# ---- design 1 ----
design_1/gate_families.png
The bar under the picture is 20 um long.
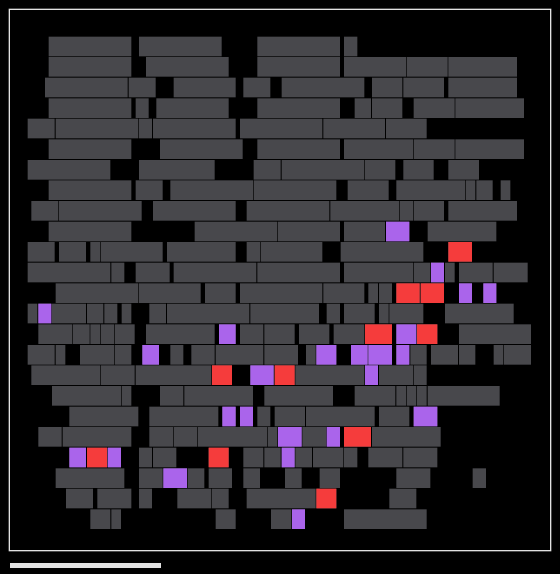
design_1/final_clocks.png
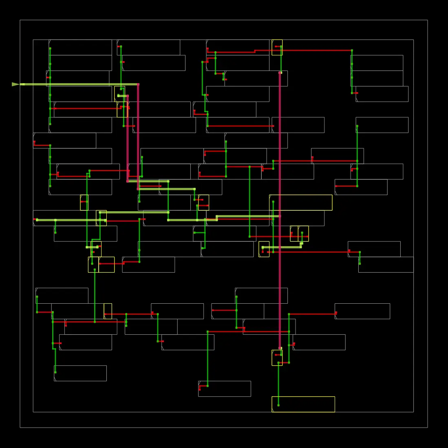
[src/rtl/uart_pkg.sv]
// Shared types and bit-timing helpers for the UART transmit path.
package uart_pkg;

  typedef enum logic [1:0] {IDLE, START, DATA, STOP} tx_state_t;

  localparam int unsigned FRAME_BITS = 10;

  // Clock cycles per serial bit (integer division).
  function automatic int unsigned bit_period(input int unsigned clock_freq,
                                             input int unsigned baud_rate);
    return clock_freq / baud_rate;
  endfunction

  function automatic int unsigned baud_cnt_width(input int unsigned clock_freq,
                                                 input int unsigned baud_rate);
    return $clog2(bit_period(clock_freq, baud_rate));
  endfunction

endpackage

[src/rtl/uart_tx_fifo.sv]
// Synchronous byte FIFO buffering transmit data; power-of-two depth.
module uart_tx_fifo #(
  parameter int unsigned DEPTH = 4,
  parameter int unsigned WIDTH = 8
) (
  input  logic             clk,
  input  logic             rst_n,
  input  logic             push,
  input  logic             pop,
  input  logic [WIDTH-1:0] din,
  output logic [WIDTH-1:0] dout,
  output logic             full,
  output logic             empty
);

  localparam int unsigned AW = $clog2(DEPTH);

  logic [WIDTH-1:0] mem_q [DEPTH];
  // Extra MSB on the pointers distinguishes full from empty.
  logic [AW:0]      wr_ptr_q, rd_ptr_q;
  logic             do_push, do_pop;

  assign empty   = (wr_ptr_q == rd_ptr_q);
  assign full    = (wr_ptr_q[AW] != rd_ptr_q[AW]) && (wr_ptr_q[AW-1:0] == rd_ptr_q[AW-1:0]);
  assign do_push = push && !full;
  assign do_pop  = pop && !empty;
  assign dout    = mem_q[rd_ptr_q[AW-1:0]];

  always_ff @(posedge clk or negedge rst_n) begin
    if (!rst_n) begin
      wr_ptr_q <= '0;
      rd_ptr_q <= '0;
    end else begin
      if (do_push) wr_ptr_q <= wr_ptr_q + 1'b1;
      if (do_pop)  rd_ptr_q <= rd_ptr_q + 1'b1;
    end
  end

  always_ff @(posedge clk) begin
    if (do_push) mem_q[wr_ptr_q[AW-1:0]] <= din;
  end

endmodule

[src/rtl/uart_transmitter.sv]
// 8N1 UART transmitter: ready/valid byte input, FIFO buffer, registered serial output.
module uart_transmitter
  import uart_pkg::*;
#(
  parameter int unsigned CLOCK_FREQ = 50_000_000,
  parameter int unsigned BAUD_RATE  = 115_200,
  parameter int unsigned FIFO_DEPTH = 4
) (
  input  logic       clk,
  input  logic       rst_n,
  input  logic [7:0] DataIn,
  input  logic       DataInValid,
  output logic       DataInReady,
  output logic       SOut,
  output logic       Busy
);

  localparam int unsigned T    = bit_period(CLOCK_FREQ, BAUD_RATE);
  localparam int unsigned CntW = baud_cnt_width(CLOCK_FREQ, BAUD_RATE);
  localparam logic [CntW-1:0] CntMax = CntW'(T - 1);

  if (T < 2) begin : g_bad_period
    $error("uart_transmitter: bit period CLOCK_FREQ/BAUD_RATE must be at least 2");
  end

  tx_state_t       state_q;
  logic [CntW-1:0] baud_cnt_q;
  logic [2:0]      bit_idx_q;
  logic [7:0]      shift_q;
  logic            sout_q;

  logic       fifo_full, fifo_empty, fifo_pop, bit_done;
  logic [7:0] fifo_dout;

  assign bit_done = (baud_cnt_q == CntMax);
  // Pop when idle, or at the end of a stop bit so frames run back to back.
  assign fifo_pop = !fifo_empty && ((state_q == IDLE) || ((state_q == STOP) && bit_done));

  uart_tx_fifo #(
    .DEPTH (FIFO_DEPTH),
    .WIDTH (8)
  ) u_fifo (
    .clk   (clk),
    .rst_n (rst_n),
    .push  (DataInValid),
    .pop   (fifo_pop),
    .din   (DataIn),
    .dout  (fifo_dout),
    .full  (fifo_full),
    .empty (fifo_empty)
  );

  always_ff @(posedge clk or negedge rst_n) begin
    if (!rst_n) begin
      state_q    <= IDLE;
      baud_cnt_q <= '0;
      bit_idx_q  <= '0;
      shift_q    <= '0;
      sout_q     <= 1'b1;
    end else begin
      unique case (state_q)
        IDLE: begin
          sout_q <= 1'b1;
          if (!fifo_empty) begin
            shift_q    <= fifo_dout;
            baud_cnt_q <= '0;
            bit_idx_q  <= '0;
            sout_q     <= 1'b0;
            state_q    <= START;
          end
        end
        START: begin
          if (bit_done) begin
            baud_cnt_q <= '0;
            bit_idx_q  <= '0;
            sout_q     <= shift_q[0];
            state_q    <= DATA;
          end else begin
            baud_cnt_q <= baud_cnt_q + 1'b1;
          end
        end
        DATA: begin
          if (bit_done) begin
            baud_cnt_q <= '0;
            if (bit_idx_q == 3'd7) begin
              sout_q  <= 1'b1;
              state_q <= STOP;
            end else begin
              shift_q   <= shift_q >> 1;
              bit_idx_q <= bit_idx_q + 3'd1;
              sout_q    <= shift_q[1];
            end
          end else begin
            baud_cnt_q <= baud_cnt_q + 1'b1;
          end
        end
        STOP: begin
          if (bit_done) begin
            baud_cnt_q <= '0;
            if (!fifo_empty) begin
              shift_q   <= fifo_dout;
              bit_idx_q <= '0;
              sout_q    <= 1'b0;
              state_q   <= START;
            end else begin
              sout_q  <= 1'b1;
              state_q <= IDLE;
            end
          end else begin
            baud_cnt_q <= baud_cnt_q + 1'b1;
          end
        end
        default: state_q <= IDLE;
      endcase
    end
  end

  assign SOut        = sout_q;
  assign DataInReady = !fifo_full;
  assign Busy        = (state_q != IDLE) || !fifo_empty;

endmodule

[config.mk]
export PLATFORM = sky130hd
export DESIGN_NAME = uart_transmitter
export DESIGN_NICKNAME = d
export VERILOG_FILES = /design/src/rtl/uart_pkg.sv /design/src/rtl/uart_tx_fifo.sv /design/src/rtl/uart_transmitter.sv
export SDC_FILE = /design/constraint.sdc
export NUM_CORES = 1
export LEC_CHECK = 0
export CORE_MARGIN = 2
export CORE_UTILIZATION = 65
export CTS_BUF_LIST = sky130_fd_sc_hd__clkbuf_2
export DETAILED_ROUTE_END_ITERATION = 7
export GPL_TIMING_DRIVEN = 0
export PLACE_DENSITY = 0.84
export SLEW_MARGIN = 10
export SYNTH_ARGS = -nofsm -noshare
export SYNTH_HDL_FRONTEND = slang
export SYNTH_SLANG_ARGS = --single-unit
[constraint.sdc]
create_clock -name clk -period 2.6 [get_ports clk]
set_input_delay 0.52 -clock clk [delete_from_list [all_inputs] [get_ports clk]]
set_output_delay 0.52 -clock clk [all_outputs]
set_load 0.03 [all_outputs]
==> results.toml <==
# implementation run metrics
[yosys]
ys_seq_elements = 61
edf_count = 32
synth.area.top_cells = "edfxtp_1 32%, dfrtp_1 24%, ha_1 6.3%"
synth.distinct_cells = 47

[power]
leakagePower_nw = 1.37
ir_drop_v = 0.000816
seq-power_w = 0.00155
p_int_w = 0.00265

[layout]
largest_cell_class = "flip-flops and latches"
fillers = 252
largest_reg_flops = 32
diodes = 0

[setup_path]
r2r_slack_ns = 0.49
path_buffers = 4

[clocking]
cts_tree = "built"
cts.hold.buffers_added = 0

[outcome]
run_status = "finished, final reports clean"

[sta]
max_freq_mhz = 413
setup_violations = 0
Notes on design_1/gate_families.png above:
Key: red = AND-OR and OR-AND gates [cells 11, most used a21o_1]; purple = inverting AOI/OAI gates [cells 24, most used o21ai_0]

Notes on design_1/final_clocks.png above:
skew final: 0.0270 ns
Clock Power: 0.000639 W
clock buffers: 10
clk sink count: 61
Seq cells: 61


# ---- design 2 ----
design_2/gate_families.png
The bar under the picture is 20 um long.
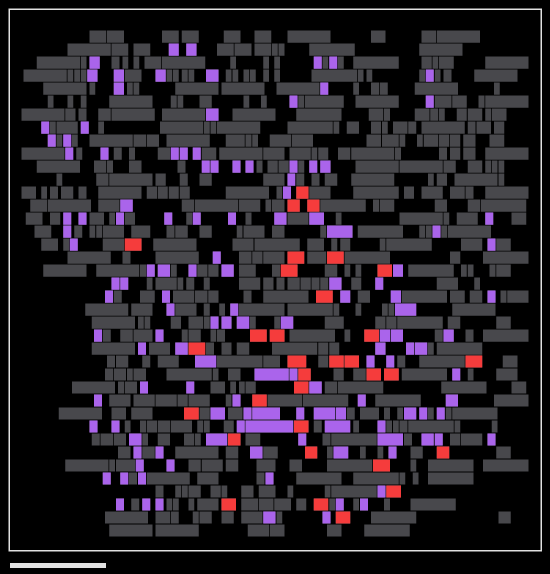
File: src/rtl/xdisp_scan.sv
// Multiplexed seven-segment display controller: latches a write, converts the
//   magnitude to BCD by double-dabble, builds per-digit glyphs and scans N digits.
// Latency: shadow updated BIN_W+1 cycles after the accepted write; writes
//   while busy are dropped (no queueing).
// Ports: clk/rst (async active-low); sel/we/data_in/msg/sgn/dot bus write side;
//   busy status; disp_value {dp,g..a} and disp_select one-hot, both active-low.
module xdisp_scan #(
  parameter int N_DIGITS = 4,
  parameter int BIN_W    = 8,
  parameter int SCAN_DIV = 50000
) (
  input  logic                clk,
  input  logic                rst,
  input  logic                sel,
  input  logic                we,
  input  logic [BIN_W-1:0]    data_in,
  input  logic [1:0]          msg,
  input  logic                sgn,
  input  logic [N_DIGITS-1:0] dot,
  output logic                busy,
  output logic [7:0]          disp_value,
  output logic [N_DIGITS-1:0] disp_select
);

  localparam int BCD_W = 4 * (N_DIGITS + 1);
  localparam int CW    = $clog2(BIN_W + 1);
  localparam int PW    = $clog2(SCAN_DIV);
  localparam int IW    = $clog2(N_DIGITS);

  typedef enum logic [1:0] {IDLE, CONV, LOAD} state_t;

  state_t              state_q, state_d;
  logic [CW-1:0]       cnt_q, cnt_d;
  logic [BIN_W-1:0]    sh_q, sh_d;
  logic [BCD_W-1:0]    bcd_q, bcd_d, bcd_tmp;
  logic [1:0]          msg_q, msg_d;
  logic                sgn_q, sgn_d;
  logic [N_DIGITS-1:0] dot_q, dot_d;
  logic [7:0]          shadow_q [N_DIGITS];
  logic [7:0]          shadow_d [N_DIGITS];
  logic [7:0]          glyph    [N_DIGITS];
  logic [PW-1:0]       presc_q, presc_d;
  logic [IW-1:0]       idx_q, idx_d;
  logic [N_DIGITS-1:0] dsel_q, dsel_d;
  logic [7:0]          dval_q, dval_d;
  logic                ovf;
  int                  msd;

  function automatic logic [7:0] seg7(input logic [3:0] v);
    case (v)
      4'd0:    seg7 = 8'hC0;
      4'd1:    seg7 = 8'hF9;
      4'd2:    seg7 = 8'hA4;
      4'd3:    seg7 = 8'hB0;
      4'd4:    seg7 = 8'h99;
      4'd5:    seg7 = 8'h92;
      4'd6:    seg7 = 8'h82;
      4'd7:    seg7 = 8'hF8;
      4'd8:    seg7 = 8'h80;
      4'd9:    seg7 = 8'h90;
      default: seg7 = 8'hFF;
    endcase
  endfunction

  // Glyph builder, evaluated from the finished BCD register during LOAD.
  // Overflow is read off the BCD digits: value >= 10^N means the extra top
  // digit is nonzero; with a sign the limit drops to 10^(N-1).
  always_comb begin
    for (int i = 0; i < N_DIGITS; i++) glyph[i] = 8'hFF;
    msd = 0;
    ovf = (bcd_q[4*N_DIGITS +: 4] != 4'd0) ||
          (sgn_q && (bcd_q[4*(N_DIGITS-1) +: 4] != 4'd0));
    if (msg_q == 2'b00 && !ovf) begin
      for (int i = 0; i < N_DIGITS; i++) begin
        if (bcd_q[4*i +: 4] != 4'd0) msd = i;
      end
      for (int i = 0; i < N_DIGITS; i++) begin
        if (i <= msd)                    glyph[i] = seg7(bcd_q[4*i +: 4]);
        else if (sgn_q && i == msd + 1)  glyph[i] = 8'hBF;
      end
    end else if (msg_q == 2'b01) begin
      glyph[1] = 8'hC0;
      glyph[0] = 8'h8C;
    end else if (msg_q == 2'b10) begin
      glyph[2] = 8'hC1;
      glyph[1] = 8'h88;
      glyph[0] = 8'hC7;
    end else begin
      glyph[2] = 8'h86;
      glyph[1] = 8'hAF;
      glyph[0] = 8'hAF;
    end
    for (int i = 0; i < N_DIGITS; i++) glyph[i][7] = glyph[i][7] & ~dot_q[i];
  end

  // Conversion FSM next-state logic.
  always_comb begin
    state_d  = state_q;
    cnt_d    = cnt_q;
    sh_d     = sh_q;
    bcd_d    = bcd_q;
    msg_d    = msg_q;
    sgn_d    = sgn_q;
    dot_d    = dot_q;
    bcd_tmp  = bcd_q;
    shadow_d = shadow_q;
    busy     = (state_q != IDLE);
    case (state_q)
      IDLE: begin
        if (sel && we) begin
          sh_d    = data_in;
          msg_d   = msg;
          sgn_d   = sgn;
          dot_d   = dot;
          bcd_d   = '0;
          cnt_d   = '0;
          state_d = CONV;
        end
      end
      CONV: begin
        for (int i = 0; i <= N_DIGITS; i++) begin
          if (bcd_tmp[4*i +: 4] >= 4'd5) bcd_tmp[4*i +: 4] = bcd_tmp[4*i +: 4] + 4'd3;
        end
        bcd_d = {bcd_tmp[BCD_W-2:0], sh_q[BIN_W-1]};
        sh_d  = {sh_q[BIN_W-2:0], 1'b0};
        cnt_d = cnt_q + CW'(1);
        if (cnt_q == CW'(BIN_W - 1)) state_d = LOAD;
      end
      LOAD: begin
        shadow_d = glyph;
        state_d  = IDLE;
      end
      default: state_d = IDLE;
    endcase
  end

  // Scanner: outputs reload only on prescaler wrap, taking the digit at the
  // current index before it advances. Reading shadow_d lets a LOAD that
  // coincides with the wrap reach the pins on the same edge.
  always_comb begin
    presc_d = presc_q + PW'(1);
    idx_d   = idx_q;
    dsel_d  = dsel_q;
    dval_d  = dval_q;
    if (presc_q == PW'(SCAN_DIV - 1)) begin
      presc_d = '0;
      idx_d   = (idx_q == IW'(N_DIGITS - 1)) ? '0 : idx_q + IW'(1);
      dsel_d  = ~({{(N_DIGITS-1){1'b0}}, 1'b1} << idx_q);
      dval_d  = shadow_d[idx_q];
    end
  end

  always_ff @(posedge clk or negedge rst) begin
    if (!rst) begin
      state_q <= IDLE;
      cnt_q   <= '0;
      sh_q    <= '0;
      bcd_q   <= '0;
      msg_q   <= 2'b00;
      sgn_q   <= 1'b0;
      dot_q   <= '0;
      for (int i = 0; i < N_DIGITS; i++) shadow_q[i] <= 8'hFF;
      presc_q <= '0;
      idx_q   <= '0;
      dsel_q  <= '1;
      dval_q  <= 8'hFF;
    end else begin
      state_q  <= state_d;
      cnt_q    <= cnt_d;
      sh_q     <= sh_d;
      bcd_q    <= bcd_d;
      msg_q    <= msg_d;
      sgn_q    <= sgn_d;
      dot_q    <= dot_d;
      shadow_q <= shadow_d;
      presc_q  <= presc_d;
      idx_q    <= idx_d;
      dsel_q   <= dsel_d;
      dval_q   <= dval_d;
    end
  end

  assign disp_value  = dval_q;
  assign disp_select = dsel_q;

endmodule

File: config.mk
export PLATFORM = sky130hd
export DESIGN_NAME = xdisp_scan
export DESIGN_NICKNAME = d
export VERILOG_FILES = /design/src/rtl/xdisp_scan.sv
export SDC_FILE = /design/constraint.sdc
export NUM_CORES = 1
export LEC_CHECK = 0
export CAP_MARGIN = 20
export CORE_AREA = 2 2 109 111
export CTS_BUF_LIST = sky130_fd_sc_hd__clkbuf_4
export DETAILED_ROUTE_END_ITERATION = 8
export DIE_AREA = 0 0 111 113
export GPL_ROUTABILITY_DRIVEN = 0
export PLACE_DENSITY_LB_ADDON = 0.15
export SLEW_MARGIN = 20
export SYNTH_ARGS = -nofsm -noshare
export SYNTH_HDL_FRONTEND = slang
export SYNTH_SLANG_ARGS = --single-unit
export TNS_END_PERCENT = 5
File: constraint.sdc
create_clock -name clk -period 2.37 [get_ports clk]
set_input_delay 0.711 -clock clk [delete_from_list [all_inputs] [get_ports clk]]
set_output_delay 0.711 -clock clk [all_outputs]
set_load 0.02 [all_outputs]
==> results.toml <==
# implementation run metrics
[outcome]
run_status = "finished, final reports clean"

[yosys]
synthesis.area_um2 = 5930
ys_sh_mux = 0.0129
yosys.stat.chipArea_um2 = 5930

[layout]
nMultiInputCombCells = 475
reg_top3 = "shadow_q x32, bcd_q x20, presc_q x16"
fillers = 985

[power]
p_clk_frac = 0.113
ir_drop_v = 0.000628

[setup_path]
path_buffers = 1
cp_top_family = "AND-OR/OR-AND gates"

[clocking]
cts_resized = 13

[die]
std_cell_rows = 39
chip_area_um2 = 12500

[sta]
final_hold_viol_count = 0
## Picture notes: design_2/gate_families.png
Key: purple = inverting AOI/OAI gates [cells 134, most used o21ai_0, where all over the die]; red = AND-OR and OR-AND gates [cells 32, most used a21o_1]


# ---- design 3 ----
design_3/metal_stack.png
Two of the layers only.
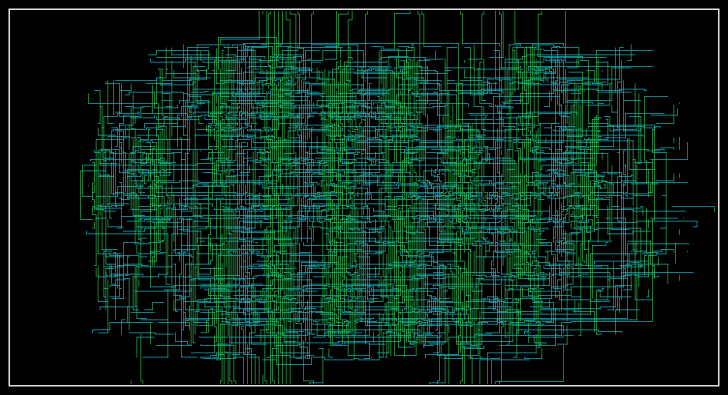
design_3/gate_families.png
The bar under the picture is 50 um long.
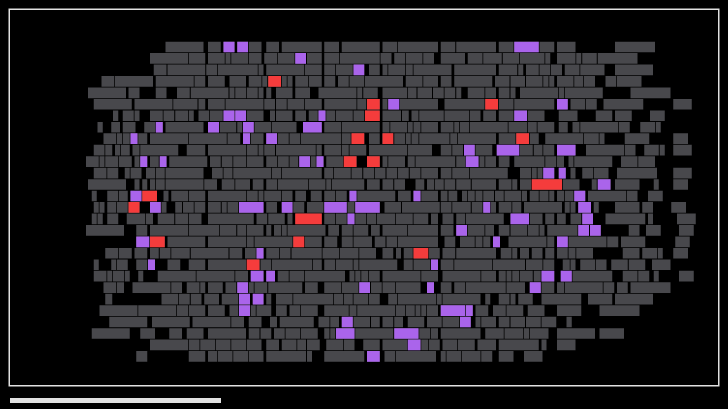
design_3/registers.png
The bar under the picture is 50 um long.
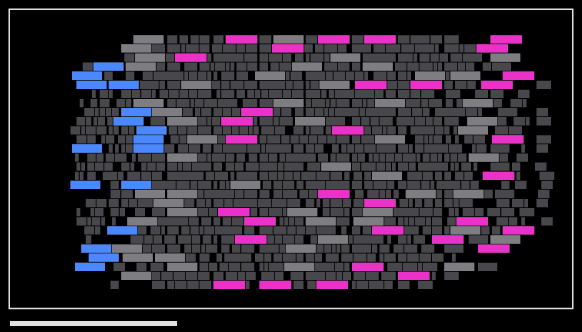
--- src/rtl/mmio_timer_slave.sv ---
// mmio_timer_slave: memory-mapped prescaled timer with compare match,
// one-shot / auto-reload modes and a level interrupt.
module mmio_timer_slave #(
    parameter int                    DATA_WIDTH     = 32,
    parameter int                    PRESCALE_WIDTH = 16,
    parameter logic [DATA_WIDTH-1:0] COMPARE_RST    = 32'hFFFF_FFFF
) (
    input  logic                  clk,
    input  logic                  rst_n,
    input  logic [DATA_WIDTH-1:0] wd,
    input  logic [31:0]           address,
    input  logic                  we,
    input  logic                  sel,
    output logic [DATA_WIDTH-1:0] rd,
    output logic                  irq
);

    localparam logic [2:0] IDX_CTRL     = 3'd0;
    localparam logic [2:0] IDX_PRESCALE = 3'd1;
    localparam logic [2:0] IDX_COMPARE  = 3'd2;
    localparam logic [2:0] IDX_COUNT    = 3'd3;
    localparam logic [2:0] IDX_STATUS   = 3'd4;

    localparam logic [PRESCALE_WIDTH-1:0] PONE = PRESCALE_WIDTH'(1);
    localparam logic [DATA_WIDTH-1:0]     CONE = DATA_WIDTH'(1);

    logic [2:0] idx;
    logic       wr;

    logic is_ctrl;
    logic is_prescale;
    logic is_compare;
    logic is_count;
    logic is_status;

    logic wr_ctrl;
    logic wr_prescale;
    logic wr_compare;
    logic wr_count;
    logic wr_status;

    logic                      en;
    logic                      auto_reload;
    logic                      irq_en;
    logic [PRESCALE_WIDTH-1:0] prescale;
    logic [PRESCALE_WIDTH-1:0] pcnt;
    logic [DATA_WIDTH-1:0]     compare;
    logic [DATA_WIDTH-1:0]     count;
    logic                      match;

    logic tick;
    logic hit;
    logic tick_live;

    logic unused_addr;

    assign idx = address[4:2];
    assign wr  = sel & we;

    // Only the word index is decoded; remaining address bits are ignored.
    assign unused_addr = ^{address[31:5], address[1:0]};

    assign is_ctrl     = (idx == IDX_CTRL);
    assign is_prescale = (idx == IDX_PRESCALE);
    assign is_compare  = (idx == IDX_COMPARE);
    assign is_count    = (idx == IDX_COUNT);
    assign is_status   = (idx == IDX_STATUS);

    assign wr_ctrl     = wr & is_ctrl;
    assign wr_prescale = wr & is_prescale;
    assign wr_compare  = wr & is_compare;
    assign wr_count    = wr & is_count;
    assign wr_status   = wr & is_status;

    // A tick fires when the prescaler reaches PRESCALE; a bus write to
    // COUNT on that cycle discards the whole tick, including any match.
    assign tick      = en && (pcnt == prescale);
    assign tick_live = tick && !wr_count;
    assign hit       = tick_live && (count == compare);

    assign irq = match & irq_en;

    // Prescaler: free-runs while enabled, restarts on tick or PRESCALE write.
    always_ff @(posedge clk or negedge rst_n) begin
        if (!rst_n) begin
            pcnt <= '0;
        end else if (wr_prescale) begin
            pcnt <= '0;
        end else if (tick) begin
            pcnt <= '0;
        end else if (en) begin
            pcnt <= pcnt + PONE;
        end
    end

    // Control bits; a bus write overrides a one-shot disable.
    always_ff @(posedge clk or negedge rst_n) begin
        if (!rst_n) begin
            en          <= 1'b0;
            auto_reload <= 1'b0;
            irq_en      <= 1'b0;
        end else if (wr_ctrl) begin
            en          <= wd[0];
            auto_reload <= wd[1];
            irq_en      <= wd[2];
        end else if (hit && !auto_reload) begin
            en <= 1'b0;
        end
    end

    // Plain configuration registers.
    always_ff @(posedge clk or negedge rst_n) begin
        if (!rst_n) begin
            prescale <= '0;
            compare  <= COMPARE_RST;
        end else begin
            if (wr_prescale) begin
                prescale <= wd[PRESCALE_WIDTH-1:0];
            end
            if (wr_compare) begin
                compare <= wd;
            end
        end
    end

    // Up-counter: bus write wins, otherwise advance, reload or hold on tick.
    always_ff @(posedge clk or negedge rst_n) begin
        if (!rst_n) begin
            count <= '0;
        end else if (wr_count) begin
            count <= wd;
        end else if (tick_live) begin
            if (hit) begin
                if (auto_reload) begin
                    count <= '0;
                end
            end else begin
                count <= count + CONE;
            end
        end
    end

    // Sticky match flag; a new match beats a same-cycle clear.
    always_ff @(posedge clk or negedge rst_n) begin
        if (!rst_n) begin
            match <= 1'b0;
        end else if (hit) begin
            match <= 1'b1;
        end else if (wr_status && wd[0]) begin
            match <= 1'b0;
        end
    end

    // Zero-wait-state read mux; unmapped words and idle bus read zero.
    always_comb begin
        rd = '0;
        if (sel) begin
            unique case (1'b1)
                is_ctrl: begin
                    rd = {{(DATA_WIDTH-3){1'b0}}, irq_en, auto_reload, en};
                end
                is_prescale: begin
                    rd = DATA_WIDTH'(prescale);
                end
                is_compare: begin
                    rd = compare;
                end
                is_count: begin
                    rd = count;
                end
                is_status: begin
                    rd = {{(DATA_WIDTH-1){1'b0}}, match};
                end
                default: begin
                    rd = '0;
                end
            endcase
        end
    end

endmodule

--- config.mk ---
export PLATFORM = sky130hd
export DESIGN_NAME = mmio_timer_slave
export DESIGN_NICKNAME = d
export VERILOG_FILES = /design/src/rtl/mmio_timer_slave.sv
export SDC_FILE = /design/constraint.sdc
export NUM_CORES = 1
export LEC_CHECK = 0
export ABC_CLOCK_PERIOD_IN_PS = 2400
export CORE_ASPECT_RATIO = 0.5
export CORE_MARGIN = 5
export CORE_UTILIZATION = 49
export CTS_CLUSTER_DIAMETER = 100
export DETAILED_ROUTE_END_ITERATION = 7
export HOLD_SLACK_MARGIN = 0.05
export PLACE_DENSITY = 0.85
export SYNTH_ARGS = -nofsm -noshare
export SYNTH_HDL_FRONTEND = slang
export SYNTH_SLANG_ARGS = --single-unit
--- constraint.sdc ---
create_clock -name clk -period 2.4 [get_ports clk]
set_clock_uncertainty 0.15 [all_clocks]
set_input_delay 0.24 -clock clk [delete_from_list [all_inputs] [get_ports clk]]
set_output_delay 0.24 -clock clk [all_outputs]
set_load 0.02 [all_outputs]
==> results.toml <==
# implementation run metrics
[grt]
grt_overflow = 0
met1_usage = 0.353

[yosys]
yosys_warnings = 0
synth.area.top_cells = "dfrtp_1 28%, dfstp_2 14%, mux2_2 12%"
syn_area_per_cell_um2 = 9.84
ys_sh_aoi = 0.105
synth.distinct_cells = 57
ys_sh_adder = 0.00409
top_area_cell = "dfrtp_1"
synthesis.area_um2 = 6120

[clocking]
cts_resized = 62

[power]
pg_comb_w = 0.00234
top_power_group = "registers"
p_int_w = 0.00404
finalPower_w = 0.00628

[layout]
flop_area_um2 = 2540
largest_cell_class = "multi-input combinational cells"
syn2layout_area_growth_pct = 47.9
clock_area_frac = 0.0340
seq_share = 0.281

[setup_path]
cp-end-kind = "flip-flop"
cp_top_family = "simple AND/OR/NAND/NOR gates"
cp.arrival_ns = 3.01

[die]
ios = 101
core_area_um2 = 12000
std_cell_rows = 28

[route]
firstDrtPassIters = 6

[sta]
setup_violations = 34
final_hold_viol_count = 0
setup-tns-final_ns = -13.82
fin_ws_ns = -0.494

[place]
pre_cts_ws_ns = -0.341
dp_cells = 960
numPortBuffers = 71
place_hpwl_um = 14100

[outcome]
run_status = "finished, violations left"
violations = "setup timing"
About design_3/metal_stack.png:
Key: green = met2 [wire length 11000 um]; cyan = met1 [wire length 8780 um]

About design_3/gate_families.png:
Key: red = AND-OR and OR-AND gates [cells 17, most used a211o_1]; purple = inverting AOI/OAI gates [cells 71, most used a22oi_1]
most numerous logic cell after layout: buf_4
logic share of the area: 0.426
post-route insts no fill: 1000

About design_3/registers.png:
Key: blue = pcnt [sequential cells 16]; magenta = compare [sequential cells 32]
Another 52 sequential cells are not colored.


# ---- design 4 ----
[config.mk]
export PLATFORM = sky130hd
export DESIGN_NAME = regfile_arbiter
export DESIGN_NICKNAME = d
export VERILOG_FILES = /design/src/rtl/regfile_arbiter.sv
export SDC_FILE = /design/constraint.sdc
export NUM_CORES = 1
export LEC_CHECK = 0
export CORE_MARGIN = 2
export CORE_UTILIZATION = 41
export CTS_CLUSTER_SIZE = 10
export DETAILED_ROUTE_END_ITERATION = 10
export GPL_TIMING_DRIVEN = 0
export HOLD_SLACK_MARGIN = 0.1
export PLACE_DENSITY = 0.95
export SYNTH_ARGS = -nofsm -noshare
export SYNTH_HDL_FRONTEND = slang
export SYNTH_SLANG_ARGS = --single-unit
[constraint.sdc]
create_clock -name clk -period 3.1 [get_ports clk]
set_input_delay 0.31 -clock clk [delete_from_list [all_inputs] [get_ports clk]]
set_output_delay 0.31 -clock clk [all_outputs]
set_load 0.02 [all_outputs]
[src/rtl/regfile_arbiter.sv]
// Round-robin arbiter sharing one register-file read/write port between NREQ requesters.
// Grants are single-cycle and registered; read data returns one cycle after the read access.
module regfile_arbiter #(
  parameter int NREQ = 2,
  parameter int AW   = 5,
  parameter int DW   = 16
) (
  input  logic               clk,
  input  logic               rst,
  input  logic [NREQ-1:0]    req,
  input  logic [NREQ-1:0]    req_we,
  input  logic [NREQ*AW-1:0] req_addr,
  input  logic [NREQ*DW-1:0] req_wdata,
  output logic [NREQ-1:0]    gnt,
  output logic [NREQ-1:0]    rvalid,
  output logic [DW-1:0]      rdata,
  output logic               rf_we,
  output logic [AW-1:0]      rf_addr,
  output logic [DW-1:0]      rf_wdata,
  input  logic [DW-1:0]      rf_rdata,
  output logic               busy
);

  localparam int IW = (NREQ > 1) ? $clog2(NREQ) : 1;

  typedef enum logic [0:0] {
    S_IDLE  = 1'b0,
    S_ISSUE = 1'b1
  } state_e;

  state_e          state_q;
  logic [IW-1:0]   last_q;
  logic [NREQ-1:0] gnt_q;
  logic [NREQ-1:0] rvalid_q;
  logic [DW-1:0]   rdata_q;
  logic            rf_we_q;
  logic [AW-1:0]   rf_addr_q;
  logic [DW-1:0]   rf_wdata_q;
  logic            busy_q;

  logic [NREQ-1:0] cand_s;
  logic            found_s;
  logic            hit_s;
  logic [IW-1:0]   last_d;
  logic [NREQ-1:0] gnt_d;
  logic            rf_we_d;
  logic [AW-1:0]   rf_addr_d;
  logic [DW-1:0]   rf_wdata_d;

  // Candidate set: the requester owning the running access still holds req, so mask it out.
  always_comb begin
    if (state_q == S_ISSUE) begin
      cand_s = req & ~gnt_q;
    end else begin
      cand_s = req;
    end
  end

  // Round-robin search upward from last+1, wrapping modulo NREQ.
  always_comb begin
    found_s = 1'b0;
    hit_s   = 1'b0;
    last_d  = last_q;
    for (int k = 1; k <= NREQ; k++) begin
      hit_s   = !found_s && cand_s[(int'(last_q) + k) % NREQ];
      last_d  = hit_s ? IW'((int'(last_q) + k) % NREQ) : last_d;
      found_s = found_s | hit_s;
    end
  end

  // Select the winning command for capture at the next edge.
  always_comb begin
    gnt_d      = {{(NREQ-1){1'b0}}, 1'b1} << last_d;
    rf_we_d    = req_we[last_d];
    rf_addr_d  = req_addr[int'(last_d)*AW +: AW];
    rf_wdata_d = req_wdata[int'(last_d)*DW +: DW];
  end

  // FSM with registered grant, register-file controls and read-data return.
  always_ff @(posedge clk or posedge rst) begin
    if (rst) begin
      state_q    <= S_IDLE;
      last_q     <= IW'(NREQ-1);
      gnt_q      <= '0;
      rvalid_q   <= '0;
      rdata_q    <= '0;
      rf_we_q    <= 1'b0;
      rf_addr_q  <= '0;
      rf_wdata_q <= '0;
      busy_q     <= 1'b0;
    end else begin
      case (state_q)
        S_IDLE: begin
          rvalid_q <= '0;
        end
        S_ISSUE: begin
          if (rf_we_q) begin
            rvalid_q <= '0;
          end else begin
            rvalid_q <= gnt_q;
            rdata_q  <= rf_rdata;
          end
        end
        default: begin
          rvalid_q <= '0;
        end
      endcase

      if (found_s) begin
        state_q    <= S_ISSUE;
        busy_q     <= 1'b1;
        last_q     <= last_d;
        gnt_q      <= gnt_d;
        rf_we_q    <= rf_we_d;
        rf_addr_q  <= rf_addr_d;
        rf_wdata_q <= rf_wdata_d;
      end else begin
        state_q    <= S_IDLE;
        busy_q     <= 1'b0;
        gnt_q      <= '0;
        rf_we_q    <= 1'b0;
      end
    end
  end

  assign gnt      = gnt_q;
  assign rvalid   = rvalid_q;
  assign rdata    = rdata_q;
  assign rf_we    = rf_we_q;
  assign rf_addr  = rf_addr_q;
  assign rf_wdata = rf_wdata_q;
  assign busy     = busy_q;

endmodule

==> results.toml <==
# implementation run metrics
[place]
place_area_um2 = 2980

[setup_path]
path_buffers = 1
cp-end-kind = "output pin"
path_depth = 1
critPathSlowestCell = "clkdlybuf4s50_1"
worstPathCellList = "clkdlybuf4s50_1"
cpPeakStageDelay_ns = 0.66
r2r_start = "busy"

[route]
met2RoutedLength_um = 2540
via_per_inst = 5.21

[layout]
final_common_cell = "clkdlybuf4s50_1"
comb_area_um2 = 666
signal_buffers = 116
final_cell_mix = "106 x clkdlybuf4s50_1, 43 x dfrtp_1, 21 x nor3b_1, 21 x a221o_1"
bufAreaShareNonClock = 0.370
diodes = 0
fin_util = 0.710

[power]
finalPower_w = 0.00207
p_clk_frac = 0.205
pg_comb_w = 0.000852

[yosys]
top_cell_area_share = 0.580
ys_sh_aoi = 0.161
syn_area_per_cell_um2 = 14.9

[clocking]
cts.sinks = 44
postCtsSetupRepairBufs = 0
h-tree-depth = 2

[hold_path]
hold_depth = 1
hold_path.startpoint = "rdata[7]"

[outcome]
run_status = "finished, final reports clean"

[die]
ios = 107
chip_area_um2 = 5080

[grt]
grt_max_degree = 45
gr-usage-met3 = 0.0338
grt_overflow = 0

[sta]
period_needed_ns = 1.75
design_4/registers.png
The bar under the picture is 20 um long.
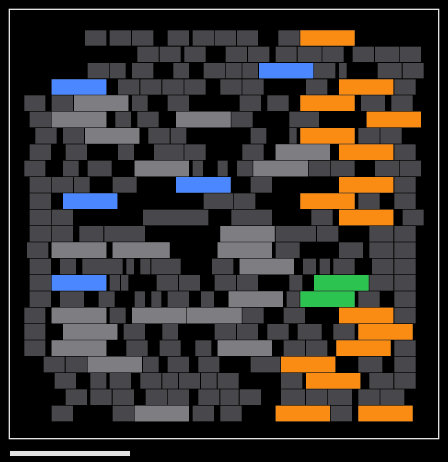
Key: green = rvalid [sequential cells 2]; blue = rf_addr [sequential cells 5]; orange = rdata [sequential cells 16]
Another 21 sequential cells are not colored.

design_4/pins.png
Pins as bars across the die edge, other pins in gray.
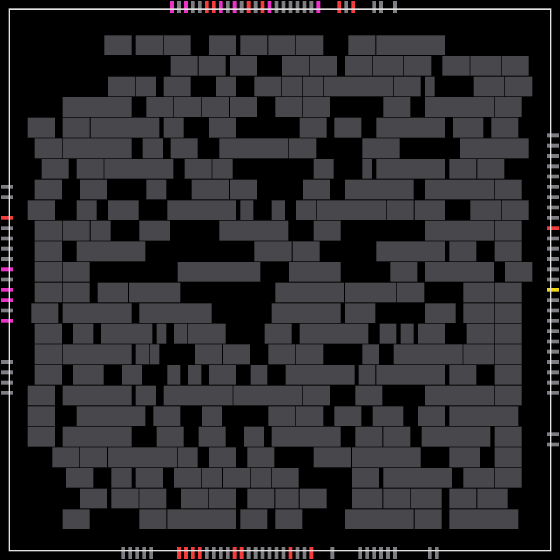
Key: magenta = req_addr [pins 10, direction input, edge 6 top, 4 left]; red = rf_wdata [pins 16, direction output, edge 8 bottom, 6 top, 1 right, 1 left]; yellow = rf_we [pins 1, direction output, edge right]
number of port buffers: 106
die extent in x: 71.3 um
Die Span Y: 71.3 um


# ---- design 5 ----
$ cat config.mk
export PLATFORM = sky130hd
export DESIGN_NAME = cache_controller
export DESIGN_NICKNAME = d
export VERILOG_FILES = /design/src/rtl/cache_pkg.sv /design/src/rtl/cache_line_array.sv /design/src/rtl/cache_controller.sv
export SDC_FILE = /design/constraint.sdc
export NUM_CORES = 1
export LEC_CHECK = 0
export CAP_MARGIN = 20
export CORE_MARGIN = 10
export CORE_UTILIZATION = 55
export CTS_BUF_LIST = sky130_fd_sc_hd__clkbuf_4 sky130_fd_sc_hd__clkbuf_8
export DETAILED_ROUTE_END_ITERATION = 8
export GPL_TIMING_DRIVEN = 1
export HOLD_SLACK_MARGIN = 0.03
export PLACE_DENSITY = 0.82
export SLEW_MARGIN = 20
export SYNTH_ARGS = -nofsm -noshare
export SYNTH_HDL_FRONTEND = slang
export SYNTH_SLANG_ARGS = --single-unit
export TNS_END_PERCENT = 50
$ cat constraint.sdc
create_clock -name clock -period 8.45 [get_ports clock]
set_input_delay 1.69 -clock clock [delete_from_list [all_inputs] [get_ports clock]]
set_output_delay 1.69 -clock clock [all_outputs]
set_load 0.01 [all_outputs]
$ cat src/rtl/cache_pkg.sv
// Shared widths, FSM state encoding and block word-order helper for the cache controller.
// Latency: none (declarations only).
// Backpressure: none.
package cache_pkg;

  localparam int ADDR_W   = 10;
  localparam int DATA_W   = 32;
  localparam int TAG_W    = 4;
  localparam int INDEX_W  = 2;
  localparam int OFFSET_W = 4;
  localparam int WORDS    = 4;
  localparam int WORD_W   = 2;
  localparam int BLOCK_W  = WORDS * DATA_W;

  // One cache line; element i is word i, so element 0 sits in the low bits (memory read order).
  typedef logic [WORDS-1:0][DATA_W-1:0] line_t;

  typedef enum logic [2:0] {
    IDLE       = 3'd0,
    COMPARE    = 3'd1,
    WRITE_BACK = 3'd2,
    WB_RELEASE = 3'd3,
    ALLOCATE   = 3'd4
  } state_t;

  // Reverses word order: converts between memory read order (word 0 low)
  // and memory write order (word 0 high). The operation is its own inverse.
  function automatic line_t swap_order(input line_t line);
    line_t result;
    for (int i = 0; i < WORDS; i++) begin
      result[i] = line[WORDS-1-i];
    end
    return result;
  endfunction

endpackage

$ cat src/rtl/cache_line_array.sv
// Valid/dirty/tag/data storage for the direct-mapped cache; one write port, combinational read.
// Latency: read is combinational on rd_index; writes take effect at the next clock edge.
// Backpressure: none; the controller FSM sequences all accesses.
module cache_line_array
  import cache_pkg::*;
#(
  parameter int LINES = 4
) (
  input  logic               clock,
  input  logic               reset_n,
  input  logic [INDEX_W-1:0] rd_index,
  output logic               rd_valid,
  output logic               rd_dirty,
  output logic [TAG_W-1:0]   rd_tag,
  output line_t              rd_line,
  input  logic               wr_word_en,
  input  logic               wr_line_en,
  input  logic [INDEX_W-1:0] wr_index,
  input  logic [WORD_W-1:0]  wr_word,
  input  logic [DATA_W-1:0]  wr_word_data,
  input  logic [TAG_W-1:0]   wr_tag,
  input  line_t              wr_line_data
);

  logic [LINES-1:0] valid;
  logic [LINES-1:0] dirty;
  logic [TAG_W-1:0] tags [LINES];
  line_t            data [LINES];

  // Reset drops all lines; a refill installs a clean line, a store marks its line dirty.
  always_ff @(posedge clock) begin
    if (!reset_n) begin
      valid <= '0;
      dirty <= '0;
    end else if (wr_line_en) begin
      valid[wr_index] <= 1'b1;
      dirty[wr_index] <= 1'b0;
      tags[wr_index]  <= wr_tag;
      data[wr_index]  <= wr_line_data;
    end else if (wr_word_en) begin
      data[wr_index][wr_word] <= wr_word_data;
      dirty[wr_index]         <= 1'b1;
    end
  end

  assign rd_valid = valid[rd_index];
  assign rd_dirty = dirty[rd_index];
  assign rd_tag   = tags[rd_index];
  assign rd_line  = data[rd_index];

endmodule

$ cat src/rtl/cache_controller.sv
// Direct-mapped write-back/write-allocate cache FSM between CPU word port and 128-bit block memory.
// Latency: from acceptance edge, hit ready in cycle 1, clean miss cycle 3, dirty miss cycle 5.
// Backpressure: CPU holds cpu_req until the one-cycle cpu_ready pulse; optional CACHE_STATS_EN adds hit/miss counters.
module cache_controller
  import cache_pkg::*;
#(
  parameter int LINES = 4
) (
  input  logic               clock,
  input  logic               reset_n,
  input  logic               cpu_req,
  input  logic               cpu_write,
  input  logic [ADDR_W-1:0]  cpu_address,
  input  logic [DATA_W-1:0]  cpu_write_data,
  output logic [DATA_W-1:0]  cpu_read_data,
  output logic               cpu_ready,
  output logic               mem_read_write,
  output logic [ADDR_W-1:0]  mem_address,
  output logic [BLOCK_W-1:0] mem_write_data,
  input  logic [BLOCK_W-1:0] mem_read_data
`ifdef CACHE_STATS_EN
  ,
  output logic [15:0]        hit_count,
  output logic [15:0]        miss_count
`endif
);

  state_t state;
  state_t state_next;

  logic [TAG_W-1:0]   req_tag;
  logic [INDEX_W-1:0] req_index;
  logic [WORD_W-1:0]  req_word;
  logic               req_write;
  logic [DATA_W-1:0]  req_data;

  logic               rd_valid;
  logic               rd_dirty;
  logic [TAG_W-1:0]   rd_tag;
  line_t              rd_line;
  logic               wr_word_en;
  logic               wr_line_en;
  logic               hit;

  // Byte-offset bits never matter for word accesses.
  logic unused_addr_bits;
  assign unused_addr_bits = ^cpu_address[1:0];

  assign hit = rd_valid && (rd_tag == req_tag);

  cache_line_array #(
    .LINES (LINES)
  ) u_lines (
    .clock        (clock),
    .reset_n      (reset_n),
    .rd_index     (req_index),
    .rd_valid     (rd_valid),
    .rd_dirty     (rd_dirty),
    .rd_tag       (rd_tag),
    .rd_line      (rd_line),
    .wr_word_en   (wr_word_en),
    .wr_line_en   (wr_line_en),
    .wr_index     (req_index),
    .wr_word      (req_word),
    .wr_word_data (req_data),
    .wr_tag       (req_tag),
    .wr_line_data (line_t'(mem_read_data))
  );

  // State register; reset abandons any transfer in flight.
  always_ff @(posedge clock) begin
    if (!reset_n) begin
      state <= IDLE;
    end else begin
      state <= state_next;
    end
  end

  // Capture the request only when accepted in IDLE so later CPU-side changes are ignored.
  always_ff @(posedge clock) begin
    if (!reset_n) begin
      req_tag   <= '0;
      req_index <= '0;
      req_word  <= '0;
      req_write <= 1'b0;
      req_data  <= '0;
    end else if (state == IDLE && cpu_req) begin
      req_tag   <= cpu_address[9:6];
      req_index <= cpu_address[5:4];
      req_word  <= cpu_address[3:2];
      req_write <= cpu_write;
      req_data  <= cpu_write_data;
    end
  end

  // Next-state and outputs; memory outputs are zero outside the write-back/allocate states.
  always_comb begin
    state_next     = state;
    cpu_ready      = 1'b0;
    cpu_read_data  = '0;
    mem_read_write = 1'b0;
    mem_address    = '0;
    mem_write_data = '0;
    wr_word_en     = 1'b0;
    wr_line_en     = 1'b0;
    case (state)
      IDLE: begin
        if (cpu_req) state_next = COMPARE;
      end
      COMPARE: begin
        if (hit) begin
          cpu_ready  = 1'b1;
          state_next = IDLE;
          if (req_write) wr_word_en = 1'b1;
          else           cpu_read_data = rd_line[req_word];
        end else if (rd_valid && rd_dirty) begin
          state_next = WRITE_BACK;
        end else begin
          state_next = ALLOCATE;
        end
      end
      WRITE_BACK: begin
        mem_address    = {rd_tag, req_index, {OFFSET_W{1'b0}}};
        mem_write_data = swap_order(rd_line);
        mem_read_write = 1'b1;
        state_next     = WB_RELEASE;
      end
      WB_RELEASE: begin
        // Victim line is untouched until ALLOCATE, so address and data stay stable here.
        mem_address    = {rd_tag, req_index, {OFFSET_W{1'b0}}};
        mem_write_data = swap_order(rd_line);
        state_next     = ALLOCATE;
      end
      ALLOCATE: begin
        mem_address = {req_tag, req_index, {OFFSET_W{1'b0}}};
        wr_line_en  = 1'b1;
        state_next  = COMPARE;
      end
      default: state_next = IDLE;
    endcase
  end

`ifdef CACHE_STATS_EN
  logic first_compare;

  // Marks the first COMPARE of each request so the post-refill hit is not counted again.
  always_ff @(posedge clock) begin
    if (!reset_n) begin
      first_compare <= 1'b0;
    end else if (state == IDLE && cpu_req) begin
      first_compare <= 1'b1;
    end else if (state == COMPARE) begin
      first_compare <= 1'b0;
    end
  end

  // Saturating hit/miss counters, one increment per request.
  always_ff @(posedge clock) begin
    if (!reset_n) begin
      hit_count  <= '0;
      miss_count <= '0;
    end else if (state == COMPARE && first_compare) begin
      if (hit) begin
        if (hit_count != 16'hFFFF) hit_count <= hit_count + 16'd1;
      end else begin
        if (miss_count != 16'hFFFF) miss_count <= miss_count + 16'd1;
      end
    end
  end
`endif

endmodule

==> results.toml <==
# implementation run metrics
[power]
p_per_area_nw_per_um2 = 192
ir_drop_v = 0.000124

[outcome]
run_status = "finished, final reports clean"

[sta]
drv_slew = 0
final_hold_viol_count = 0
clock_skew_ns = 0.0208

[hold_path]
hold_path.startpoint = "u_lines.valid[0]"

[layout]
comb_area_um2 = 7850
diodes = 2
comb_area_frac = 0.253
clock_area_frac = 0.0582

[die]
tap_cells = 600
ios = 346
chip_area_um2 = 54500

[setup_path]
cp.required_ns = 6.76
critPathLaunchType = "flip-flop"

[yosys]
ys_top_logic_family = "multiplexers"
synth.distinct_cells = 44
ys_cells = 1346
ys_seq_frac = 0.675

[grt]
use_met2 = 0.421
grt_max_degree = 136
antenna_found_initial = 2

[route]
highest_layer = "met4"
design_5/registers.png
The bar under the picture is 50 um long.
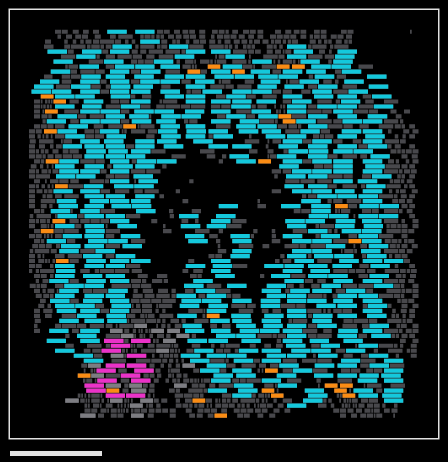
Key: cyan = u_lines.data [sequential cells 512, where all over the die]; magenta = u_lines.tags [sequential cells 16, where lower left]; orange = req_data [sequential cells 32, where all over the die]
Another 22 sequential cells are not colored.

design_5/pins.png
Pins as bars across the die edge, other pins in gray.
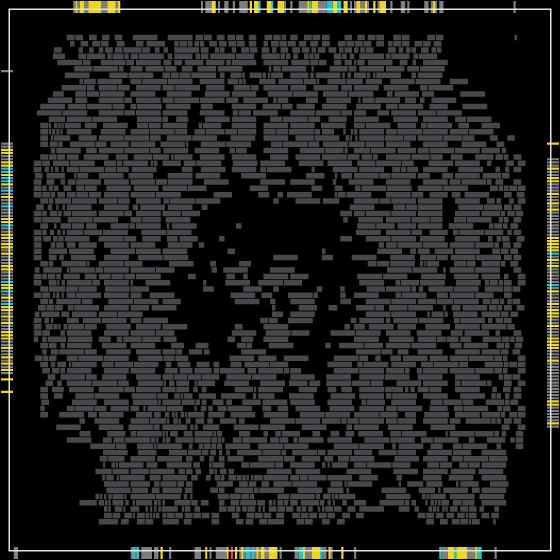
Key: yellow = mem_read_data [pins 128, direction input, edge 40 top, 32 left, 28 bottom, 28 right]; cyan = cpu_write_data [pins 32, direction input, edge 12 bottom, 10 left, 8 top, 2 right]; red = cpu_ready [pins 1, direction output, edge bottom]


# ---- design 6 ----
design_6/registers.png
The bar under the picture is 20 um long.
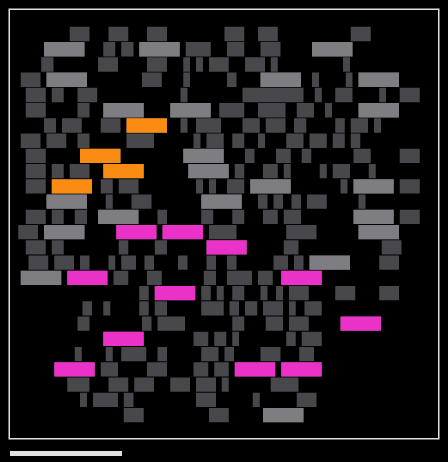
File: src/rtl/vga_timing_gen_if.sv
// vga_timing_gen_if: pixel-generator inputs and DAC/sync outputs of the VGA timing generator
interface vga_timing_gen_if;
  logic [3:0]  r_in, g_in, b_in;
  logic [10:0] draw_x, draw_y;
  logic        hsync, vsync, frame_tick;
  logic [3:0]  vga_r, vga_g, vga_b;
  modport master (
    input  r_in, g_in, b_in,
    output draw_x, draw_y, hsync, vsync, vga_r, vga_g, vga_b, frame_tick
  );
  modport slave (
    output r_in, g_in, b_in,
    input  draw_x, draw_y, hsync, vsync, vga_r, vga_g, vga_b, frame_tick
  );
endinterface

File: src/rtl/vga_timing_gen.sv
// vga_timing_gen: raster counters with registered sync, blanking and frame tick
module vga_timing_gen #(
  parameter int H_ACTIVE  = 1440,
  parameter int H_FP      = 80,
  parameter int H_SYNC    = 152,
  parameter int H_BP      = 232,
  parameter int V_ACTIVE  = 900,
  parameter int V_FP      = 1,
  parameter int V_SYNC    = 3,
  parameter int V_BP      = 28,
  parameter bit HSYNC_POL = 1'b0,
  parameter bit VSYNC_POL = 1'b1
) (
  input logic clk,
  input logic rst,
  vga_timing_gen_if.master vif
);
  localparam int H_TOTAL = H_ACTIVE + H_FP + H_SYNC + H_BP;
  localparam int V_TOTAL = V_ACTIVE + V_FP + V_SYNC + V_BP;
  localparam logic [10:0] H_LAST = 11'(H_TOTAL - 1);
  localparam logic [10:0] V_LAST = 11'(V_TOTAL - 1);
  localparam logic [10:0] HA = 11'(H_ACTIVE);
  localparam logic [10:0] VA = 11'(V_ACTIVE);
  localparam logic [10:0] HS0 = 11'(H_ACTIVE + H_FP);
  localparam logic [10:0] HS1 = 11'(H_ACTIVE + H_FP + H_SYNC);
  localparam logic [10:0] VS0 = 11'(V_ACTIVE + V_FP);
  localparam logic [10:0] VS1 = 11'(V_ACTIVE + V_FP + V_SYNC);
  logic [10:0] hcount, vcount;
  logic h_end, v_end, v_over, active, hs, vs;
  assign vif.draw_x = hcount;
  assign vif.draw_y = vcount;
  always_comb begin
    h_end  = hcount >= H_LAST;
    v_end  = vcount >= V_LAST;
    v_over = vcount > V_LAST;
    active = (hcount < HA) && (vcount < VA);
    hs     = (hcount >= HS0) && (hcount < HS1);
    vs     = (vcount >= VS0) && (vcount < VS1);
  end
  // outputs describe the pre-edge counter so they align with the sampled colour
  always_ff @(posedge clk) begin
    if (rst) begin
      hcount         <= '0;
      vcount         <= '0;
      vif.hsync      <= ~HSYNC_POL;
      vif.vsync      <= ~VSYNC_POL;
      vif.vga_r      <= '0;
      vif.vga_g      <= '0;
      vif.vga_b      <= '0;
      vif.frame_tick <= 1'b0;
    end else begin
      hcount         <= h_end ? '0 : hcount + 11'd1;
      vcount         <= (v_over || (h_end && v_end)) ? '0 : h_end ? vcount + 11'd1 : vcount;
      vif.hsync      <= hs ? HSYNC_POL : ~HSYNC_POL;
      vif.vsync      <= vs ? VSYNC_POL : ~VSYNC_POL;
      vif.vga_r      <= active ? vif.r_in : '0;
      vif.vga_g      <= active ? vif.g_in : '0;
      vif.vga_b      <= active ? vif.b_in : '0;
      vif.frame_tick <= h_end && v_end;
    end
  end
endmodule
File: src/flat_wrapper.sv
// flat-port wrapper written by rule: the top's interface ports become plain ports
module vga_timing_gen_flat 
#(
  parameter int H_ACTIVE  = 1440,
  parameter int H_FP      = 80,
  parameter int H_SYNC    = 152,
  parameter int H_BP      = 232,
  parameter int V_ACTIVE  = 900,
  parameter int V_FP      = 1,
  parameter int V_SYNC    = 3,
  parameter int V_BP      = 28,
  parameter bit HSYNC_POL = 1'b0,
  parameter bit VSYNC_POL = 1'b1
)
  (clk, rst, vif_r_in, vif_g_in, vif_b_in, vif_draw_x, vif_draw_y, vif_hsync, vif_vsync, vif_vga_r, vif_vga_g, vif_vga_b, vif_frame_tick);
  vga_timing_gen_if vif_i ();
  input logic clk;
  input logic rst;
  input wire logic [$bits(vif_i.r_in)-1:0] vif_r_in;
  input wire logic [$bits(vif_i.g_in)-1:0] vif_g_in;
  input wire logic [$bits(vif_i.b_in)-1:0] vif_b_in;
  output wire logic [$bits(vif_i.draw_x)-1:0] vif_draw_x;
  output wire logic [$bits(vif_i.draw_y)-1:0] vif_draw_y;
  output wire logic [$bits(vif_i.hsync)-1:0] vif_hsync;
  output wire logic [$bits(vif_i.vsync)-1:0] vif_vsync;
  output wire logic [$bits(vif_i.vga_r)-1:0] vif_vga_r;
  output wire logic [$bits(vif_i.vga_g)-1:0] vif_vga_g;
  output wire logic [$bits(vif_i.vga_b)-1:0] vif_vga_b;
  output wire logic [$bits(vif_i.frame_tick)-1:0] vif_frame_tick;
  assign vif_i.r_in = vif_r_in;
  assign vif_i.g_in = vif_g_in;
  assign vif_i.b_in = vif_b_in;
  assign vif_draw_x = vif_i.draw_x;
  assign vif_draw_y = vif_i.draw_y;
  assign vif_hsync = vif_i.hsync;
  assign vif_vsync = vif_i.vsync;
  assign vif_vga_r = vif_i.vga_r;
  assign vif_vga_g = vif_i.vga_g;
  assign vif_vga_b = vif_i.vga_b;
  assign vif_frame_tick = vif_i.frame_tick;
  vga_timing_gen #(.H_ACTIVE(H_ACTIVE), .H_FP(H_FP), .H_SYNC(H_SYNC), .H_BP(H_BP), .V_ACTIVE(V_ACTIVE), .V_FP(V_FP), .V_SYNC(V_SYNC), .V_BP(V_BP), .HSYNC_POL(HSYNC_POL), .VSYNC_POL(VSYNC_POL)) u_core (.clk(clk), .rst(rst), .vif(vif_i));
endmodule
File: config.mk
export PLATFORM = sky130hd
export DESIGN_NAME = vga_timing_gen_flat
export DESIGN_NICKNAME = d
export VERILOG_FILES = /design/src/rtl/vga_timing_gen_if.sv /design/src/rtl/vga_timing_gen.sv /design/src/flat_wrapper.sv
export SDC_FILE = /design/constraint.sdc
export NUM_CORES = 1
export LEC_CHECK = 0
export CAP_MARGIN = 20
export CELL_PAD_IN_SITES_DETAIL_PLACEMENT = 1
export CELL_PAD_IN_SITES_GLOBAL_PLACEMENT = 2
export CORE_UTILIZATION = 28
export CTS_CLUSTER_SIZE = 30
export DETAILED_ROUTE_END_ITERATION = 8
export GPL_TIMING_DRIVEN = 0
export PLACE_DENSITY = 0.85
export SKIP_CTS_REPAIR_TIMING = 1
export SLEW_MARGIN = 25
export SYNTH_ARGS = -nofsm -noshare
export SYNTH_HDL_FRONTEND = slang
export SYNTH_SLANG_ARGS = --single-unit
File: constraint.sdc
create_clock -name clk -period 2.87 [get_ports clk]
set_clock_uncertainty 0.15 [all_clocks]
set_input_delay 0.574 -clock clk [delete_from_list [all_inputs] [get_ports clk]]
set_output_delay 0.574 -clock clk [all_outputs]
set_load 0.01 [all_outputs]
==> results.toml <==
# implementation run metrics
[outcome]
run_status = "finished, final reports clean"

[route]
highest_layer = "met4"
antenna_left = 0
firstDrtPassIters = 4

[power]
p_clk_frac = 0.438
top_power_group = "registers"
ir_drop_v = 0.000277
power_switching_w = 0.000241
pg_comb_w = 0.0000670

[yosys]
ys_sh_simple = 0.254
async_flop_share = 0

[layout]
comb_area_um2 = 753
fillers = 613

[clocking]
h-tree-depth = 2
clkTransAtPathRegs_ns = 0.08

[grt]
grt_use_total = 0.146
met1_usage = 0.183

[place]
pre_cts_ws_ns = 0.346
numPortBuffers = 50
place_area_um2 = 2140

[die]
chip_area_um2 = 5830

[sta]
fin_crit_sh = 0.799

[setup_path]
r2r_slack_ns = 0.58
## Picture notes: design_6/registers.png
Key: orange = u_core.vif.vga_g [sequential cells 4]; magenta = u_core.vif.draw_y [sequential cells 11]
Another 22 sequential cells are not colored.


# ---- design 7 ----
design_7/registers.png
The bar under the picture is 50 um long.
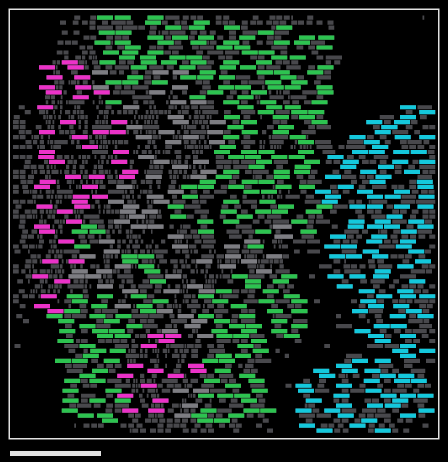
[src/rtl/ifu_fetch.sv]
// Instruction fetch stage: sequential word fetches to imem, in-order response FIFO, PC-tagged
// delivery to the core, and redirect handling that flushes queued and in-flight stale fetches.
// Latency: a response in cycle N is presented on inst_valid in cycle N+1; requests stall when
// buffered plus in-flight fetches reach DEPTH, so a response always finds a free FIFO slot.
// Ports: clk/rst (async active-low); redirect_valid/redirect_pc from core;
//   imem_req_valid/ready/addr request channel; imem_rsp_valid/data response (never stalled);
//   inst_valid/ready/inst/inst_pc towards the core.
module ifu_fetch #(
  parameter logic [63:0] RESET_PC = 64'h0000_0000_8000_0000,
  parameter int          DEPTH    = 4
) (
  input  logic        clk,
  input  logic        rst,
  input  logic        redirect_valid,
  input  logic [63:0] redirect_pc,
  output logic        imem_req_valid,
  input  logic        imem_req_ready,
  output logic [63:0] imem_req_addr,
  input  logic        imem_rsp_valid,
  input  logic [31:0] imem_rsp_data,
  output logic        inst_valid,
  input  logic        inst_ready,
  output logic [31:0] inst,
  output logic [63:0] inst_pc
);

  localparam int PW = $clog2(DEPTH);
  localparam int CW = PW + 1;
  localparam logic [CW:0] DEPTH_W = (CW + 1)'(DEPTH);

  logic [63:0]   fetch_pc;
  logic [63:0]   rsp_pc;
  logic [31:0]   data_q [DEPTH];
  logic [63:0]   pc_q   [DEPTH];
  logic [PW-1:0] rd_ptr;
  logic [PW-1:0] wr_ptr;
  logic [CW-1:0] fifo_count;
  logic [CW-1:0] inflight;
  logic [CW-1:0] drop_cnt;

  logic [CW:0]   occupancy;
  logic [CW-1:0] inflight_nxt;
  logic [63:0]   redirect_tgt;
  logic          req_fire;
  logic          push;
  logic          pop;
  logic          unused_pc_bits;

  assign redirect_tgt   = {redirect_pc[63:2], 2'b00};
  assign unused_pc_bits = ^redirect_pc[1:0];

  // Credits cover both buffered entries and outstanding fetches, so the sum needs one extra bit.
  assign occupancy      = {1'b0, fifo_count} + {1'b0, inflight};
  // Holding rst low also forces the request low while the async reset is applied.
  assign imem_req_valid = rst & ~redirect_valid & (occupancy < DEPTH_W);
  assign imem_req_addr  = fetch_pc;
  assign req_fire       = imem_req_valid & imem_req_ready;

  // Redirect outranks everything: a same-cycle response is dropped and the head is not consumed.
  assign push = imem_rsp_valid & ~redirect_valid & (drop_cnt == '0);
  assign pop  = inst_valid & inst_ready & ~redirect_valid;

  assign inflight_nxt = inflight + CW'(req_fire) - CW'(imem_rsp_valid);

  assign inst_valid = (fifo_count != '0);
  assign inst       = data_q[rd_ptr];
  assign inst_pc    = pc_q[rd_ptr];

  always_ff @(posedge clk or negedge rst) begin
    if (!rst) begin
      fetch_pc   <= RESET_PC;
      rsp_pc     <= RESET_PC;
      rd_ptr     <= '0;
      wr_ptr     <= '0;
      fifo_count <= '0;
      inflight   <= '0;
      drop_cnt   <= '0;
      for (int i = 0; i < DEPTH; i++) begin
        data_q[i] <= '0;
        pc_q[i]   <= '0;
      end
    end else begin
      inflight <= inflight_nxt;
      if (redirect_valid) begin
        fetch_pc   <= redirect_tgt;
        rsp_pc     <= redirect_tgt;
        rd_ptr     <= '0;
        wr_ptr     <= '0;
        fifo_count <= '0;
        // Everything still outstanding after this cycle belongs to the old stream.
        drop_cnt   <= inflight_nxt;
      end else begin
        if (req_fire) begin
          fetch_pc <= fetch_pc + 64'd4;
        end
        if (imem_rsp_valid && (drop_cnt != '0)) begin
          drop_cnt <= drop_cnt - CW'(1);
        end
        if (push) begin
          data_q[wr_ptr] <= imem_rsp_data;
          pc_q[wr_ptr]   <= rsp_pc;
          wr_ptr         <= wr_ptr + PW'(1);
          rsp_pc         <= rsp_pc + 64'd4;
        end
        if (pop) begin
          rd_ptr <= rd_ptr + PW'(1);
        end
        fifo_count <= fifo_count + CW'(push) - CW'(pop);
      end
    end
  end

  // The credit check makes a push into a full FIFO unreachable.
  assert property (@(posedge clk) disable iff (!rst) !(push && (fifo_count == CW'(DEPTH))));
  assert property (@(posedge clk) disable iff (!rst) (drop_cnt <= inflight));

endmodule
[config.mk]
export PLATFORM = sky130hd
export DESIGN_NAME = ifu_fetch
export DESIGN_NICKNAME = d
export VERILOG_FILES = /design/src/rtl/ifu_fetch.sv
export SDC_FILE = /design/constraint.sdc
export NUM_CORES = 1
export LEC_CHECK = 0
export CORE_UTILIZATION = 45
export DETAILED_ROUTE_END_ITERATION = 10
export PLACE_DENSITY = 0.67
export SLEW_MARGIN = 20
export SYNTH_ARGS = -nofsm -noshare
export SYNTH_HDL_FRONTEND = slang
export SYNTH_SLANG_ARGS = --single-unit
[constraint.sdc]
create_clock -name clk -period 3.5 [get_ports clk]
set_input_delay 0.7 -clock clk [delete_from_list [all_inputs] [get_ports clk]]
set_output_delay 0.7 -clock clk [all_outputs]
set_load 0.03 [all_outputs]
==> results.toml <==
# implementation run metrics
[route]
vias = 16400
antenna_left = 0
route.detailed.drc = 30
via_per_inst = 5.84

[yosys]
edf_count = 0
ys_seq_elements = 513
ys_sh_simple = 0.0972
top_cells_by_count = "511 x dfrtp_1, 385 x mux2_2, 144 x nand2_1"
synthesis.area_um2 = 24200

[clocking]
cts.sinks = 513
postCtsSetupRepairBufs = 0

[layout]
diodes = 2
bufAreaShareNonClock = 0.106
largest_cell_class = "flip-flops and latches"

[grt]
grt_max_degree = 182
grt_pass1_vias = 16900

[setup_path]
worstPathCellList = "buf_12, mux4_2, clkdlybuf4s50_1"
cp_top_family = "buffers and inverters"

[sta]
hold_slack_ns = 0.257
setup_violations = 0

[outcome]
run_status = "finished, violations left"
violations = "DRC"

[power]
p_per_area_nw_per_um2 = 731
About design_7/registers.png:
Key: cyan = data_q [sequential cells 128]; green = pc_q [sequential cells 248]; magenta = imem_req_addr [sequential cells 62]
Final Util: 0.558
Seq. pwr: 0.00807 W


# ---- design 8 ----
--- src/rtl/branch_ctrl.sv ---
// branch_ctrl: control-flow unit that feeds IF its Branch/Target/Halt inputs.
// Handles jump, conditional jump, call/return through a small return-address
// stack, and halt. Every taken transfer is followed by one flush slot.
// Optional feature: define BRANCH_CTRL_COUNT_EN to build the saturating
// taken-transfer counter; without it BranchCount is tied to zero.
module branch_ctrl #(
    parameter int AW        = 8,
    parameter int RAS_DEPTH = 4
) (
    input  logic                             CLK,
    input  logic                             Init,
    input  logic [AW-1:0]                    PC,
    input  logic                             IsJmp,
    input  logic                             IsCall,
    input  logic                             IsRet,
    input  logic                             IsHalt,
    input  logic                             Cond,
    input  logic [AW-1:0]                    Addr,
    output logic                             Branch,
    output logic [AW-1:0]                    Target,
    output logic                             Halt,
    output logic [$clog2(RAS_DEPTH+1)-1:0]   Depth,
    output logic                             StackErr,
    output logic [15:0]                      BranchCount
);

    localparam int            DW       = $clog2(RAS_DEPTH + 1);
    localparam logic [AW-1:0] ADDR_ONE = AW'(1);
    localparam logic [DW-1:0] DEPTH_ONE = DW'(1);
    localparam logic [DW-1:0] DEPTH_MAX = DW'(RAS_DEPTH);

    typedef enum logic [1:0] {ST_RUN, ST_FLUSH, ST_HALTED} state_t;

    state_t          state_reg, state_next;
    logic            branch_reg, branch_next;
    logic [AW-1:0]   target_reg, target_next;
    logic            halt_reg, halt_next;
    logic            err_reg, err_next;
    logic [DW-1:0]   depth_reg, depth_next;
    logic [AW-1:0]   ras_reg [RAS_DEPTH];
    logic [AW-1:0]   ras_top;
    logic [RAS_DEPTH-1:0] ras_wr;

    // Priority decode: only meaningful in RUN; FLUSH and HALTED ignore inputs.
    logic run, sel_halt, sel_ret, sel_call, sel_jmp;
    logic ras_empty, ras_full, push, pop, err_ret, err_call;

    assign run       = (state_reg == ST_RUN);
    assign sel_halt  = run & IsHalt;
    assign sel_ret   = run & ~IsHalt & IsRet;
    assign sel_call  = run & ~IsHalt & ~IsRet & IsCall;
    assign sel_jmp   = run & ~IsHalt & ~IsRet & ~IsCall & IsJmp & Cond;
    assign ras_empty = (depth_reg == '0);
    assign ras_full  = (depth_reg == DEPTH_MAX);
    assign push      = sel_call & ~ras_full;
    assign pop       = sel_ret & ~ras_empty;
    assign err_ret   = sel_ret & ras_empty;
    assign err_call  = sel_call & ras_full;

    // Top-of-stack read: the entry just below the occupancy pointer.
    always_comb begin
        ras_top = '0;
        for (int i = 0; i < RAS_DEPTH; i++) begin
            if (depth_reg == DW'(i + 1)) begin
                ras_top = ras_reg[i];
            end
        end
    end

    // Per-entry write enables: a push lands at index Depth.
    generate
        for (genvar gi = 0; gi < RAS_DEPTH; gi++) begin : g_ras_wr
            assign ras_wr[gi] = push && (depth_reg == DW'(gi));
        end
    endgenerate

    // State register.
    always_ff @(posedge CLK) begin
        if (Init) begin
            state_reg <= ST_RUN;
        end else begin
            state_reg <= state_next;
        end
    end

    // Next-state logic: taken transfers go through one FLUSH slot, errors and halt park in HALTED.
    always_comb begin
        state_next = state_reg;
        case (state_reg)
            ST_RUN: begin
                if (sel_halt || err_ret || err_call) begin
                    state_next = ST_HALTED;
                end else if (push || pop || sel_jmp) begin
                    state_next = ST_FLUSH;
                end else begin
                    state_next = ST_RUN;
                end
            end
            ST_FLUSH:  state_next = ST_RUN;
            ST_HALTED: state_next = ST_HALTED;
            default:   state_next = ST_RUN;
        endcase
    end

    // Output/datapath next values; Target keeps its last value when not branching.
    always_comb begin
        branch_next = push | pop | sel_jmp;
        target_next = target_reg;
        if (pop) begin
            target_next = ras_top + ADDR_ONE;
        end else if (push || sel_jmp) begin
            target_next = Addr + ADDR_ONE;
        end
        halt_next  = (state_reg == ST_HALTED) | sel_halt | err_ret | err_call;
        err_next   = err_reg | err_ret | err_call;
        depth_next = depth_reg;
        if (push) begin
            depth_next = depth_reg + DEPTH_ONE;
        end else if (pop) begin
            depth_next = depth_reg - DEPTH_ONE;
        end
    end

    // Registered outputs and stack pointer.
    always_ff @(posedge CLK) begin
        if (Init) begin
            branch_reg <= 1'b0;
            target_reg <= '0;
            halt_reg   <= 1'b0;
            err_reg    <= 1'b0;
            depth_reg  <= '0;
        end else begin
            branch_reg <= branch_next;
            target_reg <= target_next;
            halt_reg   <= halt_next;
            err_reg    <= err_next;
            depth_reg  <= depth_next;
        end
    end

    // Stack storage: contents above Depth are don't-care, so no reset.
    always_ff @(posedge CLK) begin
        for (int i = 0; i < RAS_DEPTH; i++) begin
            if (ras_wr[i]) begin
                ras_reg[i] <= PC + ADDR_ONE;
            end
        end
    end

`ifdef BRANCH_CTRL_COUNT_EN
    logic [15:0] count_reg;

    // Saturating count of cycles with Branch asserted.
    always_ff @(posedge CLK) begin
        if (Init) begin
            count_reg <= 16'h0;
        end else if (branch_reg && (count_reg != 16'hFFFF)) begin
            count_reg <= count_reg + 16'd1;
        end
    end

    assign BranchCount = count_reg;
`else
    assign BranchCount = 16'h0;
`endif

    assign Branch   = branch_reg;
    assign Target   = target_reg;
    assign Halt     = halt_reg;
    assign Depth    = depth_reg;
    assign StackErr = err_reg;

endmodule

--- config.mk ---
export PLATFORM = sky130hd
export DESIGN_NAME = branch_ctrl
export DESIGN_NICKNAME = d
export VERILOG_FILES = /design/src/rtl/branch_ctrl.sv
export SDC_FILE = /design/constraint.sdc
export NUM_CORES = 1
export LEC_CHECK = 0
export CORE_MARGIN = 5
export CORE_UTILIZATION = 54
export DETAILED_ROUTE_END_ITERATION = 16
export PLACE_DENSITY = 0.94
export SYNTH_ARGS = -nofsm -noshare
export SYNTH_HDL_FRONTEND = slang
export SYNTH_SLANG_ARGS = --single-unit
--- constraint.sdc ---
create_clock -name CLK -period 6.8 [get_ports CLK]
set_clock_uncertainty 0.1 [all_clocks]
set_input_delay 2.04 -clock CLK [delete_from_list [all_inputs] [get_ports CLK]]
set_output_delay 2.04 -clock CLK [all_outputs]
set_load 0.005 [all_outputs]
design_8/final_clocks.png
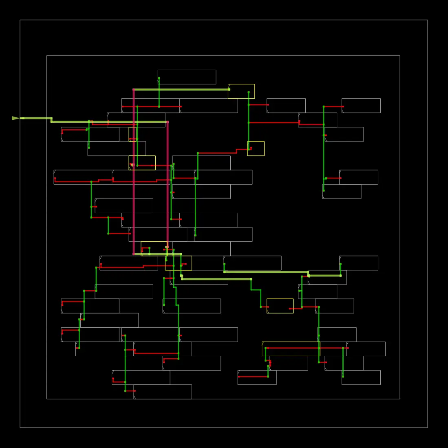
Seq cells: 48
clock buffers: 5
Clock Power: 0.000205 W
Insertion Delay late pin: 0.30 ns

design_8/pins.png
Pins as bars across the die edge, other pins in gray.
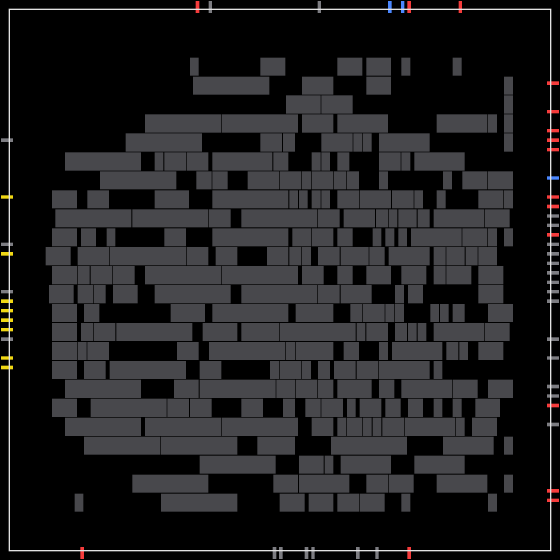
Key: blue = Depth [pins 3, direction output, edge 2 top, 1 right]; red = BranchCount [pins 16, direction output, edge 11 right, 3 top, 2 bottom]; yellow = PC [pins 8, direction input, edge left]
Die Span Y: 77.5 um
number of port buffers: 36
die extent in x: 77.5 um

==> results.toml <==
# implementation run metrics
[outcome]
run_status = "finished, final reports clean"

[setup_path]
cpPeakStageDelay_ns = 0.47
path_buffers = 1
cp-end-kind = "flip-flop"
r2r_slack_ns = 3.38

[clocking]
h-tree-depth = 2
cts_root_buf = "clkbuf_8"
postCtsSetupRepairBufs = 0

[layout]
layout-drive-gt1-share = 0.0717
syn2layout_area_growth_pct = 17.2
signal_buffers = 36
diodes = 0
fin_util = 0.658
nMultiInputCombCells = 151
final_common_cell = "clkdlybuf4s50_1"
clock_area_frac = 0.0386

[hold_path]
whs_endpoint = "Target[2]"

[route]
firstDrtPassIters = 4
route.detailed.drc = 0
via_per_inst = 5.82
met2RoutedLength_um = 2400

[die]
std_cell_rows = 24
tap_cells = 52

[sta]
hold_slack_ns = 0.361
fin_crit_sh = 0.613

[yosys]
synthesis.area_um2 = 2460
most_common_cell = "edfxtp_1"
yosys.stat.chipArea_um2 = 2460
ff_type = "edfxtp_1"

[power]
p_seq_frac = 0.514

[grt]
grt_overflow = 0
antenna_found_initial = 0

# ---- design 9 ----
design_9/metal_stack.png
Two of the layers only.
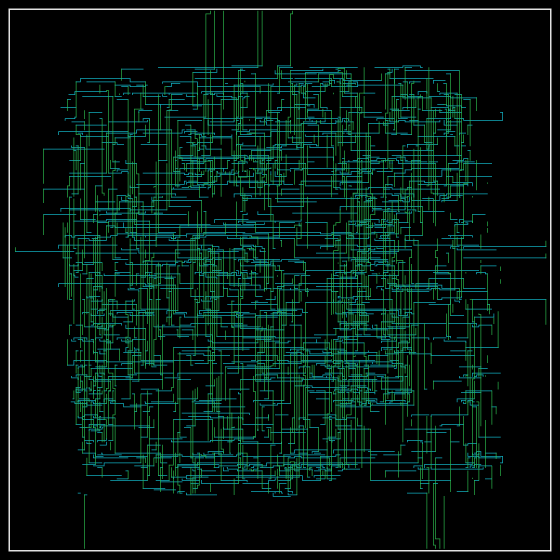
design_9/gate_families.png
The bar under the picture is 20 um long.
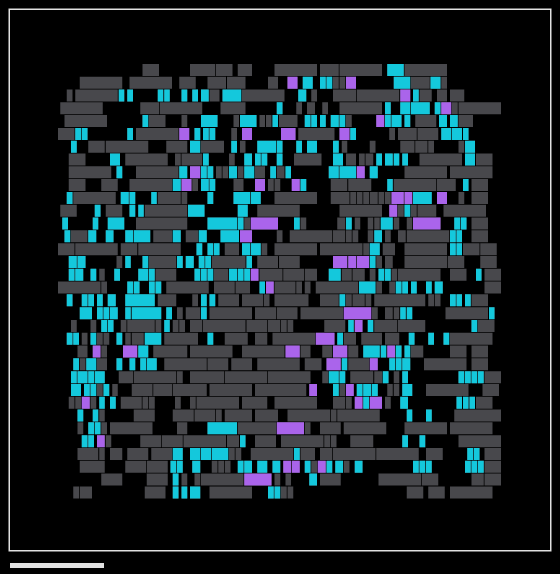
design_9/final_clocks.png
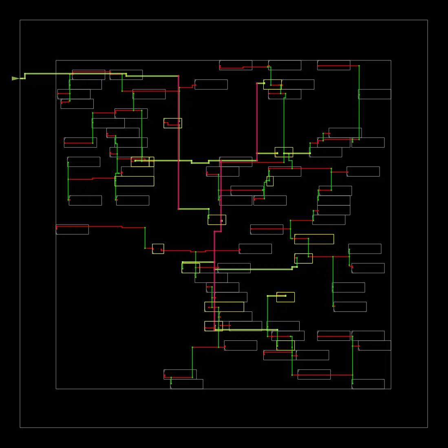
**src/rtl/conv_sched_pkg.sv**
```systemverilog
// Shared types and constants for the convolution row scheduler: FSM states,
// packet layout and layer geometry.
package conv_sched_pkg;

  localparam int unsigned WIDTH_data     = 8;
  localparam int unsigned WIDTH_addr     = 12;
  localparam int unsigned WIDTH_out_data = 13;
  localparam int unsigned DEPTH_F        = 5;
  localparam int unsigned DEPTH_I        = 25;
  localparam int unsigned DEPTH_R        = DEPTH_I - DEPTH_F + 1;

  localparam int unsigned R_W     = 5;
  localparam int unsigned K_W     = 3;
  localparam int unsigned C_W     = 5;
  localparam int unsigned F_CNT_W = 5;
  localparam int unsigned I_CNT_W = 10;
  localparam int unsigned F_WORDS = DEPTH_F * DEPTH_F;
  localparam int unsigned I_WORDS = DEPTH_I * DEPTH_I;

  localparam logic [1:0] DT_FILTER = 2'd0;
  localparam logic [1:0] DT_IFMAP  = 2'd1;

  localparam int unsigned PKT_DATA_LSB  = 0;
  localparam int unsigned PKT_DEST_LSB  = WIDTH_data;
  localparam int unsigned PKT_DTYPE_LSB = WIDTH_data + K_W;

  typedef enum logic [2:0] {
    S_IDLE,
    S_LOAD,
    S_ISSUE,
    S_RDWAIT,
    S_SEND,
    S_ROWWAIT
  } state_e;

  typedef struct packed {
    logic [1:0] dtype;
    logic [2:0] dest;
    logic [7:0] data;
  } pkt_t;

endpackage

```
**src/rtl/conv_addr_gen.sv**
```systemverilog
// Row/filter-row/column/phase counters for the scheduler, plus the read
// address the next ISSUE will use (derived from the next-state counters).
module conv_addr_gen
  import conv_sched_pkg::*;
(
  input  logic                  clk,
  input  logic                  rst_n,
  input  logic                  clr_i,
  input  logic                  adv_i,
  input  logic                  next_row_i,
  output logic                  phase_o,
  output logic [K_W-1:0]        k_o,
  output logic                  last_word_c,
  output logic                  row_end_c,
  output logic                  r_last_c,
  output logic                  rd_sel_nxt_c,
  output logic [WIDTH_addr-1:0] rd_addr_nxt_c
);

  logic [R_W-1:0] r_q, r_d;
  logic [K_W-1:0] k_q, k_d;
  logic [C_W-1:0] c_q, c_d;
  logic           ph_q, ph_d;

  always_ff @(posedge clk or negedge rst_n) begin
    if (!rst_n) begin
      r_q  <= '0;
      k_q  <= '0;
      c_q  <= '0;
      ph_q <= 1'b0;
    end else begin
      r_q  <= r_d;
      k_q  <= k_d;
      c_q  <= c_d;
      ph_q <= ph_d;
    end
  end

  // Walk filter row k, then ifmap row r+k, for k = 0..DEPTH_F-1; hold at row end.
  always_comb begin
    r_d  = r_q;
    k_d  = k_q;
    c_d  = c_q;
    ph_d = ph_q;
    if (clr_i) begin
      r_d  = '0;
      k_d  = '0;
      c_d  = '0;
      ph_d = 1'b0;
    end else if (next_row_i) begin
      r_d  = r_q + R_W'(1);
      k_d  = '0;
      c_d  = '0;
      ph_d = 1'b0;
    end else if (adv_i) begin
      if (!ph_q) begin
        if (c_q < C_W'(DEPTH_F - 1)) begin
          c_d = c_q + C_W'(1);
        end else begin
          ph_d = 1'b1;
          c_d  = '0;
        end
      end else if (c_q < C_W'(DEPTH_I - 1)) begin
        c_d = c_q + C_W'(1);
      end else if (k_q < K_W'(DEPTH_F - 1)) begin
        k_d  = k_q + K_W'(1);
        ph_d = 1'b0;
        c_d  = '0;
      end
    end
  end

  always_comb begin
    rd_sel_nxt_c = ph_d;
    if (ph_d) begin
      rd_addr_nxt_c = WIDTH_addr'(r_d + R_W'(k_d)) * WIDTH_addr'(DEPTH_I) + WIDTH_addr'(c_d);
    end else begin
      rd_addr_nxt_c = WIDTH_addr'(k_d) * WIDTH_addr'(DEPTH_F) + WIDTH_addr'(c_d);
    end
  end

  assign phase_o     = ph_q;
  assign k_o         = k_q;
  assign last_word_c = ph_q && (c_q == C_W'(DEPTH_I - 1));
  assign row_end_c   = last_word_c && (k_q == K_W'(DEPTH_F - 1));
  assign r_last_c    = (r_q == R_W'(DEPTH_R - 1));

endmodule

```
**src/rtl/conv_row_scheduler.sv**
```systemverilog
// Streams filter and ifmap rows from memory to the row PEs as NoC packets,
// one output row at a time, pacing rows on the output side's row_done token.
module conv_row_scheduler
  import conv_sched_pkg::*;
(
  input  logic                      clk,
  input  logic                      rst_n,
  input  logic                      start,
  input  logic                      ld_fire,
  input  logic                      ld_sel,
  output logic                      rd_en,
  output logic                      rd_sel,
  output logic [WIDTH_addr-1:0]     rd_addr,
  input  logic [WIDTH_data-1:0]     rd_data,
  output logic                      pkt_valid,
  input  logic                      pkt_ready,
  output logic [WIDTH_out_data-1:0] pkt_data,
  output logic                      pkt_last,
  input  logic                      row_done,
  output logic                      busy,
  output logic                      done
);

  state_e               state_q, state_d;
  logic [F_CNT_W-1:0]   f_cnt_q, f_cnt_d;
  logic [I_CNT_W-1:0]   i_cnt_q, i_cnt_d;
  logic                 rd_pend_q, rd_pend_d;
  logic                 rd_en_q, rd_en_d;
  logic                 rd_sel_q, rd_sel_d;
  logic [WIDTH_addr-1:0] rd_addr_q, rd_addr_d;
  pkt_t                 pkt_q, pkt_d;
  logic                 pkt_valid_q, pkt_valid_d;
  logic                 pkt_last_q, pkt_last_d;
  logic                 busy_q, busy_d;
  logic                 done_q, done_d;

  logic                 clr_c, adv_c, next_row_c;
  logic                 phase;
  logic [K_W-1:0]       k;
  logic                 last_word_c, row_end_c, r_last_c, sel_nxt_c;
  logic [WIDTH_addr-1:0] addr_nxt_c;

  conv_addr_gen u_addr_gen (
    .clk           (clk),
    .rst_n         (rst_n),
    .clr_i         (clr_c),
    .adv_i         (adv_c),
    .next_row_i    (next_row_c),
    .phase_o       (phase),
    .k_o           (k),
    .last_word_c   (last_word_c),
    .row_end_c     (row_end_c),
    .r_last_c      (r_last_c),
    .rd_sel_nxt_c  (sel_nxt_c),
    .rd_addr_nxt_c (addr_nxt_c)
  );

  always_ff @(posedge clk or negedge rst_n) begin
    if (!rst_n) begin
      state_q     <= S_IDLE;
      f_cnt_q     <= '0;
      i_cnt_q     <= '0;
      rd_pend_q   <= 1'b0;
      rd_en_q     <= 1'b0;
      rd_sel_q    <= 1'b0;
      rd_addr_q   <= '0;
      pkt_q       <= '0;
      pkt_valid_q <= 1'b0;
      pkt_last_q  <= 1'b0;
      busy_q      <= 1'b0;
      done_q      <= 1'b0;
    end else begin
      state_q     <= state_d;
      f_cnt_q     <= f_cnt_d;
      i_cnt_q     <= i_cnt_d;
      rd_pend_q   <= rd_pend_d;
      rd_en_q     <= rd_en_d;
      rd_sel_q    <= rd_sel_d;
      rd_addr_q   <= rd_addr_d;
      pkt_q       <= pkt_d;
      pkt_valid_q <= pkt_valid_d;
      pkt_last_q  <= pkt_last_d;
      busy_q      <= busy_d;
      done_q      <= done_d;
    end
  end

  // Next state and packet/counter updates; row_done is sticky so an early token is kept.
  always_comb begin
    state_d     = state_q;
    f_cnt_d     = f_cnt_q;
    i_cnt_d     = i_cnt_q;
    rd_pend_d   = rd_pend_q | (row_done && (state_q != S_IDLE));
    pkt_d       = pkt_q;
    pkt_valid_d = pkt_valid_q;
    pkt_last_d  = pkt_last_q;
    done_d      = 1'b0;
    clr_c       = 1'b0;
    adv_c       = 1'b0;
    next_row_c  = 1'b0;
    unique case (state_q)
      S_IDLE: begin
        if (start) begin
          state_d   = S_LOAD;
          f_cnt_d   = '0;
          i_cnt_d   = '0;
          rd_pend_d = 1'b0;
        end
      end
      S_LOAD: begin
        if (ld_fire && !ld_sel && (f_cnt_q != F_CNT_W'(F_WORDS))) f_cnt_d = f_cnt_q + F_CNT_W'(1);
        if (ld_fire && ld_sel && (i_cnt_q != I_CNT_W'(I_WORDS))) i_cnt_d = i_cnt_q + I_CNT_W'(1);
        if ((f_cnt_d == F_CNT_W'(F_WORDS)) && (i_cnt_d == I_CNT_W'(I_WORDS))) begin
          state_d = S_ISSUE;
          clr_c   = 1'b1;
        end
      end
      S_ISSUE: state_d = S_RDWAIT;
      S_RDWAIT: begin
        pkt_d.dtype = phase ? DT_IFMAP : DT_FILTER;
        pkt_d.dest  = k;
        pkt_d.data  = rd_data;
        pkt_valid_d = 1'b1;
        pkt_last_d  = last_word_c;
        state_d     = S_SEND;
      end
      S_SEND: begin
        if (pkt_valid_q && pkt_ready) begin
          pkt_valid_d = 1'b0;
          pkt_last_d  = 1'b0;
          adv_c       = 1'b1;
          state_d     = row_end_c ? S_ROWWAIT : S_ISSUE;
        end
      end
      S_ROWWAIT: begin
        if (rd_pend_q) begin
          rd_pend_d = 1'b0;
          if (r_last_c) begin
            done_d  = 1'b1;
            state_d = S_IDLE;
          end else begin
            next_row_c = 1'b1;
            state_d    = S_ISSUE;
          end
        end
      end
      default: state_d = S_IDLE;
    endcase
  end

  // Read strobe/address are registered on entry to ISSUE from the next counter values.
  always_comb begin
    rd_en_d   = (state_d == S_ISSUE);
    rd_sel_d  = rd_en_d ? sel_nxt_c : rd_sel_q;
    rd_addr_d = rd_en_d ? addr_nxt_c : rd_addr_q;
    busy_d    = (state_d != S_IDLE);
  end

  assign rd_en     = rd_en_q;
  assign rd_sel    = rd_sel_q;
  assign rd_addr   = rd_addr_q;
  assign pkt_valid = pkt_valid_q;
  assign pkt_data  = pkt_q;
  assign pkt_last  = pkt_last_q;
  assign busy      = busy_q;
  assign done      = done_q;

endmodule

```
**config.mk**
```make
export PLATFORM = sky130hd
export DESIGN_NAME = conv_row_scheduler
export DESIGN_NICKNAME = d
export VERILOG_FILES = /design/src/rtl/conv_sched_pkg.sv /design/src/rtl/conv_addr_gen.sv /design/src/rtl/conv_row_scheduler.sv
export SDC_FILE = /design/constraint.sdc
export NUM_CORES = 1
export LEC_CHECK = 0
export ABC_AREA = 1
export CORE_MARGIN = 10
export CORE_UTILIZATION = 53
export DETAILED_ROUTE_END_ITERATION = 16
export GPL_TIMING_DRIVEN = 0
export PLACE_DENSITY_LB_ADDON = 0.08
export SLEW_MARGIN = 30
export SYNTH_ARGS = -nofsm -noshare
export SYNTH_HDL_FRONTEND = slang
export SYNTH_HIERARCHICAL = 1
export SYNTH_SLANG_ARGS = --single-unit
```
**constraint.sdc**
```tcl
create_clock -name clk -period 5.2 [get_ports clk]
set_input_delay 1.3 -clock clk [delete_from_list [all_inputs] [get_ports clk]]
set_output_delay 1.3 -clock clk [all_outputs]
set_load 0.05 [all_outputs]
```
==> results.toml <==
# implementation run metrics
[layout]
n_all_inverters = 87
flop_area_um2 = 1580
final_cell_mix = "194 x nand2_1, 72 x inv_1, 63 x dfrtp_1, 41 x clkdlybuf4s50_1, 39 x nor2_1"

[setup_path]
critPathSlowestCell = "fa_1"
r2r-end = "rd_addr[10]"
cp_top_family = "adder cells"
reg2reg_depth = 35
cp-endpoint = "rd_addr[10]"

[yosys]
top_cell_area_share = 0.331
top_cells_by_count = "209 x nand2_1, 82 x inv_1, 63 x dfrtp_1"
fp_nets = 708
yosys.stat.chipArea_um2 = 4760
top_area_cell = "dfrtp_1"
async_flop_share = 1.00
most_common_cell = "nand2_1"
ys_seq_elements = 63
ys_sh_simple = 0.331
syn_area_per_cell_um2 = 7.50
ys_sh_aoi = 0.0642

[outcome]
violations = "setup timing"
run_status = "finished, violations left"

[sta]
setup_violations = 8
fin_ws_ns = -0.463
hold_slack_ns = 0.472

[clocking]
h-tree-depth = 3
clkLatencyLatePin_ns = 0.36
clkTransAtPathRegs_ns = 0.08

[place]
numPortBuffers = 44
dp_cells = 787

[hold_path]
whs_endpoint = "pkt_data[0]"

[route]
highest_layer = "met4"
via_per_inst = 5.38

[die]
core_area_um2 = 8720

[grt]
grt_max_degree = 47
Notes on design_9/metal_stack.png above:
Key: green = met2 [wire length 5930 um]; cyan = met1 [wire length 5480 um]
WL per Instance: 15.2 um
GR Util All Layers: 0.190
DR vias: 4428

Notes on design_9/gate_families.png above:
Key: purple = inverting AOI/OAI gates [cells 47, most used a21oi_1]; cyan = NAND gates [cells 288, most used nand2_1, where all over the die]
post-route insts no fill: 823
most numerous logic cell after layout: nand2_1
logic share of the area: 0.514

Notes on design_9/final_clocks.png above:
skew final: 0.0178 ns


# ---- design 10 ----
design_10/gate_families.png
The bar under the picture is 50 um long.
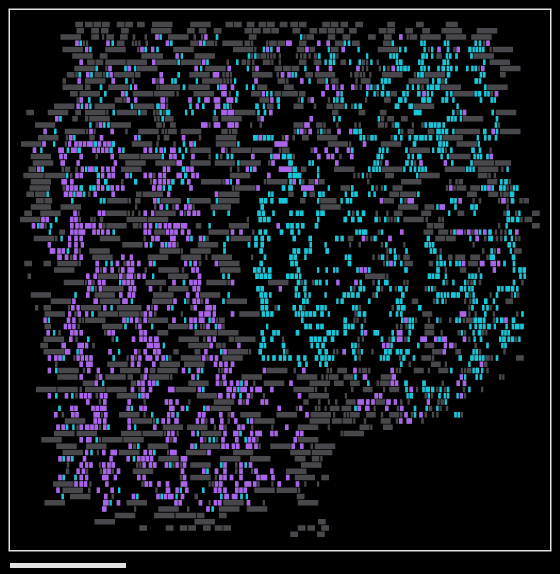
design_10/pins.png
Pins as bars across the die edge, other pins in gray.
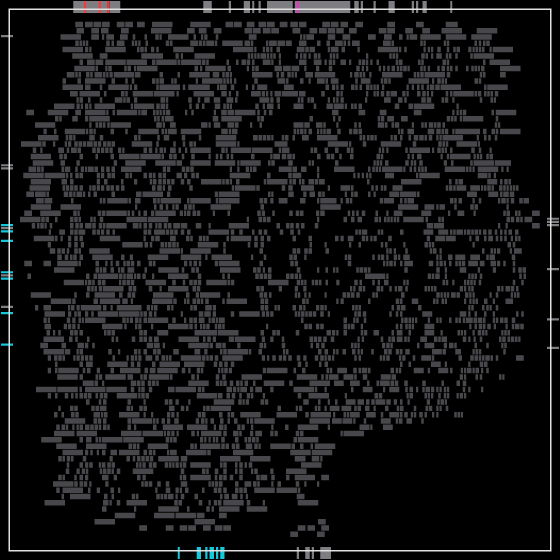
design_10/registers.png
The bar under the picture is 50 um long.
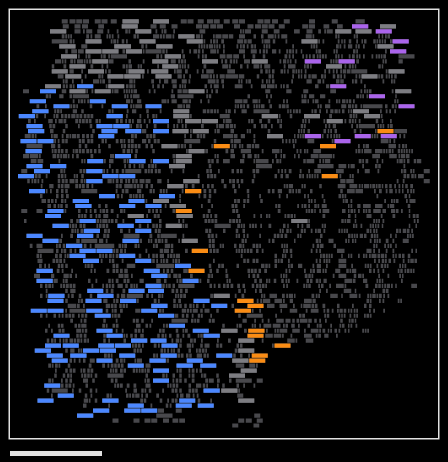
## config.mk

```make
export PLATFORM = sky130hd
export DESIGN_NAME = mc_data_path_flat
export DESIGN_NICKNAME = d
export VERILOG_FILES = /design/src/rtl/mc_data_path_if.sv /design/src/rtl/mc_data_path.sv /design/src/flat_wrapper.sv
export SDC_FILE = /design/constraint.sdc
export NUM_CORES = 1
export LEC_CHECK = 0
export ABC_AREA = 1
export CAP_MARGIN = 20
export CORE_MARGIN = 4
export CORE_UTILIZATION = 35
export DETAILED_ROUTE_END_ITERATION = 8
export PLACE_DENSITY = 0.6
export SLEW_MARGIN = 0
export SYNTH_ARGS = -nofsm -noshare
export SYNTH_HDL_FRONTEND = slang
export SYNTH_SLANG_ARGS = --single-unit
```

## constraint.sdc

```tcl
create_clock -name clk -period 6.9 [get_ports clk]
set_clock_uncertainty 0.1 [all_clocks]
set_input_delay 1.38 -clock clk [delete_from_list [all_inputs] [get_ports clk]]
set_output_delay 1.38 -clock clk [all_outputs]
set_load 0.03 [all_outputs]
```

## src/rtl/mc_data_path_if.sv

```systemverilog
// Memory request/response bus between the multi-cycle datapath and its memory.
// The datapath drives the request side; the memory answers with mem_ready/mem_rdata.
interface mc_data_path_if #(
  parameter int DW = 16,
  parameter int AW = 13
);
  logic          mem_req;
  logic          mem_we;
  logic [AW-1:0] mem_addr;
  logic [DW-1:0] mem_wdata;
  logic [DW-1:0] mem_rdata;
  logic          mem_ready;

  modport master (output mem_req, mem_we, mem_addr, mem_wdata,
                  input  mem_rdata, mem_ready);
  modport slave  (input  mem_req, mem_we, mem_addr, mem_wdata,
                  output mem_rdata, mem_ready);
endinterface

```

## src/rtl/mc_data_path.sv

```systemverilog
// Multi-cycle datapath: FETCH/DECODE/EXEC/MEM/WB sequencing, register file, ALU
// and PC logic; control strobes come from an external controller.
module mc_data_path #(
  parameter int DW   = 16,
  parameter int AW   = 13,
  parameter int NREG = 8
) (
  input  logic                     clk,
  input  logic                     rst,
  input  logic                     jump,
  input  logic                     branch,
  input  logic                     jr,
  input  logic                     mem_read,
  input  logic                     mem_write,
  input  logic                     alu_src,
  input  logic                     reg_write,
  input  logic [1:0]               reg_dst,
  input  logic [1:0]               mem_to_reg,
  input  logic [2:0]               alu_ctl,
  mc_data_path_if.master           bus,
  output logic [2:0]               op,
  output logic [DW-1:0]            current_instr,
  output logic [AW-1:0]            current_pc,
  output logic [2:0]               state,
  output logic                     instr_done,
  input  logic [$clog2(NREG)-1:0]  dbg_sel,
  output logic [DW-1:0]            dbg_data
);
  localparam int LW = $clog2(NREG);

  typedef enum logic [2:0] {
    S_FETCH  = 3'd0,
    S_DECODE = 3'd1,
    S_EXEC   = 3'd2,
    S_MEM    = 3'd3,
    S_WB     = 3'd4
  } state_t;

  state_t        state_reg;
  logic [AW-1:0] pc_reg;
  logic [AW-1:0] npc_reg;
  logic [DW-1:0] ir_reg;
  logic [DW-1:0] a_reg;
  logic [DW-1:0] b_reg;
  logic [DW-1:0] alu_out_reg;
  logic [DW-1:0] mdr_reg;
  logic [DW-1:0] rf [NREG];

  logic [DW-1:0] op2;
  logic [3:0]    shamt;
  logic [DW-1:0] alu_f;
  logic          zero;
  logic [AW-1:0] pc_inc;
  logic [AW-1:0] br_target;
  logic [AW-1:0] jump_target;
  logic [AW-1:0] npc_comb;
  logic          wb_needed;
  logic          mem_needed;
  logic          retire;
  logic [LW-1:0] wr_idx;
  logic [DW-1:0] wb_data;

  assign op2   = alu_src ? DW'(ir_reg[6:0]) : b_reg;
  assign shamt = op2[3:0];

  always_comb begin
    alu_f = '0;
    case (alu_ctl)
      3'b000: alu_f = a_reg + op2;
      3'b001: alu_f = a_reg - op2;
      3'b010: alu_f = a_reg & op2;
      3'b011: alu_f = a_reg | op2;
      3'b100: alu_f = DW'(a_reg < op2);
      3'b101: alu_f = a_reg ^ op2;
      3'b110: alu_f = a_reg << shamt;
      3'b111: alu_f = a_reg >> shamt;
      default: alu_f = '0;
    endcase
  end

  assign zero        = (alu_f == '0);
  assign pc_inc      = pc_reg + AW'(1);
  assign br_target   = pc_inc + AW'(ir_reg[6:0]);
  assign jump_target = AW'(ir_reg[12:0]);

  always_comb begin
    npc_comb = pc_inc;
    if (jr)
      npc_comb = a_reg[AW-1:0];
    else if (jump)
      npc_comb = jump_target;
    else if (branch && zero)
      npc_comb = br_target;
  end

  // jr never writes a register, so it also never visits WB.
  assign wb_needed  = reg_write && !jr;
  assign mem_needed = mem_read || mem_write;
  assign retire     = ((state_reg == S_EXEC) && !mem_needed && !wb_needed) ||
                      ((state_reg == S_MEM) && bus.mem_ready && !wb_needed) ||
                      (state_reg == S_WB);

  always_comb begin
    case (reg_dst)
      2'd0:    wr_idx = LW'(ir_reg[9:7]);
      2'd1:    wr_idx = LW'(ir_reg[6:4]);
      default: wr_idx = LW'(NREG - 1);
    endcase
    case (mem_to_reg)
      2'd0:    wb_data = alu_out_reg;
      2'd1:    wb_data = mdr_reg;
      default: wb_data = DW'(pc_inc);
    endcase
  end

  always_ff @(posedge clk or negedge rst) begin
    if (!rst) begin
      state_reg   <= S_FETCH;
      pc_reg      <= '0;
      npc_reg     <= '0;
      ir_reg      <= '0;
      a_reg       <= '0;
      b_reg       <= '0;
      alu_out_reg <= '0;
      mdr_reg     <= '0;
    end else begin
      case (state_reg)
        S_FETCH: begin
          if (bus.mem_ready) begin
            ir_reg    <= bus.mem_rdata;
            state_reg <= S_DECODE;
          end
        end
        S_DECODE: begin
          a_reg     <= rf[LW'(ir_reg[12:10])];
          b_reg     <= rf[LW'(ir_reg[9:7])];
          state_reg <= S_EXEC;
        end
        S_EXEC: begin
          alu_out_reg <= alu_f;
          npc_reg     <= npc_comb;
          if (mem_needed) begin
            state_reg <= S_MEM;
          end else if (wb_needed) begin
            state_reg <= S_WB;
          end else begin
            pc_reg    <= npc_comb;
            state_reg <= S_FETCH;
          end
        end
        S_MEM: begin
          if (bus.mem_ready) begin
            mdr_reg <= bus.mem_rdata;
            if (wb_needed) begin
              state_reg <= S_WB;
            end else begin
              pc_reg    <= npc_reg;
              state_reg <= S_FETCH;
            end
          end
        end
        S_WB: begin
          pc_reg    <= npc_reg;
          state_reg <= S_FETCH;
        end
        default: state_reg <= S_FETCH;
      endcase
    end
  end

  // Register 0 is never written, so it holds its reset value of zero.
  always_ff @(posedge clk or negedge rst) begin
    if (!rst) begin
      for (int i = 0; i < NREG; i++)
        rf[i] <= '0;
    end else if ((state_reg == S_WB) && (wr_idx != '0)) begin
      rf[wr_idx] <= wb_data;
    end
  end

  // Request lines decode from state but are also gated by rst so a reset
  // mid-access drops the request without waiting for a clock.
  assign bus.mem_req   = rst && ((state_reg == S_FETCH) || (state_reg == S_MEM));
  assign bus.mem_we    = rst && (state_reg == S_MEM) && mem_write;
  assign bus.mem_addr  = (state_reg == S_MEM) ? alu_out_reg[AW-1:0] : pc_reg;
  assign bus.mem_wdata = b_reg;

  assign op            = ir_reg[15:13];
  assign current_instr = ir_reg;
  assign current_pc    = pc_reg;
  assign state         = state_reg;
  assign instr_done    = retire;
  assign dbg_data      = (dbg_sel == '0) ? '0 : rf[dbg_sel];
endmodule

```

## src/flat_wrapper.sv

```systemverilog
// flat-port wrapper written by rule: the top's interface ports become plain ports
module mc_data_path_flat 
#(
  parameter int DW   = 16,
  parameter int AW   = 13,
  parameter int NREG = 8
)
  (clk, rst, jump, branch, jr, mem_read, mem_write, alu_src, reg_write, reg_dst, mem_to_reg, alu_ctl, op, current_instr, current_pc, state, instr_done, dbg_sel, dbg_data, bus_mem_req, bus_mem_we, bus_mem_addr, bus_mem_wdata, bus_mem_rdata, bus_mem_ready);
  mc_data_path_if #(.DW(DW), .AW(AW)) bus_i ();
  input  logic clk;
  input  logic rst;
  input  logic jump;
  input  logic branch;
  input  logic jr;
  input  logic mem_read;
  input  logic mem_write;
  input  logic alu_src;
  input  logic reg_write;
  input  logic [1:0] reg_dst;
  input  logic [1:0] mem_to_reg;
  input  logic [2:0] alu_ctl;
  output logic [2:0] op;
  output logic [DW-1:0] current_instr;
  output logic [AW-1:0] current_pc;
  output logic [2:0] state;
  output logic instr_done;
  input  logic [$clog2(NREG)-1:0] dbg_sel;
  output logic [DW-1:0] dbg_data;
  output wire logic [$bits(bus_i.mem_req)-1:0] bus_mem_req;
  output wire logic [$bits(bus_i.mem_we)-1:0] bus_mem_we;
  output wire logic [$bits(bus_i.mem_addr)-1:0] bus_mem_addr;
  output wire logic [$bits(bus_i.mem_wdata)-1:0] bus_mem_wdata;
  input wire logic [$bits(bus_i.mem_rdata)-1:0] bus_mem_rdata;
  input wire logic [$bits(bus_i.mem_ready)-1:0] bus_mem_ready;
  assign bus_mem_req = bus_i.mem_req;
  assign bus_mem_we = bus_i.mem_we;
  assign bus_mem_addr = bus_i.mem_addr;
  assign bus_mem_wdata = bus_i.mem_wdata;
  assign bus_i.mem_rdata = bus_mem_rdata;
  assign bus_i.mem_ready = bus_mem_ready;
  mc_data_path #(.DW(DW), .AW(AW), .NREG(NREG)) u_core (.clk(clk), .rst(rst), .jump(jump), .branch(branch), .jr(jr), .mem_read(mem_read), .mem_write(mem_write), .alu_src(alu_src), .reg_write(reg_write), .reg_dst(reg_dst), .mem_to_reg(mem_to_reg), .alu_ctl(alu_ctl), .bus(bus_i), .op(op), .current_instr(current_instr), .current_pc(current_pc), .state(state), .instr_done(instr_done), .dbg_sel(dbg_sel), .dbg_data(dbg_data));
endmodule
```

==> results.toml <==
# implementation run metrics
[hold_path]
hold_path.startpoint = "u_core.rf[113]"
hold_class = "flip-flop to flip-flop"
hold_depth = 0

[grt]
gr-usage-met3 = 0.0380
grt_pass1_vias = 18000
use_met2 = 0.416

[sta]
fin_ws_ns = 0.776
hold_slack_ns = 0.322
rsz0062_at_grt = "no"

[power]
power_switching_w = 0.00524
p_clk_frac = 0.164
pg_comb_w = 0.00571
sw_frac_of_total = 0.542

[clocking]
cts_buffer_depth = 3
postCtsSetupRepairBufs = 0
cts.sinks = 237
clkTransAtPathRegs_ns = 0.06

[layout]
final_common_cell = "nand2_1"
final_nets = 2829
clkbuf_count = 37
largest_reg_flops = 128

[setup_path]
reg2reg_depth = 25
cpMostUsedCell = "clkdlybuf4s50_1"
r2r_slack_ns = 2.20

[yosys]
top_cell_area_share = 0.334
ys_cells = 2726
ys_seq_frac = 0.334

[route]
wirelength_um = 76200

[die]
ios = 119

[place]
dp_cells = 3372
place_hpwl_um = 55000

[outcome]
run_status = "finished, final reports clean"
## Picture notes: design_10/gate_families.png
Key: purple = inverting AOI/OAI gates [cells 760, most used o21ai_0]; cyan = NAND gates [cells 936, most used nand2_1]

## Picture notes: design_10/pins.png
Key: magenta = bus_mem_ready [pins 1, direction input, edge top]; cyan = dbg_data [pins 16, direction output, edge 9 bottom, 7 left]; red = op [pins 3, direction output, edge top]
All pins by edge: 82 top, 18 bottom, 13 left, 6 right.
number of port buffers: 118
die extent in x: 233 um
Die Span Y: 233 um

## Picture notes: design_10/registers.png
Key: orange = u_core.a_reg [sequential cells 16]; purple = u_core.npc_reg [sequential cells 13, where upper right]; blue = u_core.rf [sequential cells 128]
Another 80 sequential cells are not colored.
Sequential Area: 5930 um2
Final Util: 0.405
register share of the cell area: 0.292
Seq. pwr: 0.00236 W


# ---- design 11 ----
design_11/final_clocks.png
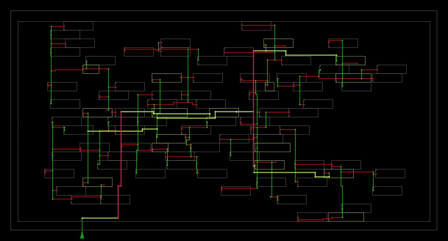
--- src/rtl/skip_table_programmer.sv ---
// Skip-table write sequencer: program (2 writes, or 3 with SKIP_PROG_SAFE_SEQ_EN), invalidate, clear-all.
// First write issues the cycle after accept; StallIn holds the current write; not ready while busy.
module skip_table_programmer #(
    parameter int          SKIP_TABLE_SIZE = 16,
    parameter logic [31:0] TABLE_BLOCK_IDX = 32'h1,
    localparam int         IW              = $clog2(SKIP_TABLE_SIZE)
) (
    input  logic          ClockIn,
    input  logic          AsyncResetIn,
    input  logic          ReqValidIn,
    output logic          ReqReadyOut,
    input  logic [1:0]    ReqOpIn,
    input  logic [IW-1:0] ReqIdxIn,
    input  logic [31:0]   ReqPCIn,
    input  logic [31:0]   ReqEntryIn,
    input  logic          StallIn,
    output logic          WriteEnOut,
    output logic [31:0]   WriteAddressOut,
    output logic [31:0]   WriteDataOut,
    output logic          BusyOut,
    output logic          DoneOut,
    output logic          ErrOut
);

    localparam logic [29-IW:0] BLK      = TABLE_BLOCK_IDX[29-IW:0];
    localparam logic [IW-1:0]  LAST_IDX = IW'(SKIP_TABLE_SIZE - 1);

    localparam logic [1:0] OP_PROG = 2'b00;
    localparam logic [1:0] OP_INV  = 2'b01;
    localparam logic [1:0] OP_CLR  = 2'b10;

    typedef enum logic [2:0] {
        S_IDLE,
        S_W_INV,
        S_W_PC,
        S_W_ENT,
        S_W_ENT0,
        S_CLR,
        S_ERR
    } state_t;

    state_t        r_state;
    state_t        w_state_nxt;
    logic [IW-1:0] r_idx;
    logic [31:0]   r_pc;
    logic [31:0]   r_entry;
    logic [IW-1:0] r_clr_cnt;
    logic          w_accept;
    logic          w_clr_issue;
    logic [31:0]   w_entry_clean;
    logic          w_we;
    logic [31:0]   w_addr;
    logic [31:0]   w_data;
    logic          w_done;
    logic          w_err;

    function automatic logic [31:0] f_addr(input logic [IW-1:0] idx, input logic off);
        return {BLK, 1'b0, idx, off};
    endfunction

    assign ReqReadyOut   = (r_state == S_IDLE) && !AsyncResetIn;
    assign BusyOut       = (r_state != S_IDLE);
    assign w_accept      = ReqValidIn && ReqReadyOut;
    // Reserved bits [11:8] of the entry word are always written as zero.
    assign w_entry_clean = ReqEntryIn & 32'hFFFF_F0FF;
    assign w_clr_issue   = (r_state == S_CLR) && !StallIn;

    always_ff @(posedge ClockIn or posedge AsyncResetIn) begin
        if (AsyncResetIn) begin
            r_state <= S_IDLE;
        end else begin
            r_state <= w_state_nxt;
        end
    end

    always_ff @(posedge ClockIn or posedge AsyncResetIn) begin
        if (AsyncResetIn) begin
            r_idx   <= '0;
            r_pc    <= '0;
            r_entry <= '0;
        end else if (w_accept) begin
            r_idx   <= ReqIdxIn;
            r_pc    <= ReqPCIn;
            r_entry <= w_entry_clean;
        end
    end

    always_ff @(posedge ClockIn or posedge AsyncResetIn) begin
        if (AsyncResetIn) begin
            r_clr_cnt <= '0;
        end else if (w_clr_issue) begin
            r_clr_cnt <= (r_clr_cnt == LAST_IDX) ? '0 : r_clr_cnt + 1'b1;
        end
    end

    always_comb begin
        w_state_nxt = r_state;
        w_we        = 1'b0;
        w_addr      = '0;
        w_data      = '0;
        w_done      = 1'b0;
        w_err       = 1'b0;
        case (r_state)
            S_IDLE: begin
                if (w_accept) begin
                    case (ReqOpIn)
`ifdef SKIP_PROG_SAFE_SEQ_EN
                        OP_PROG: w_state_nxt = S_W_INV;
`else
                        OP_PROG: w_state_nxt = S_W_PC;
`endif
                        OP_INV:  w_state_nxt = S_W_ENT0;
                        OP_CLR:  w_state_nxt = S_CLR;
                        default: w_state_nxt = S_ERR;
                    endcase
                end
            end
            S_W_INV: begin
                // Kill the old entry first so the CAM never pairs the new PC with stale valid data.
                w_we   = !StallIn;
                w_addr = f_addr(r_idx, 1'b1);
                w_data = {1'b0, r_entry[30:0]};
                if (!StallIn) w_state_nxt = S_W_PC;
            end
            S_W_PC: begin
                w_we   = !StallIn;
                w_addr = f_addr(r_idx, 1'b0);
                w_data = r_pc;
                if (!StallIn) w_state_nxt = S_W_ENT;
            end
            S_W_ENT: begin
                w_we   = !StallIn;
                w_addr = f_addr(r_idx, 1'b1);
                w_data = r_entry;
                w_done = !StallIn;
                if (!StallIn) w_state_nxt = S_IDLE;
            end
            S_W_ENT0: begin
                w_we   = !StallIn;
                w_addr = f_addr(r_idx, 1'b1);
                w_done = !StallIn;
                if (!StallIn) w_state_nxt = S_IDLE;
            end
            S_CLR: begin
                w_we   = !StallIn;
                w_addr = f_addr(r_clr_cnt, 1'b1);
                if (w_clr_issue && (r_clr_cnt == LAST_IDX)) begin
                    w_done      = 1'b1;
                    w_state_nxt = S_IDLE;
                end
            end
            S_ERR: begin
                w_err       = 1'b1;
                w_state_nxt = S_IDLE;
            end
            default: w_state_nxt = S_IDLE;
        endcase
    end

    // Outputs are forced low for the whole reset window, not just from the next edge.
    assign WriteEnOut      = w_we   && !AsyncResetIn;
    assign WriteAddressOut = AsyncResetIn ? '0 : w_addr;
    assign WriteDataOut    = AsyncResetIn ? '0 : w_data;
    assign DoneOut         = w_done && !AsyncResetIn;
    assign ErrOut          = w_err  && !AsyncResetIn;

endmodule

--- config.mk ---
export PLATFORM = sky130hd
export DESIGN_NAME = skip_table_programmer
export DESIGN_NICKNAME = d
export VERILOG_FILES = /design/src/rtl/skip_table_programmer.sv
export SDC_FILE = /design/constraint.sdc
export NUM_CORES = 1
export LEC_CHECK = 0
export ABC_AREA = 1
export CAP_MARGIN = 10
export CORE_ASPECT_RATIO = 0.5
export CORE_MARGIN = 2
export CORE_UTILIZATION = 45
export DETAILED_ROUTE_END_ITERATION = 7
export PLACE_DENSITY = 0.8
export SYNTH_ARGS = -nofsm -noshare
export SYNTH_HDL_FRONTEND = slang
export SYNTH_SLANG_ARGS = --single-unit
--- constraint.sdc ---
create_clock -name ClockIn -period 8.7 [get_ports ClockIn]
set_input_delay 1.305 -clock ClockIn [delete_from_list [all_inputs] [get_ports ClockIn]]
set_output_delay 1.305 -clock ClockIn [all_outputs]
set_load 0.01 [all_outputs]
==> results.toml <==
# implementation run metrics
[clocking]
cts.hold.buffers_added = 0
cts_tree = "built"
postCtsSetupRepairBufs = 0

[power]
sw_frac_of_total = 0.350
finalPower_w = 0.00155
ir_drop_v = 0.000145

[yosys]
async_flop_share = 1.00
top_cell_area_share = 0.472
ys_sh_adder = 0.0133
synthesis.area_um2 = 3760
ys_top_logic_family = "simple AND/OR/NAND/NOR gates"
ys_seq_frac = 0.472

[route]
via_per_inst = 4.96
wirelength_met1_um = 4230
firstDrtPassIters = 4
highest_layer = "met4"

[place]
place_hpwl_um = 6110

[grt]
grt_max_degree = 75
grt_overflow = 0
gr-usage-met3 = 0.0497
grt_pass1_vias = 3361
grt_pass1_wl_um = 15700

[die]
dieWidth_um = 133
fp_util = 0.467
die_h_um = 68.6
tap_cells = 112
core_area_um2 = 8060

[layout]
fin_util = 0.643
reg_top3 = "r_pc x32, r_entry x28"
largest_cell_class = "flip-flops and latches"
flop_area_um2 = 1780

[hold_path]
hold_depth = 2
whs_endpoint = "r_pc[2]"

[setup_path]
reg2reg_depth = 10
cp.arrival_ns = 3.73
r2r_start = "r_state[2]"
worst-path-max-fanout = 74

[outcome]
run_status = "finished, final reports clean"

[sta]
setup_violations = 0
## Picture notes: design_11/final_clocks.png
Seq cells: 71
clk sink count: 71
Insertion Delay late pin: 0.33 ns
clock buffers: 11


# ---- design 12 ----
==> src/rtl/result_uart_tx.sv <==
// Purpose: buffers strobed result words in a small FIFO and sends each one as four 8N1 UART frames, low byte first.
// Latency: a strobe into an idle, empty block drives the start bit from the next edge. A word takes 40*CLKS_PER_BIT cycles.
// Backpressure: none upstream. A strobe that arrives while the FIFO is full is dropped, and the sticky overflow flag is set.
//
// Ports:
//   clk          system clock, rising edge
//   reset        asynchronous, active-low clear of all state
//   result       word to capture
//   result_valid capture strobe, sampled on every rising edge
//   tx           registered UART line, idles high
//   busy         registered: FIFO non-empty or serializer active
//   full         FIFO count equals DEPTH
//   overflow     sticky drop indicator, cleared only by reset
module result_uart_tx #(
  parameter int WIDTH        = 32,
  parameter int DEPTH        = 4,
  parameter int CLKS_PER_BIT = 434
) (
  input  logic             clk,
  input  logic             reset,
  input  logic [WIDTH-1:0] result,
  input  logic             result_valid,
  output logic             tx,
  output logic             busy,
  output logic             full,
  output logic             overflow
);

  localparam int AW     = $clog2(DEPTH);
  localparam int CW     = AW + 1;
  localparam int TW     = $clog2(CLKS_PER_BIT);
  localparam int NBYTES = WIDTH / 8;
  localparam int BW     = $clog2(NBYTES);

  localparam logic [CW-1:0] DEPTH_C   = CW'(DEPTH);
  localparam logic [TW-1:0] T_LAST    = TW'(CLKS_PER_BIT - 1);
  localparam logic [BW-1:0] BYTE_LAST = BW'(NBYTES - 1);

  typedef enum logic [1:0] {S_IDLE, S_START, S_DATA, S_STOP} state_t;

  state_t           state;
  logic [WIDTH-1:0] mem [DEPTH];
  logic [AW-1:0]    rd_ptr;
  logic [AW-1:0]    wr_ptr;
  logic [CW-1:0]    count;
  logic [CW-1:0]    count_nxt;
  logic [WIDTH-1:0] shreg;
  logic [TW-1:0]    bit_tmr;
  logic [2:0]       bit_idx;
  logic [BW-1:0]    byte_idx;
  logic             push;
  logic             pop;
  logic             bit_end;

  // Fullness is judged on the pre-edge count. A strobe while full is dropped,
  // even if the serializer pops at the same edge.
  assign push      = result_valid && (count != DEPTH_C);
  assign pop       = (state == S_IDLE) && (count != '0);
  assign count_nxt = count + CW'(push) - CW'(pop);
  assign full      = (count == DEPTH_C);
  assign bit_end   = (bit_tmr == T_LAST);

  // FIFO pointers, occupancy and drop flag
  always_ff @(posedge clk or negedge reset) begin
    if (!reset) begin
      rd_ptr   <= '0;
      wr_ptr   <= '0;
      count    <= '0;
      overflow <= 1'b0;
    end else begin
      if (push) wr_ptr <= wr_ptr + AW'(1);
      if (pop)  rd_ptr <= rd_ptr + AW'(1);
      count <= count_nxt;
      if (result_valid && !push) overflow <= 1'b1;
    end
  end

  // Storage needs no reset: pointers and count define what is valid
  always_ff @(posedge clk) begin
    if (push) mem[wr_ptr] <= result;
  end

  // Serializer. tx is loaded with the level for the coming bit at each bit
  // boundary. The shift register is consumed one bit per data bit, so after
  // each frame the next byte sits at the bottom. This gives little-endian order.
  always_ff @(posedge clk or negedge reset) begin
    if (!reset) begin
      state    <= S_IDLE;
      tx       <= 1'b1;
      busy     <= 1'b0;
      shreg    <= '0;
      bit_tmr  <= '0;
      bit_idx  <= '0;
      byte_idx <= '0;
    end else begin
      busy    <= 1'b1;
      bit_tmr <= bit_end ? '0 : bit_tmr + TW'(1);
      case (state)
        S_IDLE: begin
          bit_tmr <= '0;
          tx      <= 1'b1;
          if (pop) begin
            shreg    <= mem[rd_ptr];
            byte_idx <= '0;
            bit_idx  <= '0;
            tx       <= 1'b0;
            state    <= S_START;
          end else begin
            busy <= (count_nxt != '0);
          end
        end
        S_START: begin
          if (bit_end) begin
            tx      <= shreg[0];
            shreg   <= shreg >> 1;
            bit_idx <= '0;
            state   <= S_DATA;
          end
        end
        S_DATA: begin
          if (bit_end) begin
            if (bit_idx == 3'd7) begin
              tx    <= 1'b1;
              state <= S_STOP;
            end else begin
              tx      <= shreg[0];
              shreg   <= shreg >> 1;
              bit_idx <= bit_idx + 3'd1;
            end
          end
        end
        S_STOP: begin
          if (bit_end) begin
            if (byte_idx != BYTE_LAST) begin
              // back-to-back frames within a word: no gap
              byte_idx <= byte_idx + BW'(1);
              tx       <= 1'b0;
              state    <= S_START;
            end else begin
              state <= S_IDLE;
              busy  <= (count_nxt != '0);
            end
          end
        end
        default: begin
          state <= S_IDLE;
          tx    <= 1'b1;
        end
      endcase
    end
  end

endmodule

==> config.mk <==
export PLATFORM = sky130hd
export DESIGN_NAME = result_uart_tx
export DESIGN_NICKNAME = d
export VERILOG_FILES = /design/src/rtl/result_uart_tx.sv
export SDC_FILE = /design/constraint.sdc
export NUM_CORES = 1
export LEC_CHECK = 0
export CORE_MARGIN = 4
export CORE_UTILIZATION = 60
export DETAILED_ROUTE_END_ITERATION = 8
export HOLD_SLACK_MARGIN = 0.02
export PLACE_DENSITY = 0.89
export SLEW_MARGIN = 10
export SYNTH_ARGS = -nofsm -noshare
export SYNTH_HDL_FRONTEND = slang
export SYNTH_SLANG_ARGS = --single-unit
==> constraint.sdc <==
create_clock -name clk -period 5 [get_ports clk]
set_input_delay 1 -clock clk [delete_from_list [all_inputs] [get_ports clk]]
set_output_delay 1 -clock clk [all_outputs]
set_load 0.02 [all_outputs]
==> results.toml <==
# implementation run metrics
[flow_run]
max_cap_violations = 0

[layout]
fin_util = 0.703
seq_share = 0.594

[yosys]
yosys_warnings = 0
ff_type = "edfxtp_1"
synth.distinct_cells = 45
top_cells_by_count = "128 x edfxtp_1, 57 x dfrtp_1, 37 x mux2_2"
ys_top_logic_family = "multiplexers"

[sta]
max_freq_mhz = 315
slew_headroom = 0.460

[clocking]
postCtsSetupRepairBufs = 0
clkLatencyLatePin_ns = 0.43

[hold_path]
whs_endpoint = "overflow"

[outcome]
run_status = "finished, final reports clean"

[route]
route.detailed.drc = 0

[setup_path]
cpPeakStageDelay_ns = 0.47

[power]
finalPower_w = 0.00366
design_12/metal_stack.png
Two of the layers only.
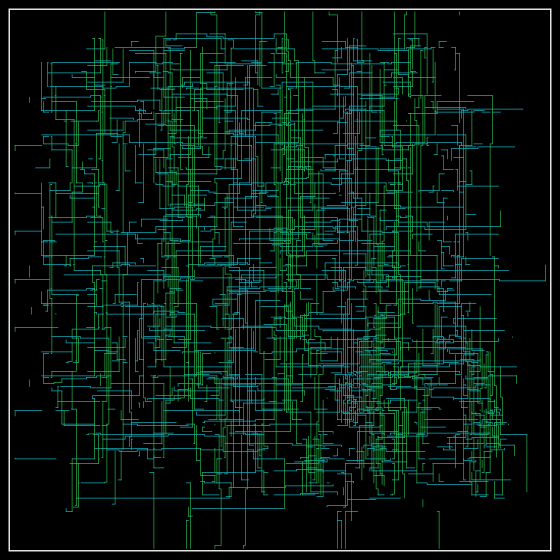
Key: green = met2 [wire length 7030 um]; cyan = met1 [wire length 5490 um]
GR Util All Layers: 0.196
DR vias: 3761
Routed WL: 13200 um
WL per Instance: 20.3 um

design_12/final_clocks.png
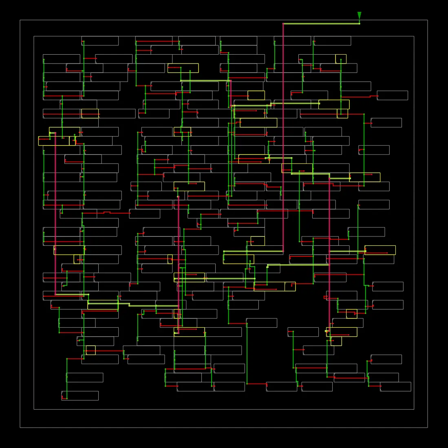
CTS Buf Count: 17
Clock Power: 0.00130 W


# ---- design 13 ----
--- config.mk ---
export PLATFORM = sky130hd
export DESIGN_NAME = pipe_stage
export DESIGN_NICKNAME = d
export VERILOG_FILES = /design/src/rtl/pipe_stage.sv
export SDC_FILE = /design/constraint.sdc
export NUM_CORES = 1
export LEC_CHECK = 0
export CAP_MARGIN = 20
export CORE_ASPECT_RATIO = 1.2
export CORE_MARGIN = 5
export CORE_UTILIZATION = 55
export DETAILED_ROUTE_END_ITERATION = 12
export GPL_TIMING_DRIVEN = 0
export PLACE_DENSITY = 0.95
export SLEW_MARGIN = 20
export SYNTH_ARGS = -nofsm -noshare
export SYNTH_HDL_FRONTEND = slang
export SYNTH_SLANG_ARGS = --single-unit
--- constraint.sdc ---
create_clock -name clock -period 10.5 [get_ports clock]
set_input_delay 1.575 -clock clock [delete_from_list [all_inputs] [get_ports clock]]
set_output_delay 1.575 -clock clock [all_outputs]
set_load 0.01 [all_outputs]
--- src/rtl/pipe_stage.sv ---
// Pipeline register stage with valid/ready handshake, optional two-entry skid
// buffer, flush, bubble control masking and a saturating back-pressure counter.
module pipe_stage #(
  parameter int DATA_W = 32,
  parameter int CTRL_W = 12,
  parameter int SKID   = 1
) (
  input  logic              clock,
  input  logic              reset,
  input  logic              in_valid,
  output logic              in_ready,
  input  logic [CTRL_W-1:0] in_ctrl,
  input  logic [DATA_W-1:0] in_data,
  input  logic              flush,
  output logic              out_valid,
  input  logic              out_ready,
  output logic [CTRL_W-1:0] out_ctrl,
  output logic [DATA_W-1:0] out_data,
  output logic [1:0]        occupancy,
  output logic [15:0]       stall_cnt,
  input  logic              clr_cnt
);

  // State bits are {skid_valid, main_valid}.
  typedef enum logic [1:0] {
    EMPTY = 2'b00,
    ONE   = 2'b01,
    FULL  = 2'b11
  } state_t;

  state_t              r_state, w_state_n;
  logic [CTRL_W-1:0]   r_main_ctrl, r_skid_ctrl;
  logic [DATA_W-1:0]   r_main_data, r_skid_data;
  logic [15:0]         r_stall;
  logic                w_vm, w_vs;
  logic                w_in_xfer, w_out_xfer;
  logic                w_ld_main, w_ld_skid, w_skid_to_main;

  assign w_vm = r_state[0];
  assign w_vs = r_state[1];

  // Gating with reset keeps in_ready low while reset is held.
  assign in_ready   = ~reset & ((SKID != 0) ? ~w_vs : (~w_vm | out_ready));
  assign w_in_xfer  = in_valid & in_ready;
  assign w_out_xfer = w_vm & out_ready;

  always_comb begin
    w_state_n      = r_state;
    w_ld_main      = 1'b0;
    w_ld_skid      = 1'b0;
    w_skid_to_main = 1'b0;
    if (flush) begin
      w_state_n = EMPTY;
    end else begin
      case (r_state)
        EMPTY: begin
          if (w_in_xfer) begin
            w_state_n = ONE;
            w_ld_main = 1'b1;
          end
        end
        ONE: begin
          // Without a skid entry, in-without-out cannot happen (in_ready low).
          if (w_in_xfer && w_out_xfer) begin
            w_ld_main = 1'b1;
          end else if (w_in_xfer && (SKID != 0)) begin
            w_state_n = FULL;
            w_ld_skid = 1'b1;
          end else if (w_out_xfer) begin
            w_state_n = EMPTY;
          end
        end
        FULL: begin
          if (w_out_xfer) begin
            w_state_n      = ONE;
            w_skid_to_main = 1'b1;
          end
        end
        default: w_state_n = EMPTY;
      endcase
    end
  end

  always_ff @(posedge clock or posedge reset) begin
    if (reset) begin
      r_state     <= EMPTY;
      r_main_ctrl <= '0;
      r_main_data <= '0;
      r_skid_ctrl <= '0;
      r_skid_data <= '0;
    end else begin
      r_state <= w_state_n;
      if (w_ld_main) begin
        r_main_ctrl <= in_ctrl;
        r_main_data <= in_data;
      end else if (w_skid_to_main) begin
        r_main_ctrl <= r_skid_ctrl;
        r_main_data <= r_skid_data;
      end
      if (w_ld_skid) begin
        r_skid_ctrl <= in_ctrl;
        r_skid_data <= in_data;
      end
    end
  end

  always_ff @(posedge clock or posedge reset) begin
    if (reset) begin
      r_stall <= '0;
    end else if (clr_cnt) begin
      r_stall <= '0;
    end else if (w_vm && !out_ready && (r_stall != 16'hFFFF)) begin
      r_stall <= r_stall + 16'd1;
    end
  end

  assign out_valid = w_vm;
  assign out_ctrl  = w_vm ? r_main_ctrl : '0;
  assign out_data  = r_main_data;
  assign occupancy = {1'b0, w_vm} + {1'b0, w_vs};
  assign stall_cnt = r_stall;

endmodule

design_13/final_clocks.png
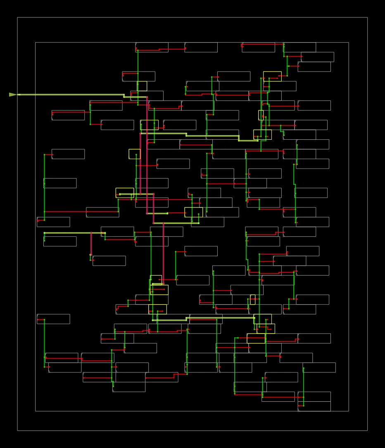
Clock Power: 0.000229 W
skew final: 0.00743 ns
clk sink count: 106
CTS Buf Count: 9
Insertion Delay late pin: 0.36 ns

design_13/metal_stack.png
Two of the layers only.
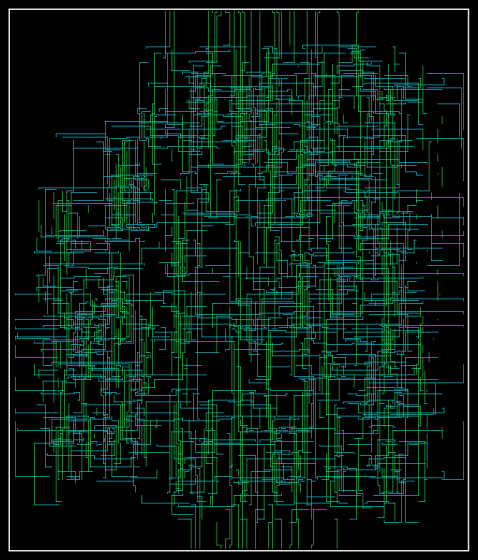
Key: cyan = met1 [wire length 5150 um]; green = met2 [wire length 6400 um]
Routed WL: 12600 um
GR Util All Layers: 0.227

design_13/registers.png
The bar under the picture is 20 um long.
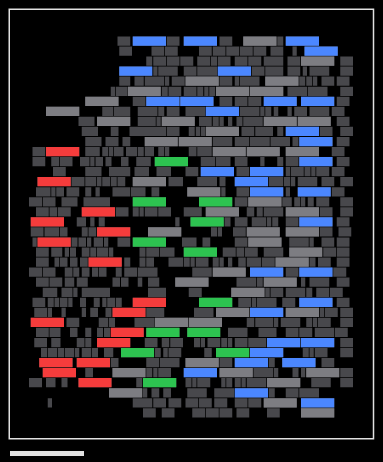
Key: red = stall_cnt [sequential cells 16]; green = r_main_ctrl [sequential cells 12]; blue = out_data [sequential cells 32]
Another 46 sequential cells are not colored.
Seq. pwr: 0.000659 W
register share of the cell area: 0.401
Sequential Area: 2650 um2
Final Util: 0.728

==> results.toml <==
# implementation run metrics
[die]
tap_cells = 120
ios = 114
chip_area_um2 = 11400
dieWidth_um = 98.2

[route]
route.detailed.drc = 0
wl_met3_um = 883

[outcome]
run_status = "finished, final reports clean"

[yosys]
xor_share = 0
yosys_warnings = 0

[clocking]
cts_tree = "built"
cts.hold.buffers_added = 0
cts_buffer_depth = 2

[layout]
final_nets = 607
flops = 106
comb_area_frac = 0.343
n_all_inverters = 7

[setup_path]
cp_top_family = "buffers and inverters"
critPathLaunch = "reset"
path_buffers = 2
cpMostUsedCell = "clkdlybuf4s50_1"

[sta]
worst_pin_slew_ns = 0.491
rsz0062_at_grt = "no"
setup_violations = 0
drv_slew = 0

[place]
dp_cells = 661
pre_cts_ws_ns = 6.09

[power]
p_per_area_nw_per_um2 = 215
p_clk_frac = 0.161

[grt]
grt_pass1_vias = 4126
grt_max_degree = 74

[hold_path]
hold_depth = 1


==> screenshots <==
Gate-type map.
Plate I
The bar under the picture is 50 um long.
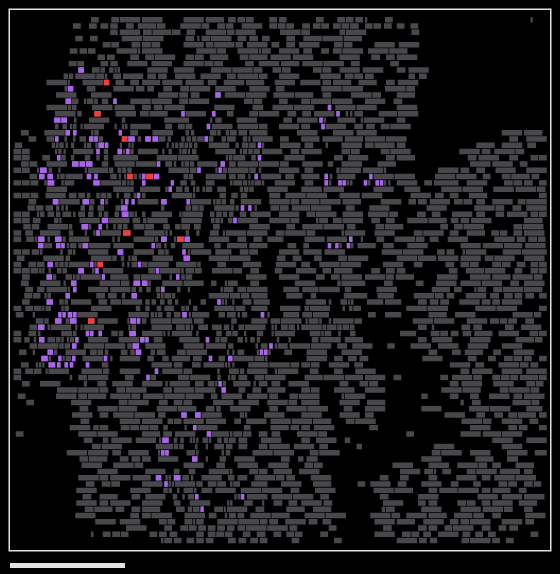
Plate II
The bar under the picture is 50 um long.
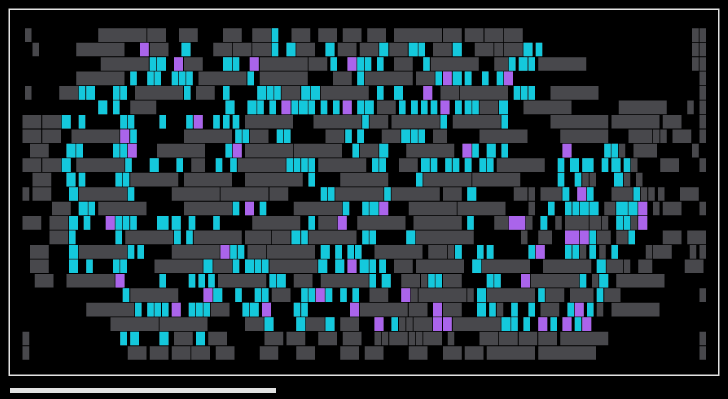
Plate III
The bar under the picture is 20 um long.
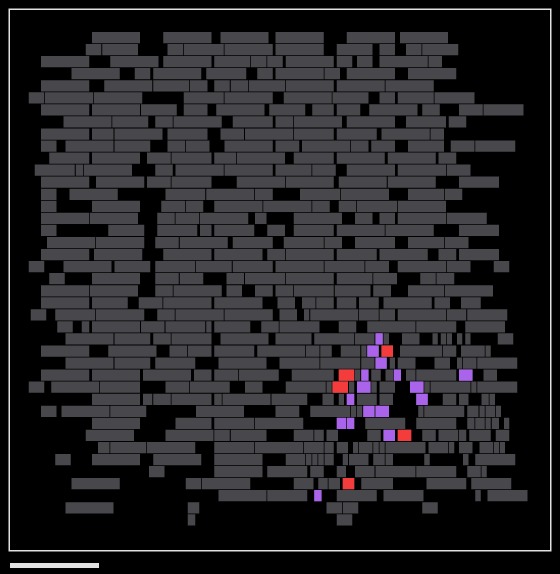
Plate IV
The bar under the picture is 20 um long.
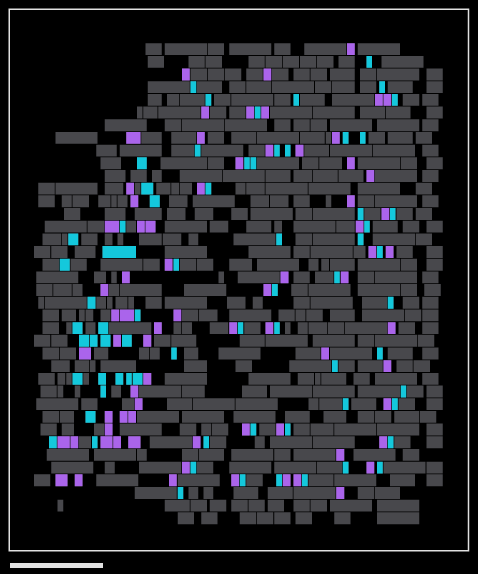
Plate V
The bar under the picture is 20 um long.
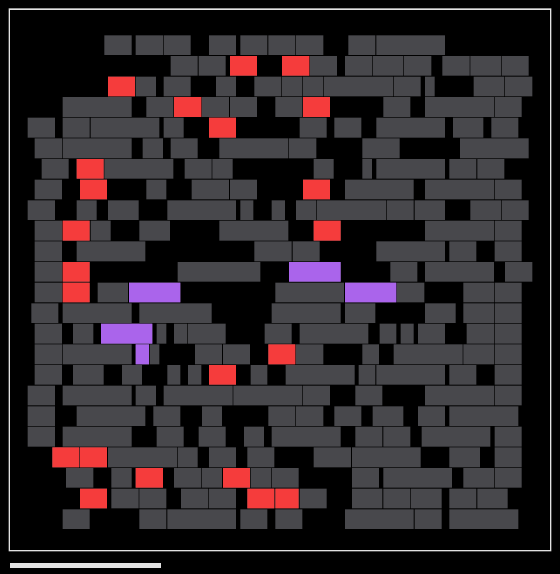
Plate VI
The bar under the picture is 20 um long.
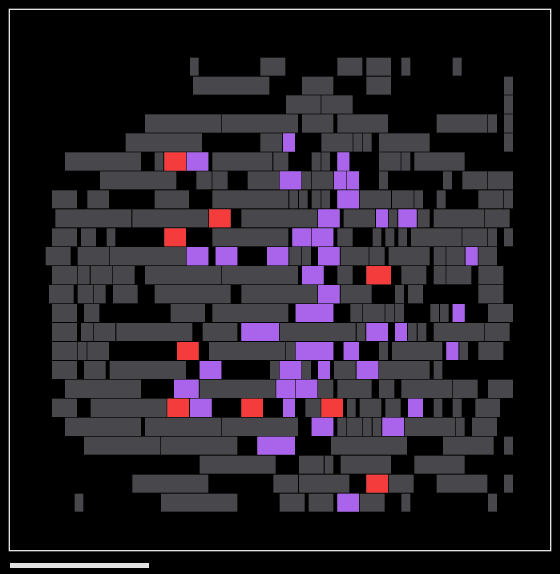
Plate I: design 7
Plate VI: design 8
Plate II: design 11
Plate IV: design 13
Plate V: design 4
Plate III: design 12
The one with the largest die is Plate I.
The one with the most cells is Plate I.

Key to Plate I:
Key: purple = inverting AOI/OAI gates [cells 167, most used o21ai_0]; red = AND-OR and OR-AND gates [cells 9]


## Gallery

Ports around the boundary.
Pins as bars across the die edge, other pins in gray.
image #1
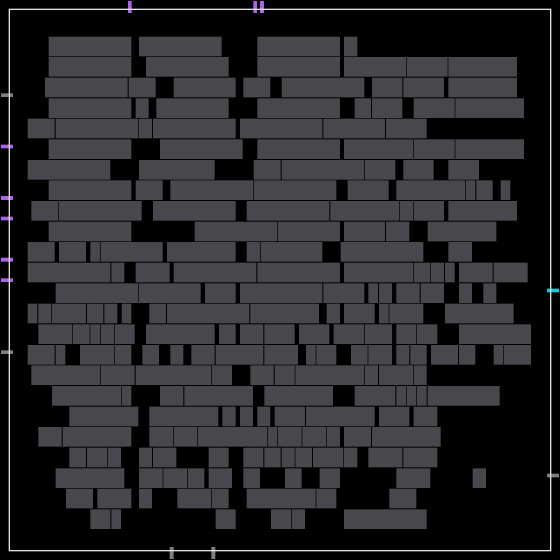
image #2
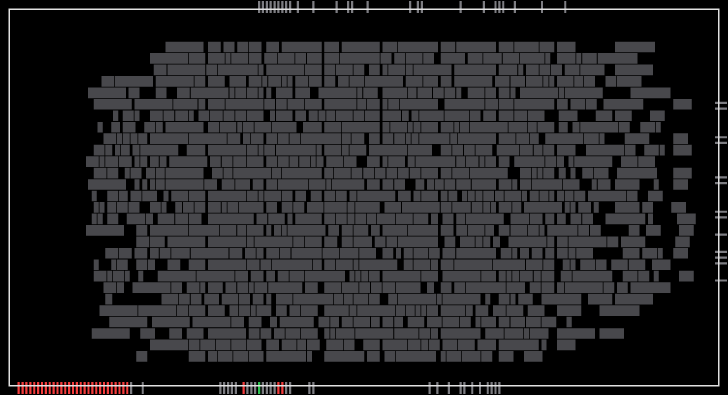
image #3
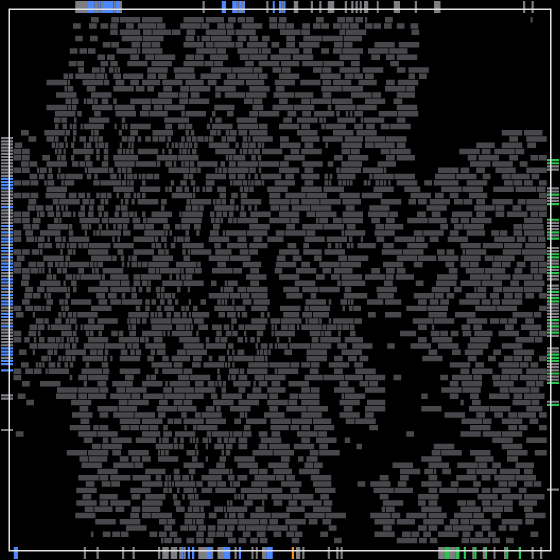
image #4
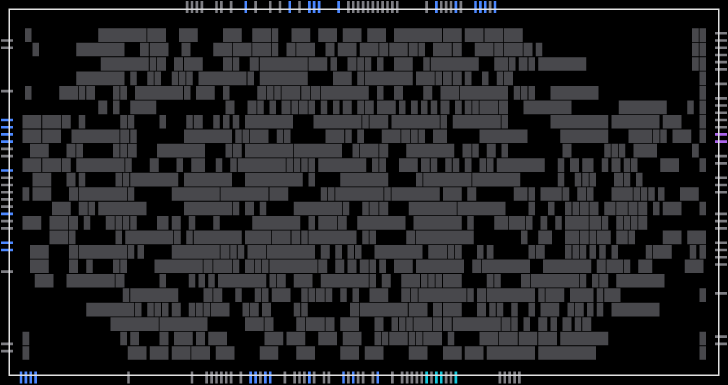
image #5
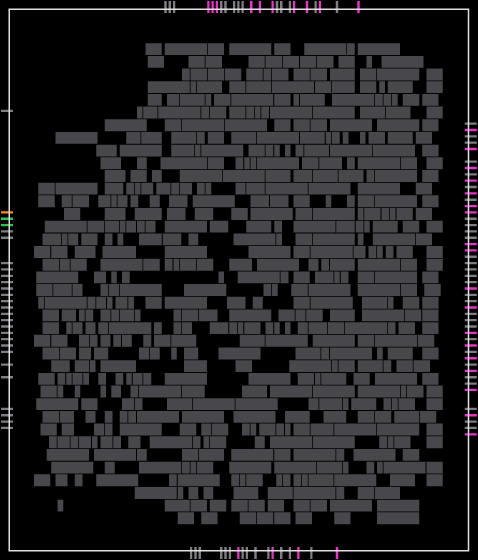
Image #5 is design 13.
Image #3 is design 7.
Image #2 is design 3.
Image #4 is design 11.
Image #1 is design 1.
Of these, fewest pins: image #1
Of these, most pins: image #3

Key to image #1:
Key: cyan = SOut [pins 1, direction output, edge right]; purple = DataIn [pins 8, direction input, edge 5 left, 3 top]

Power figures rest on the tool's default switching activity, not on a simulated workload.
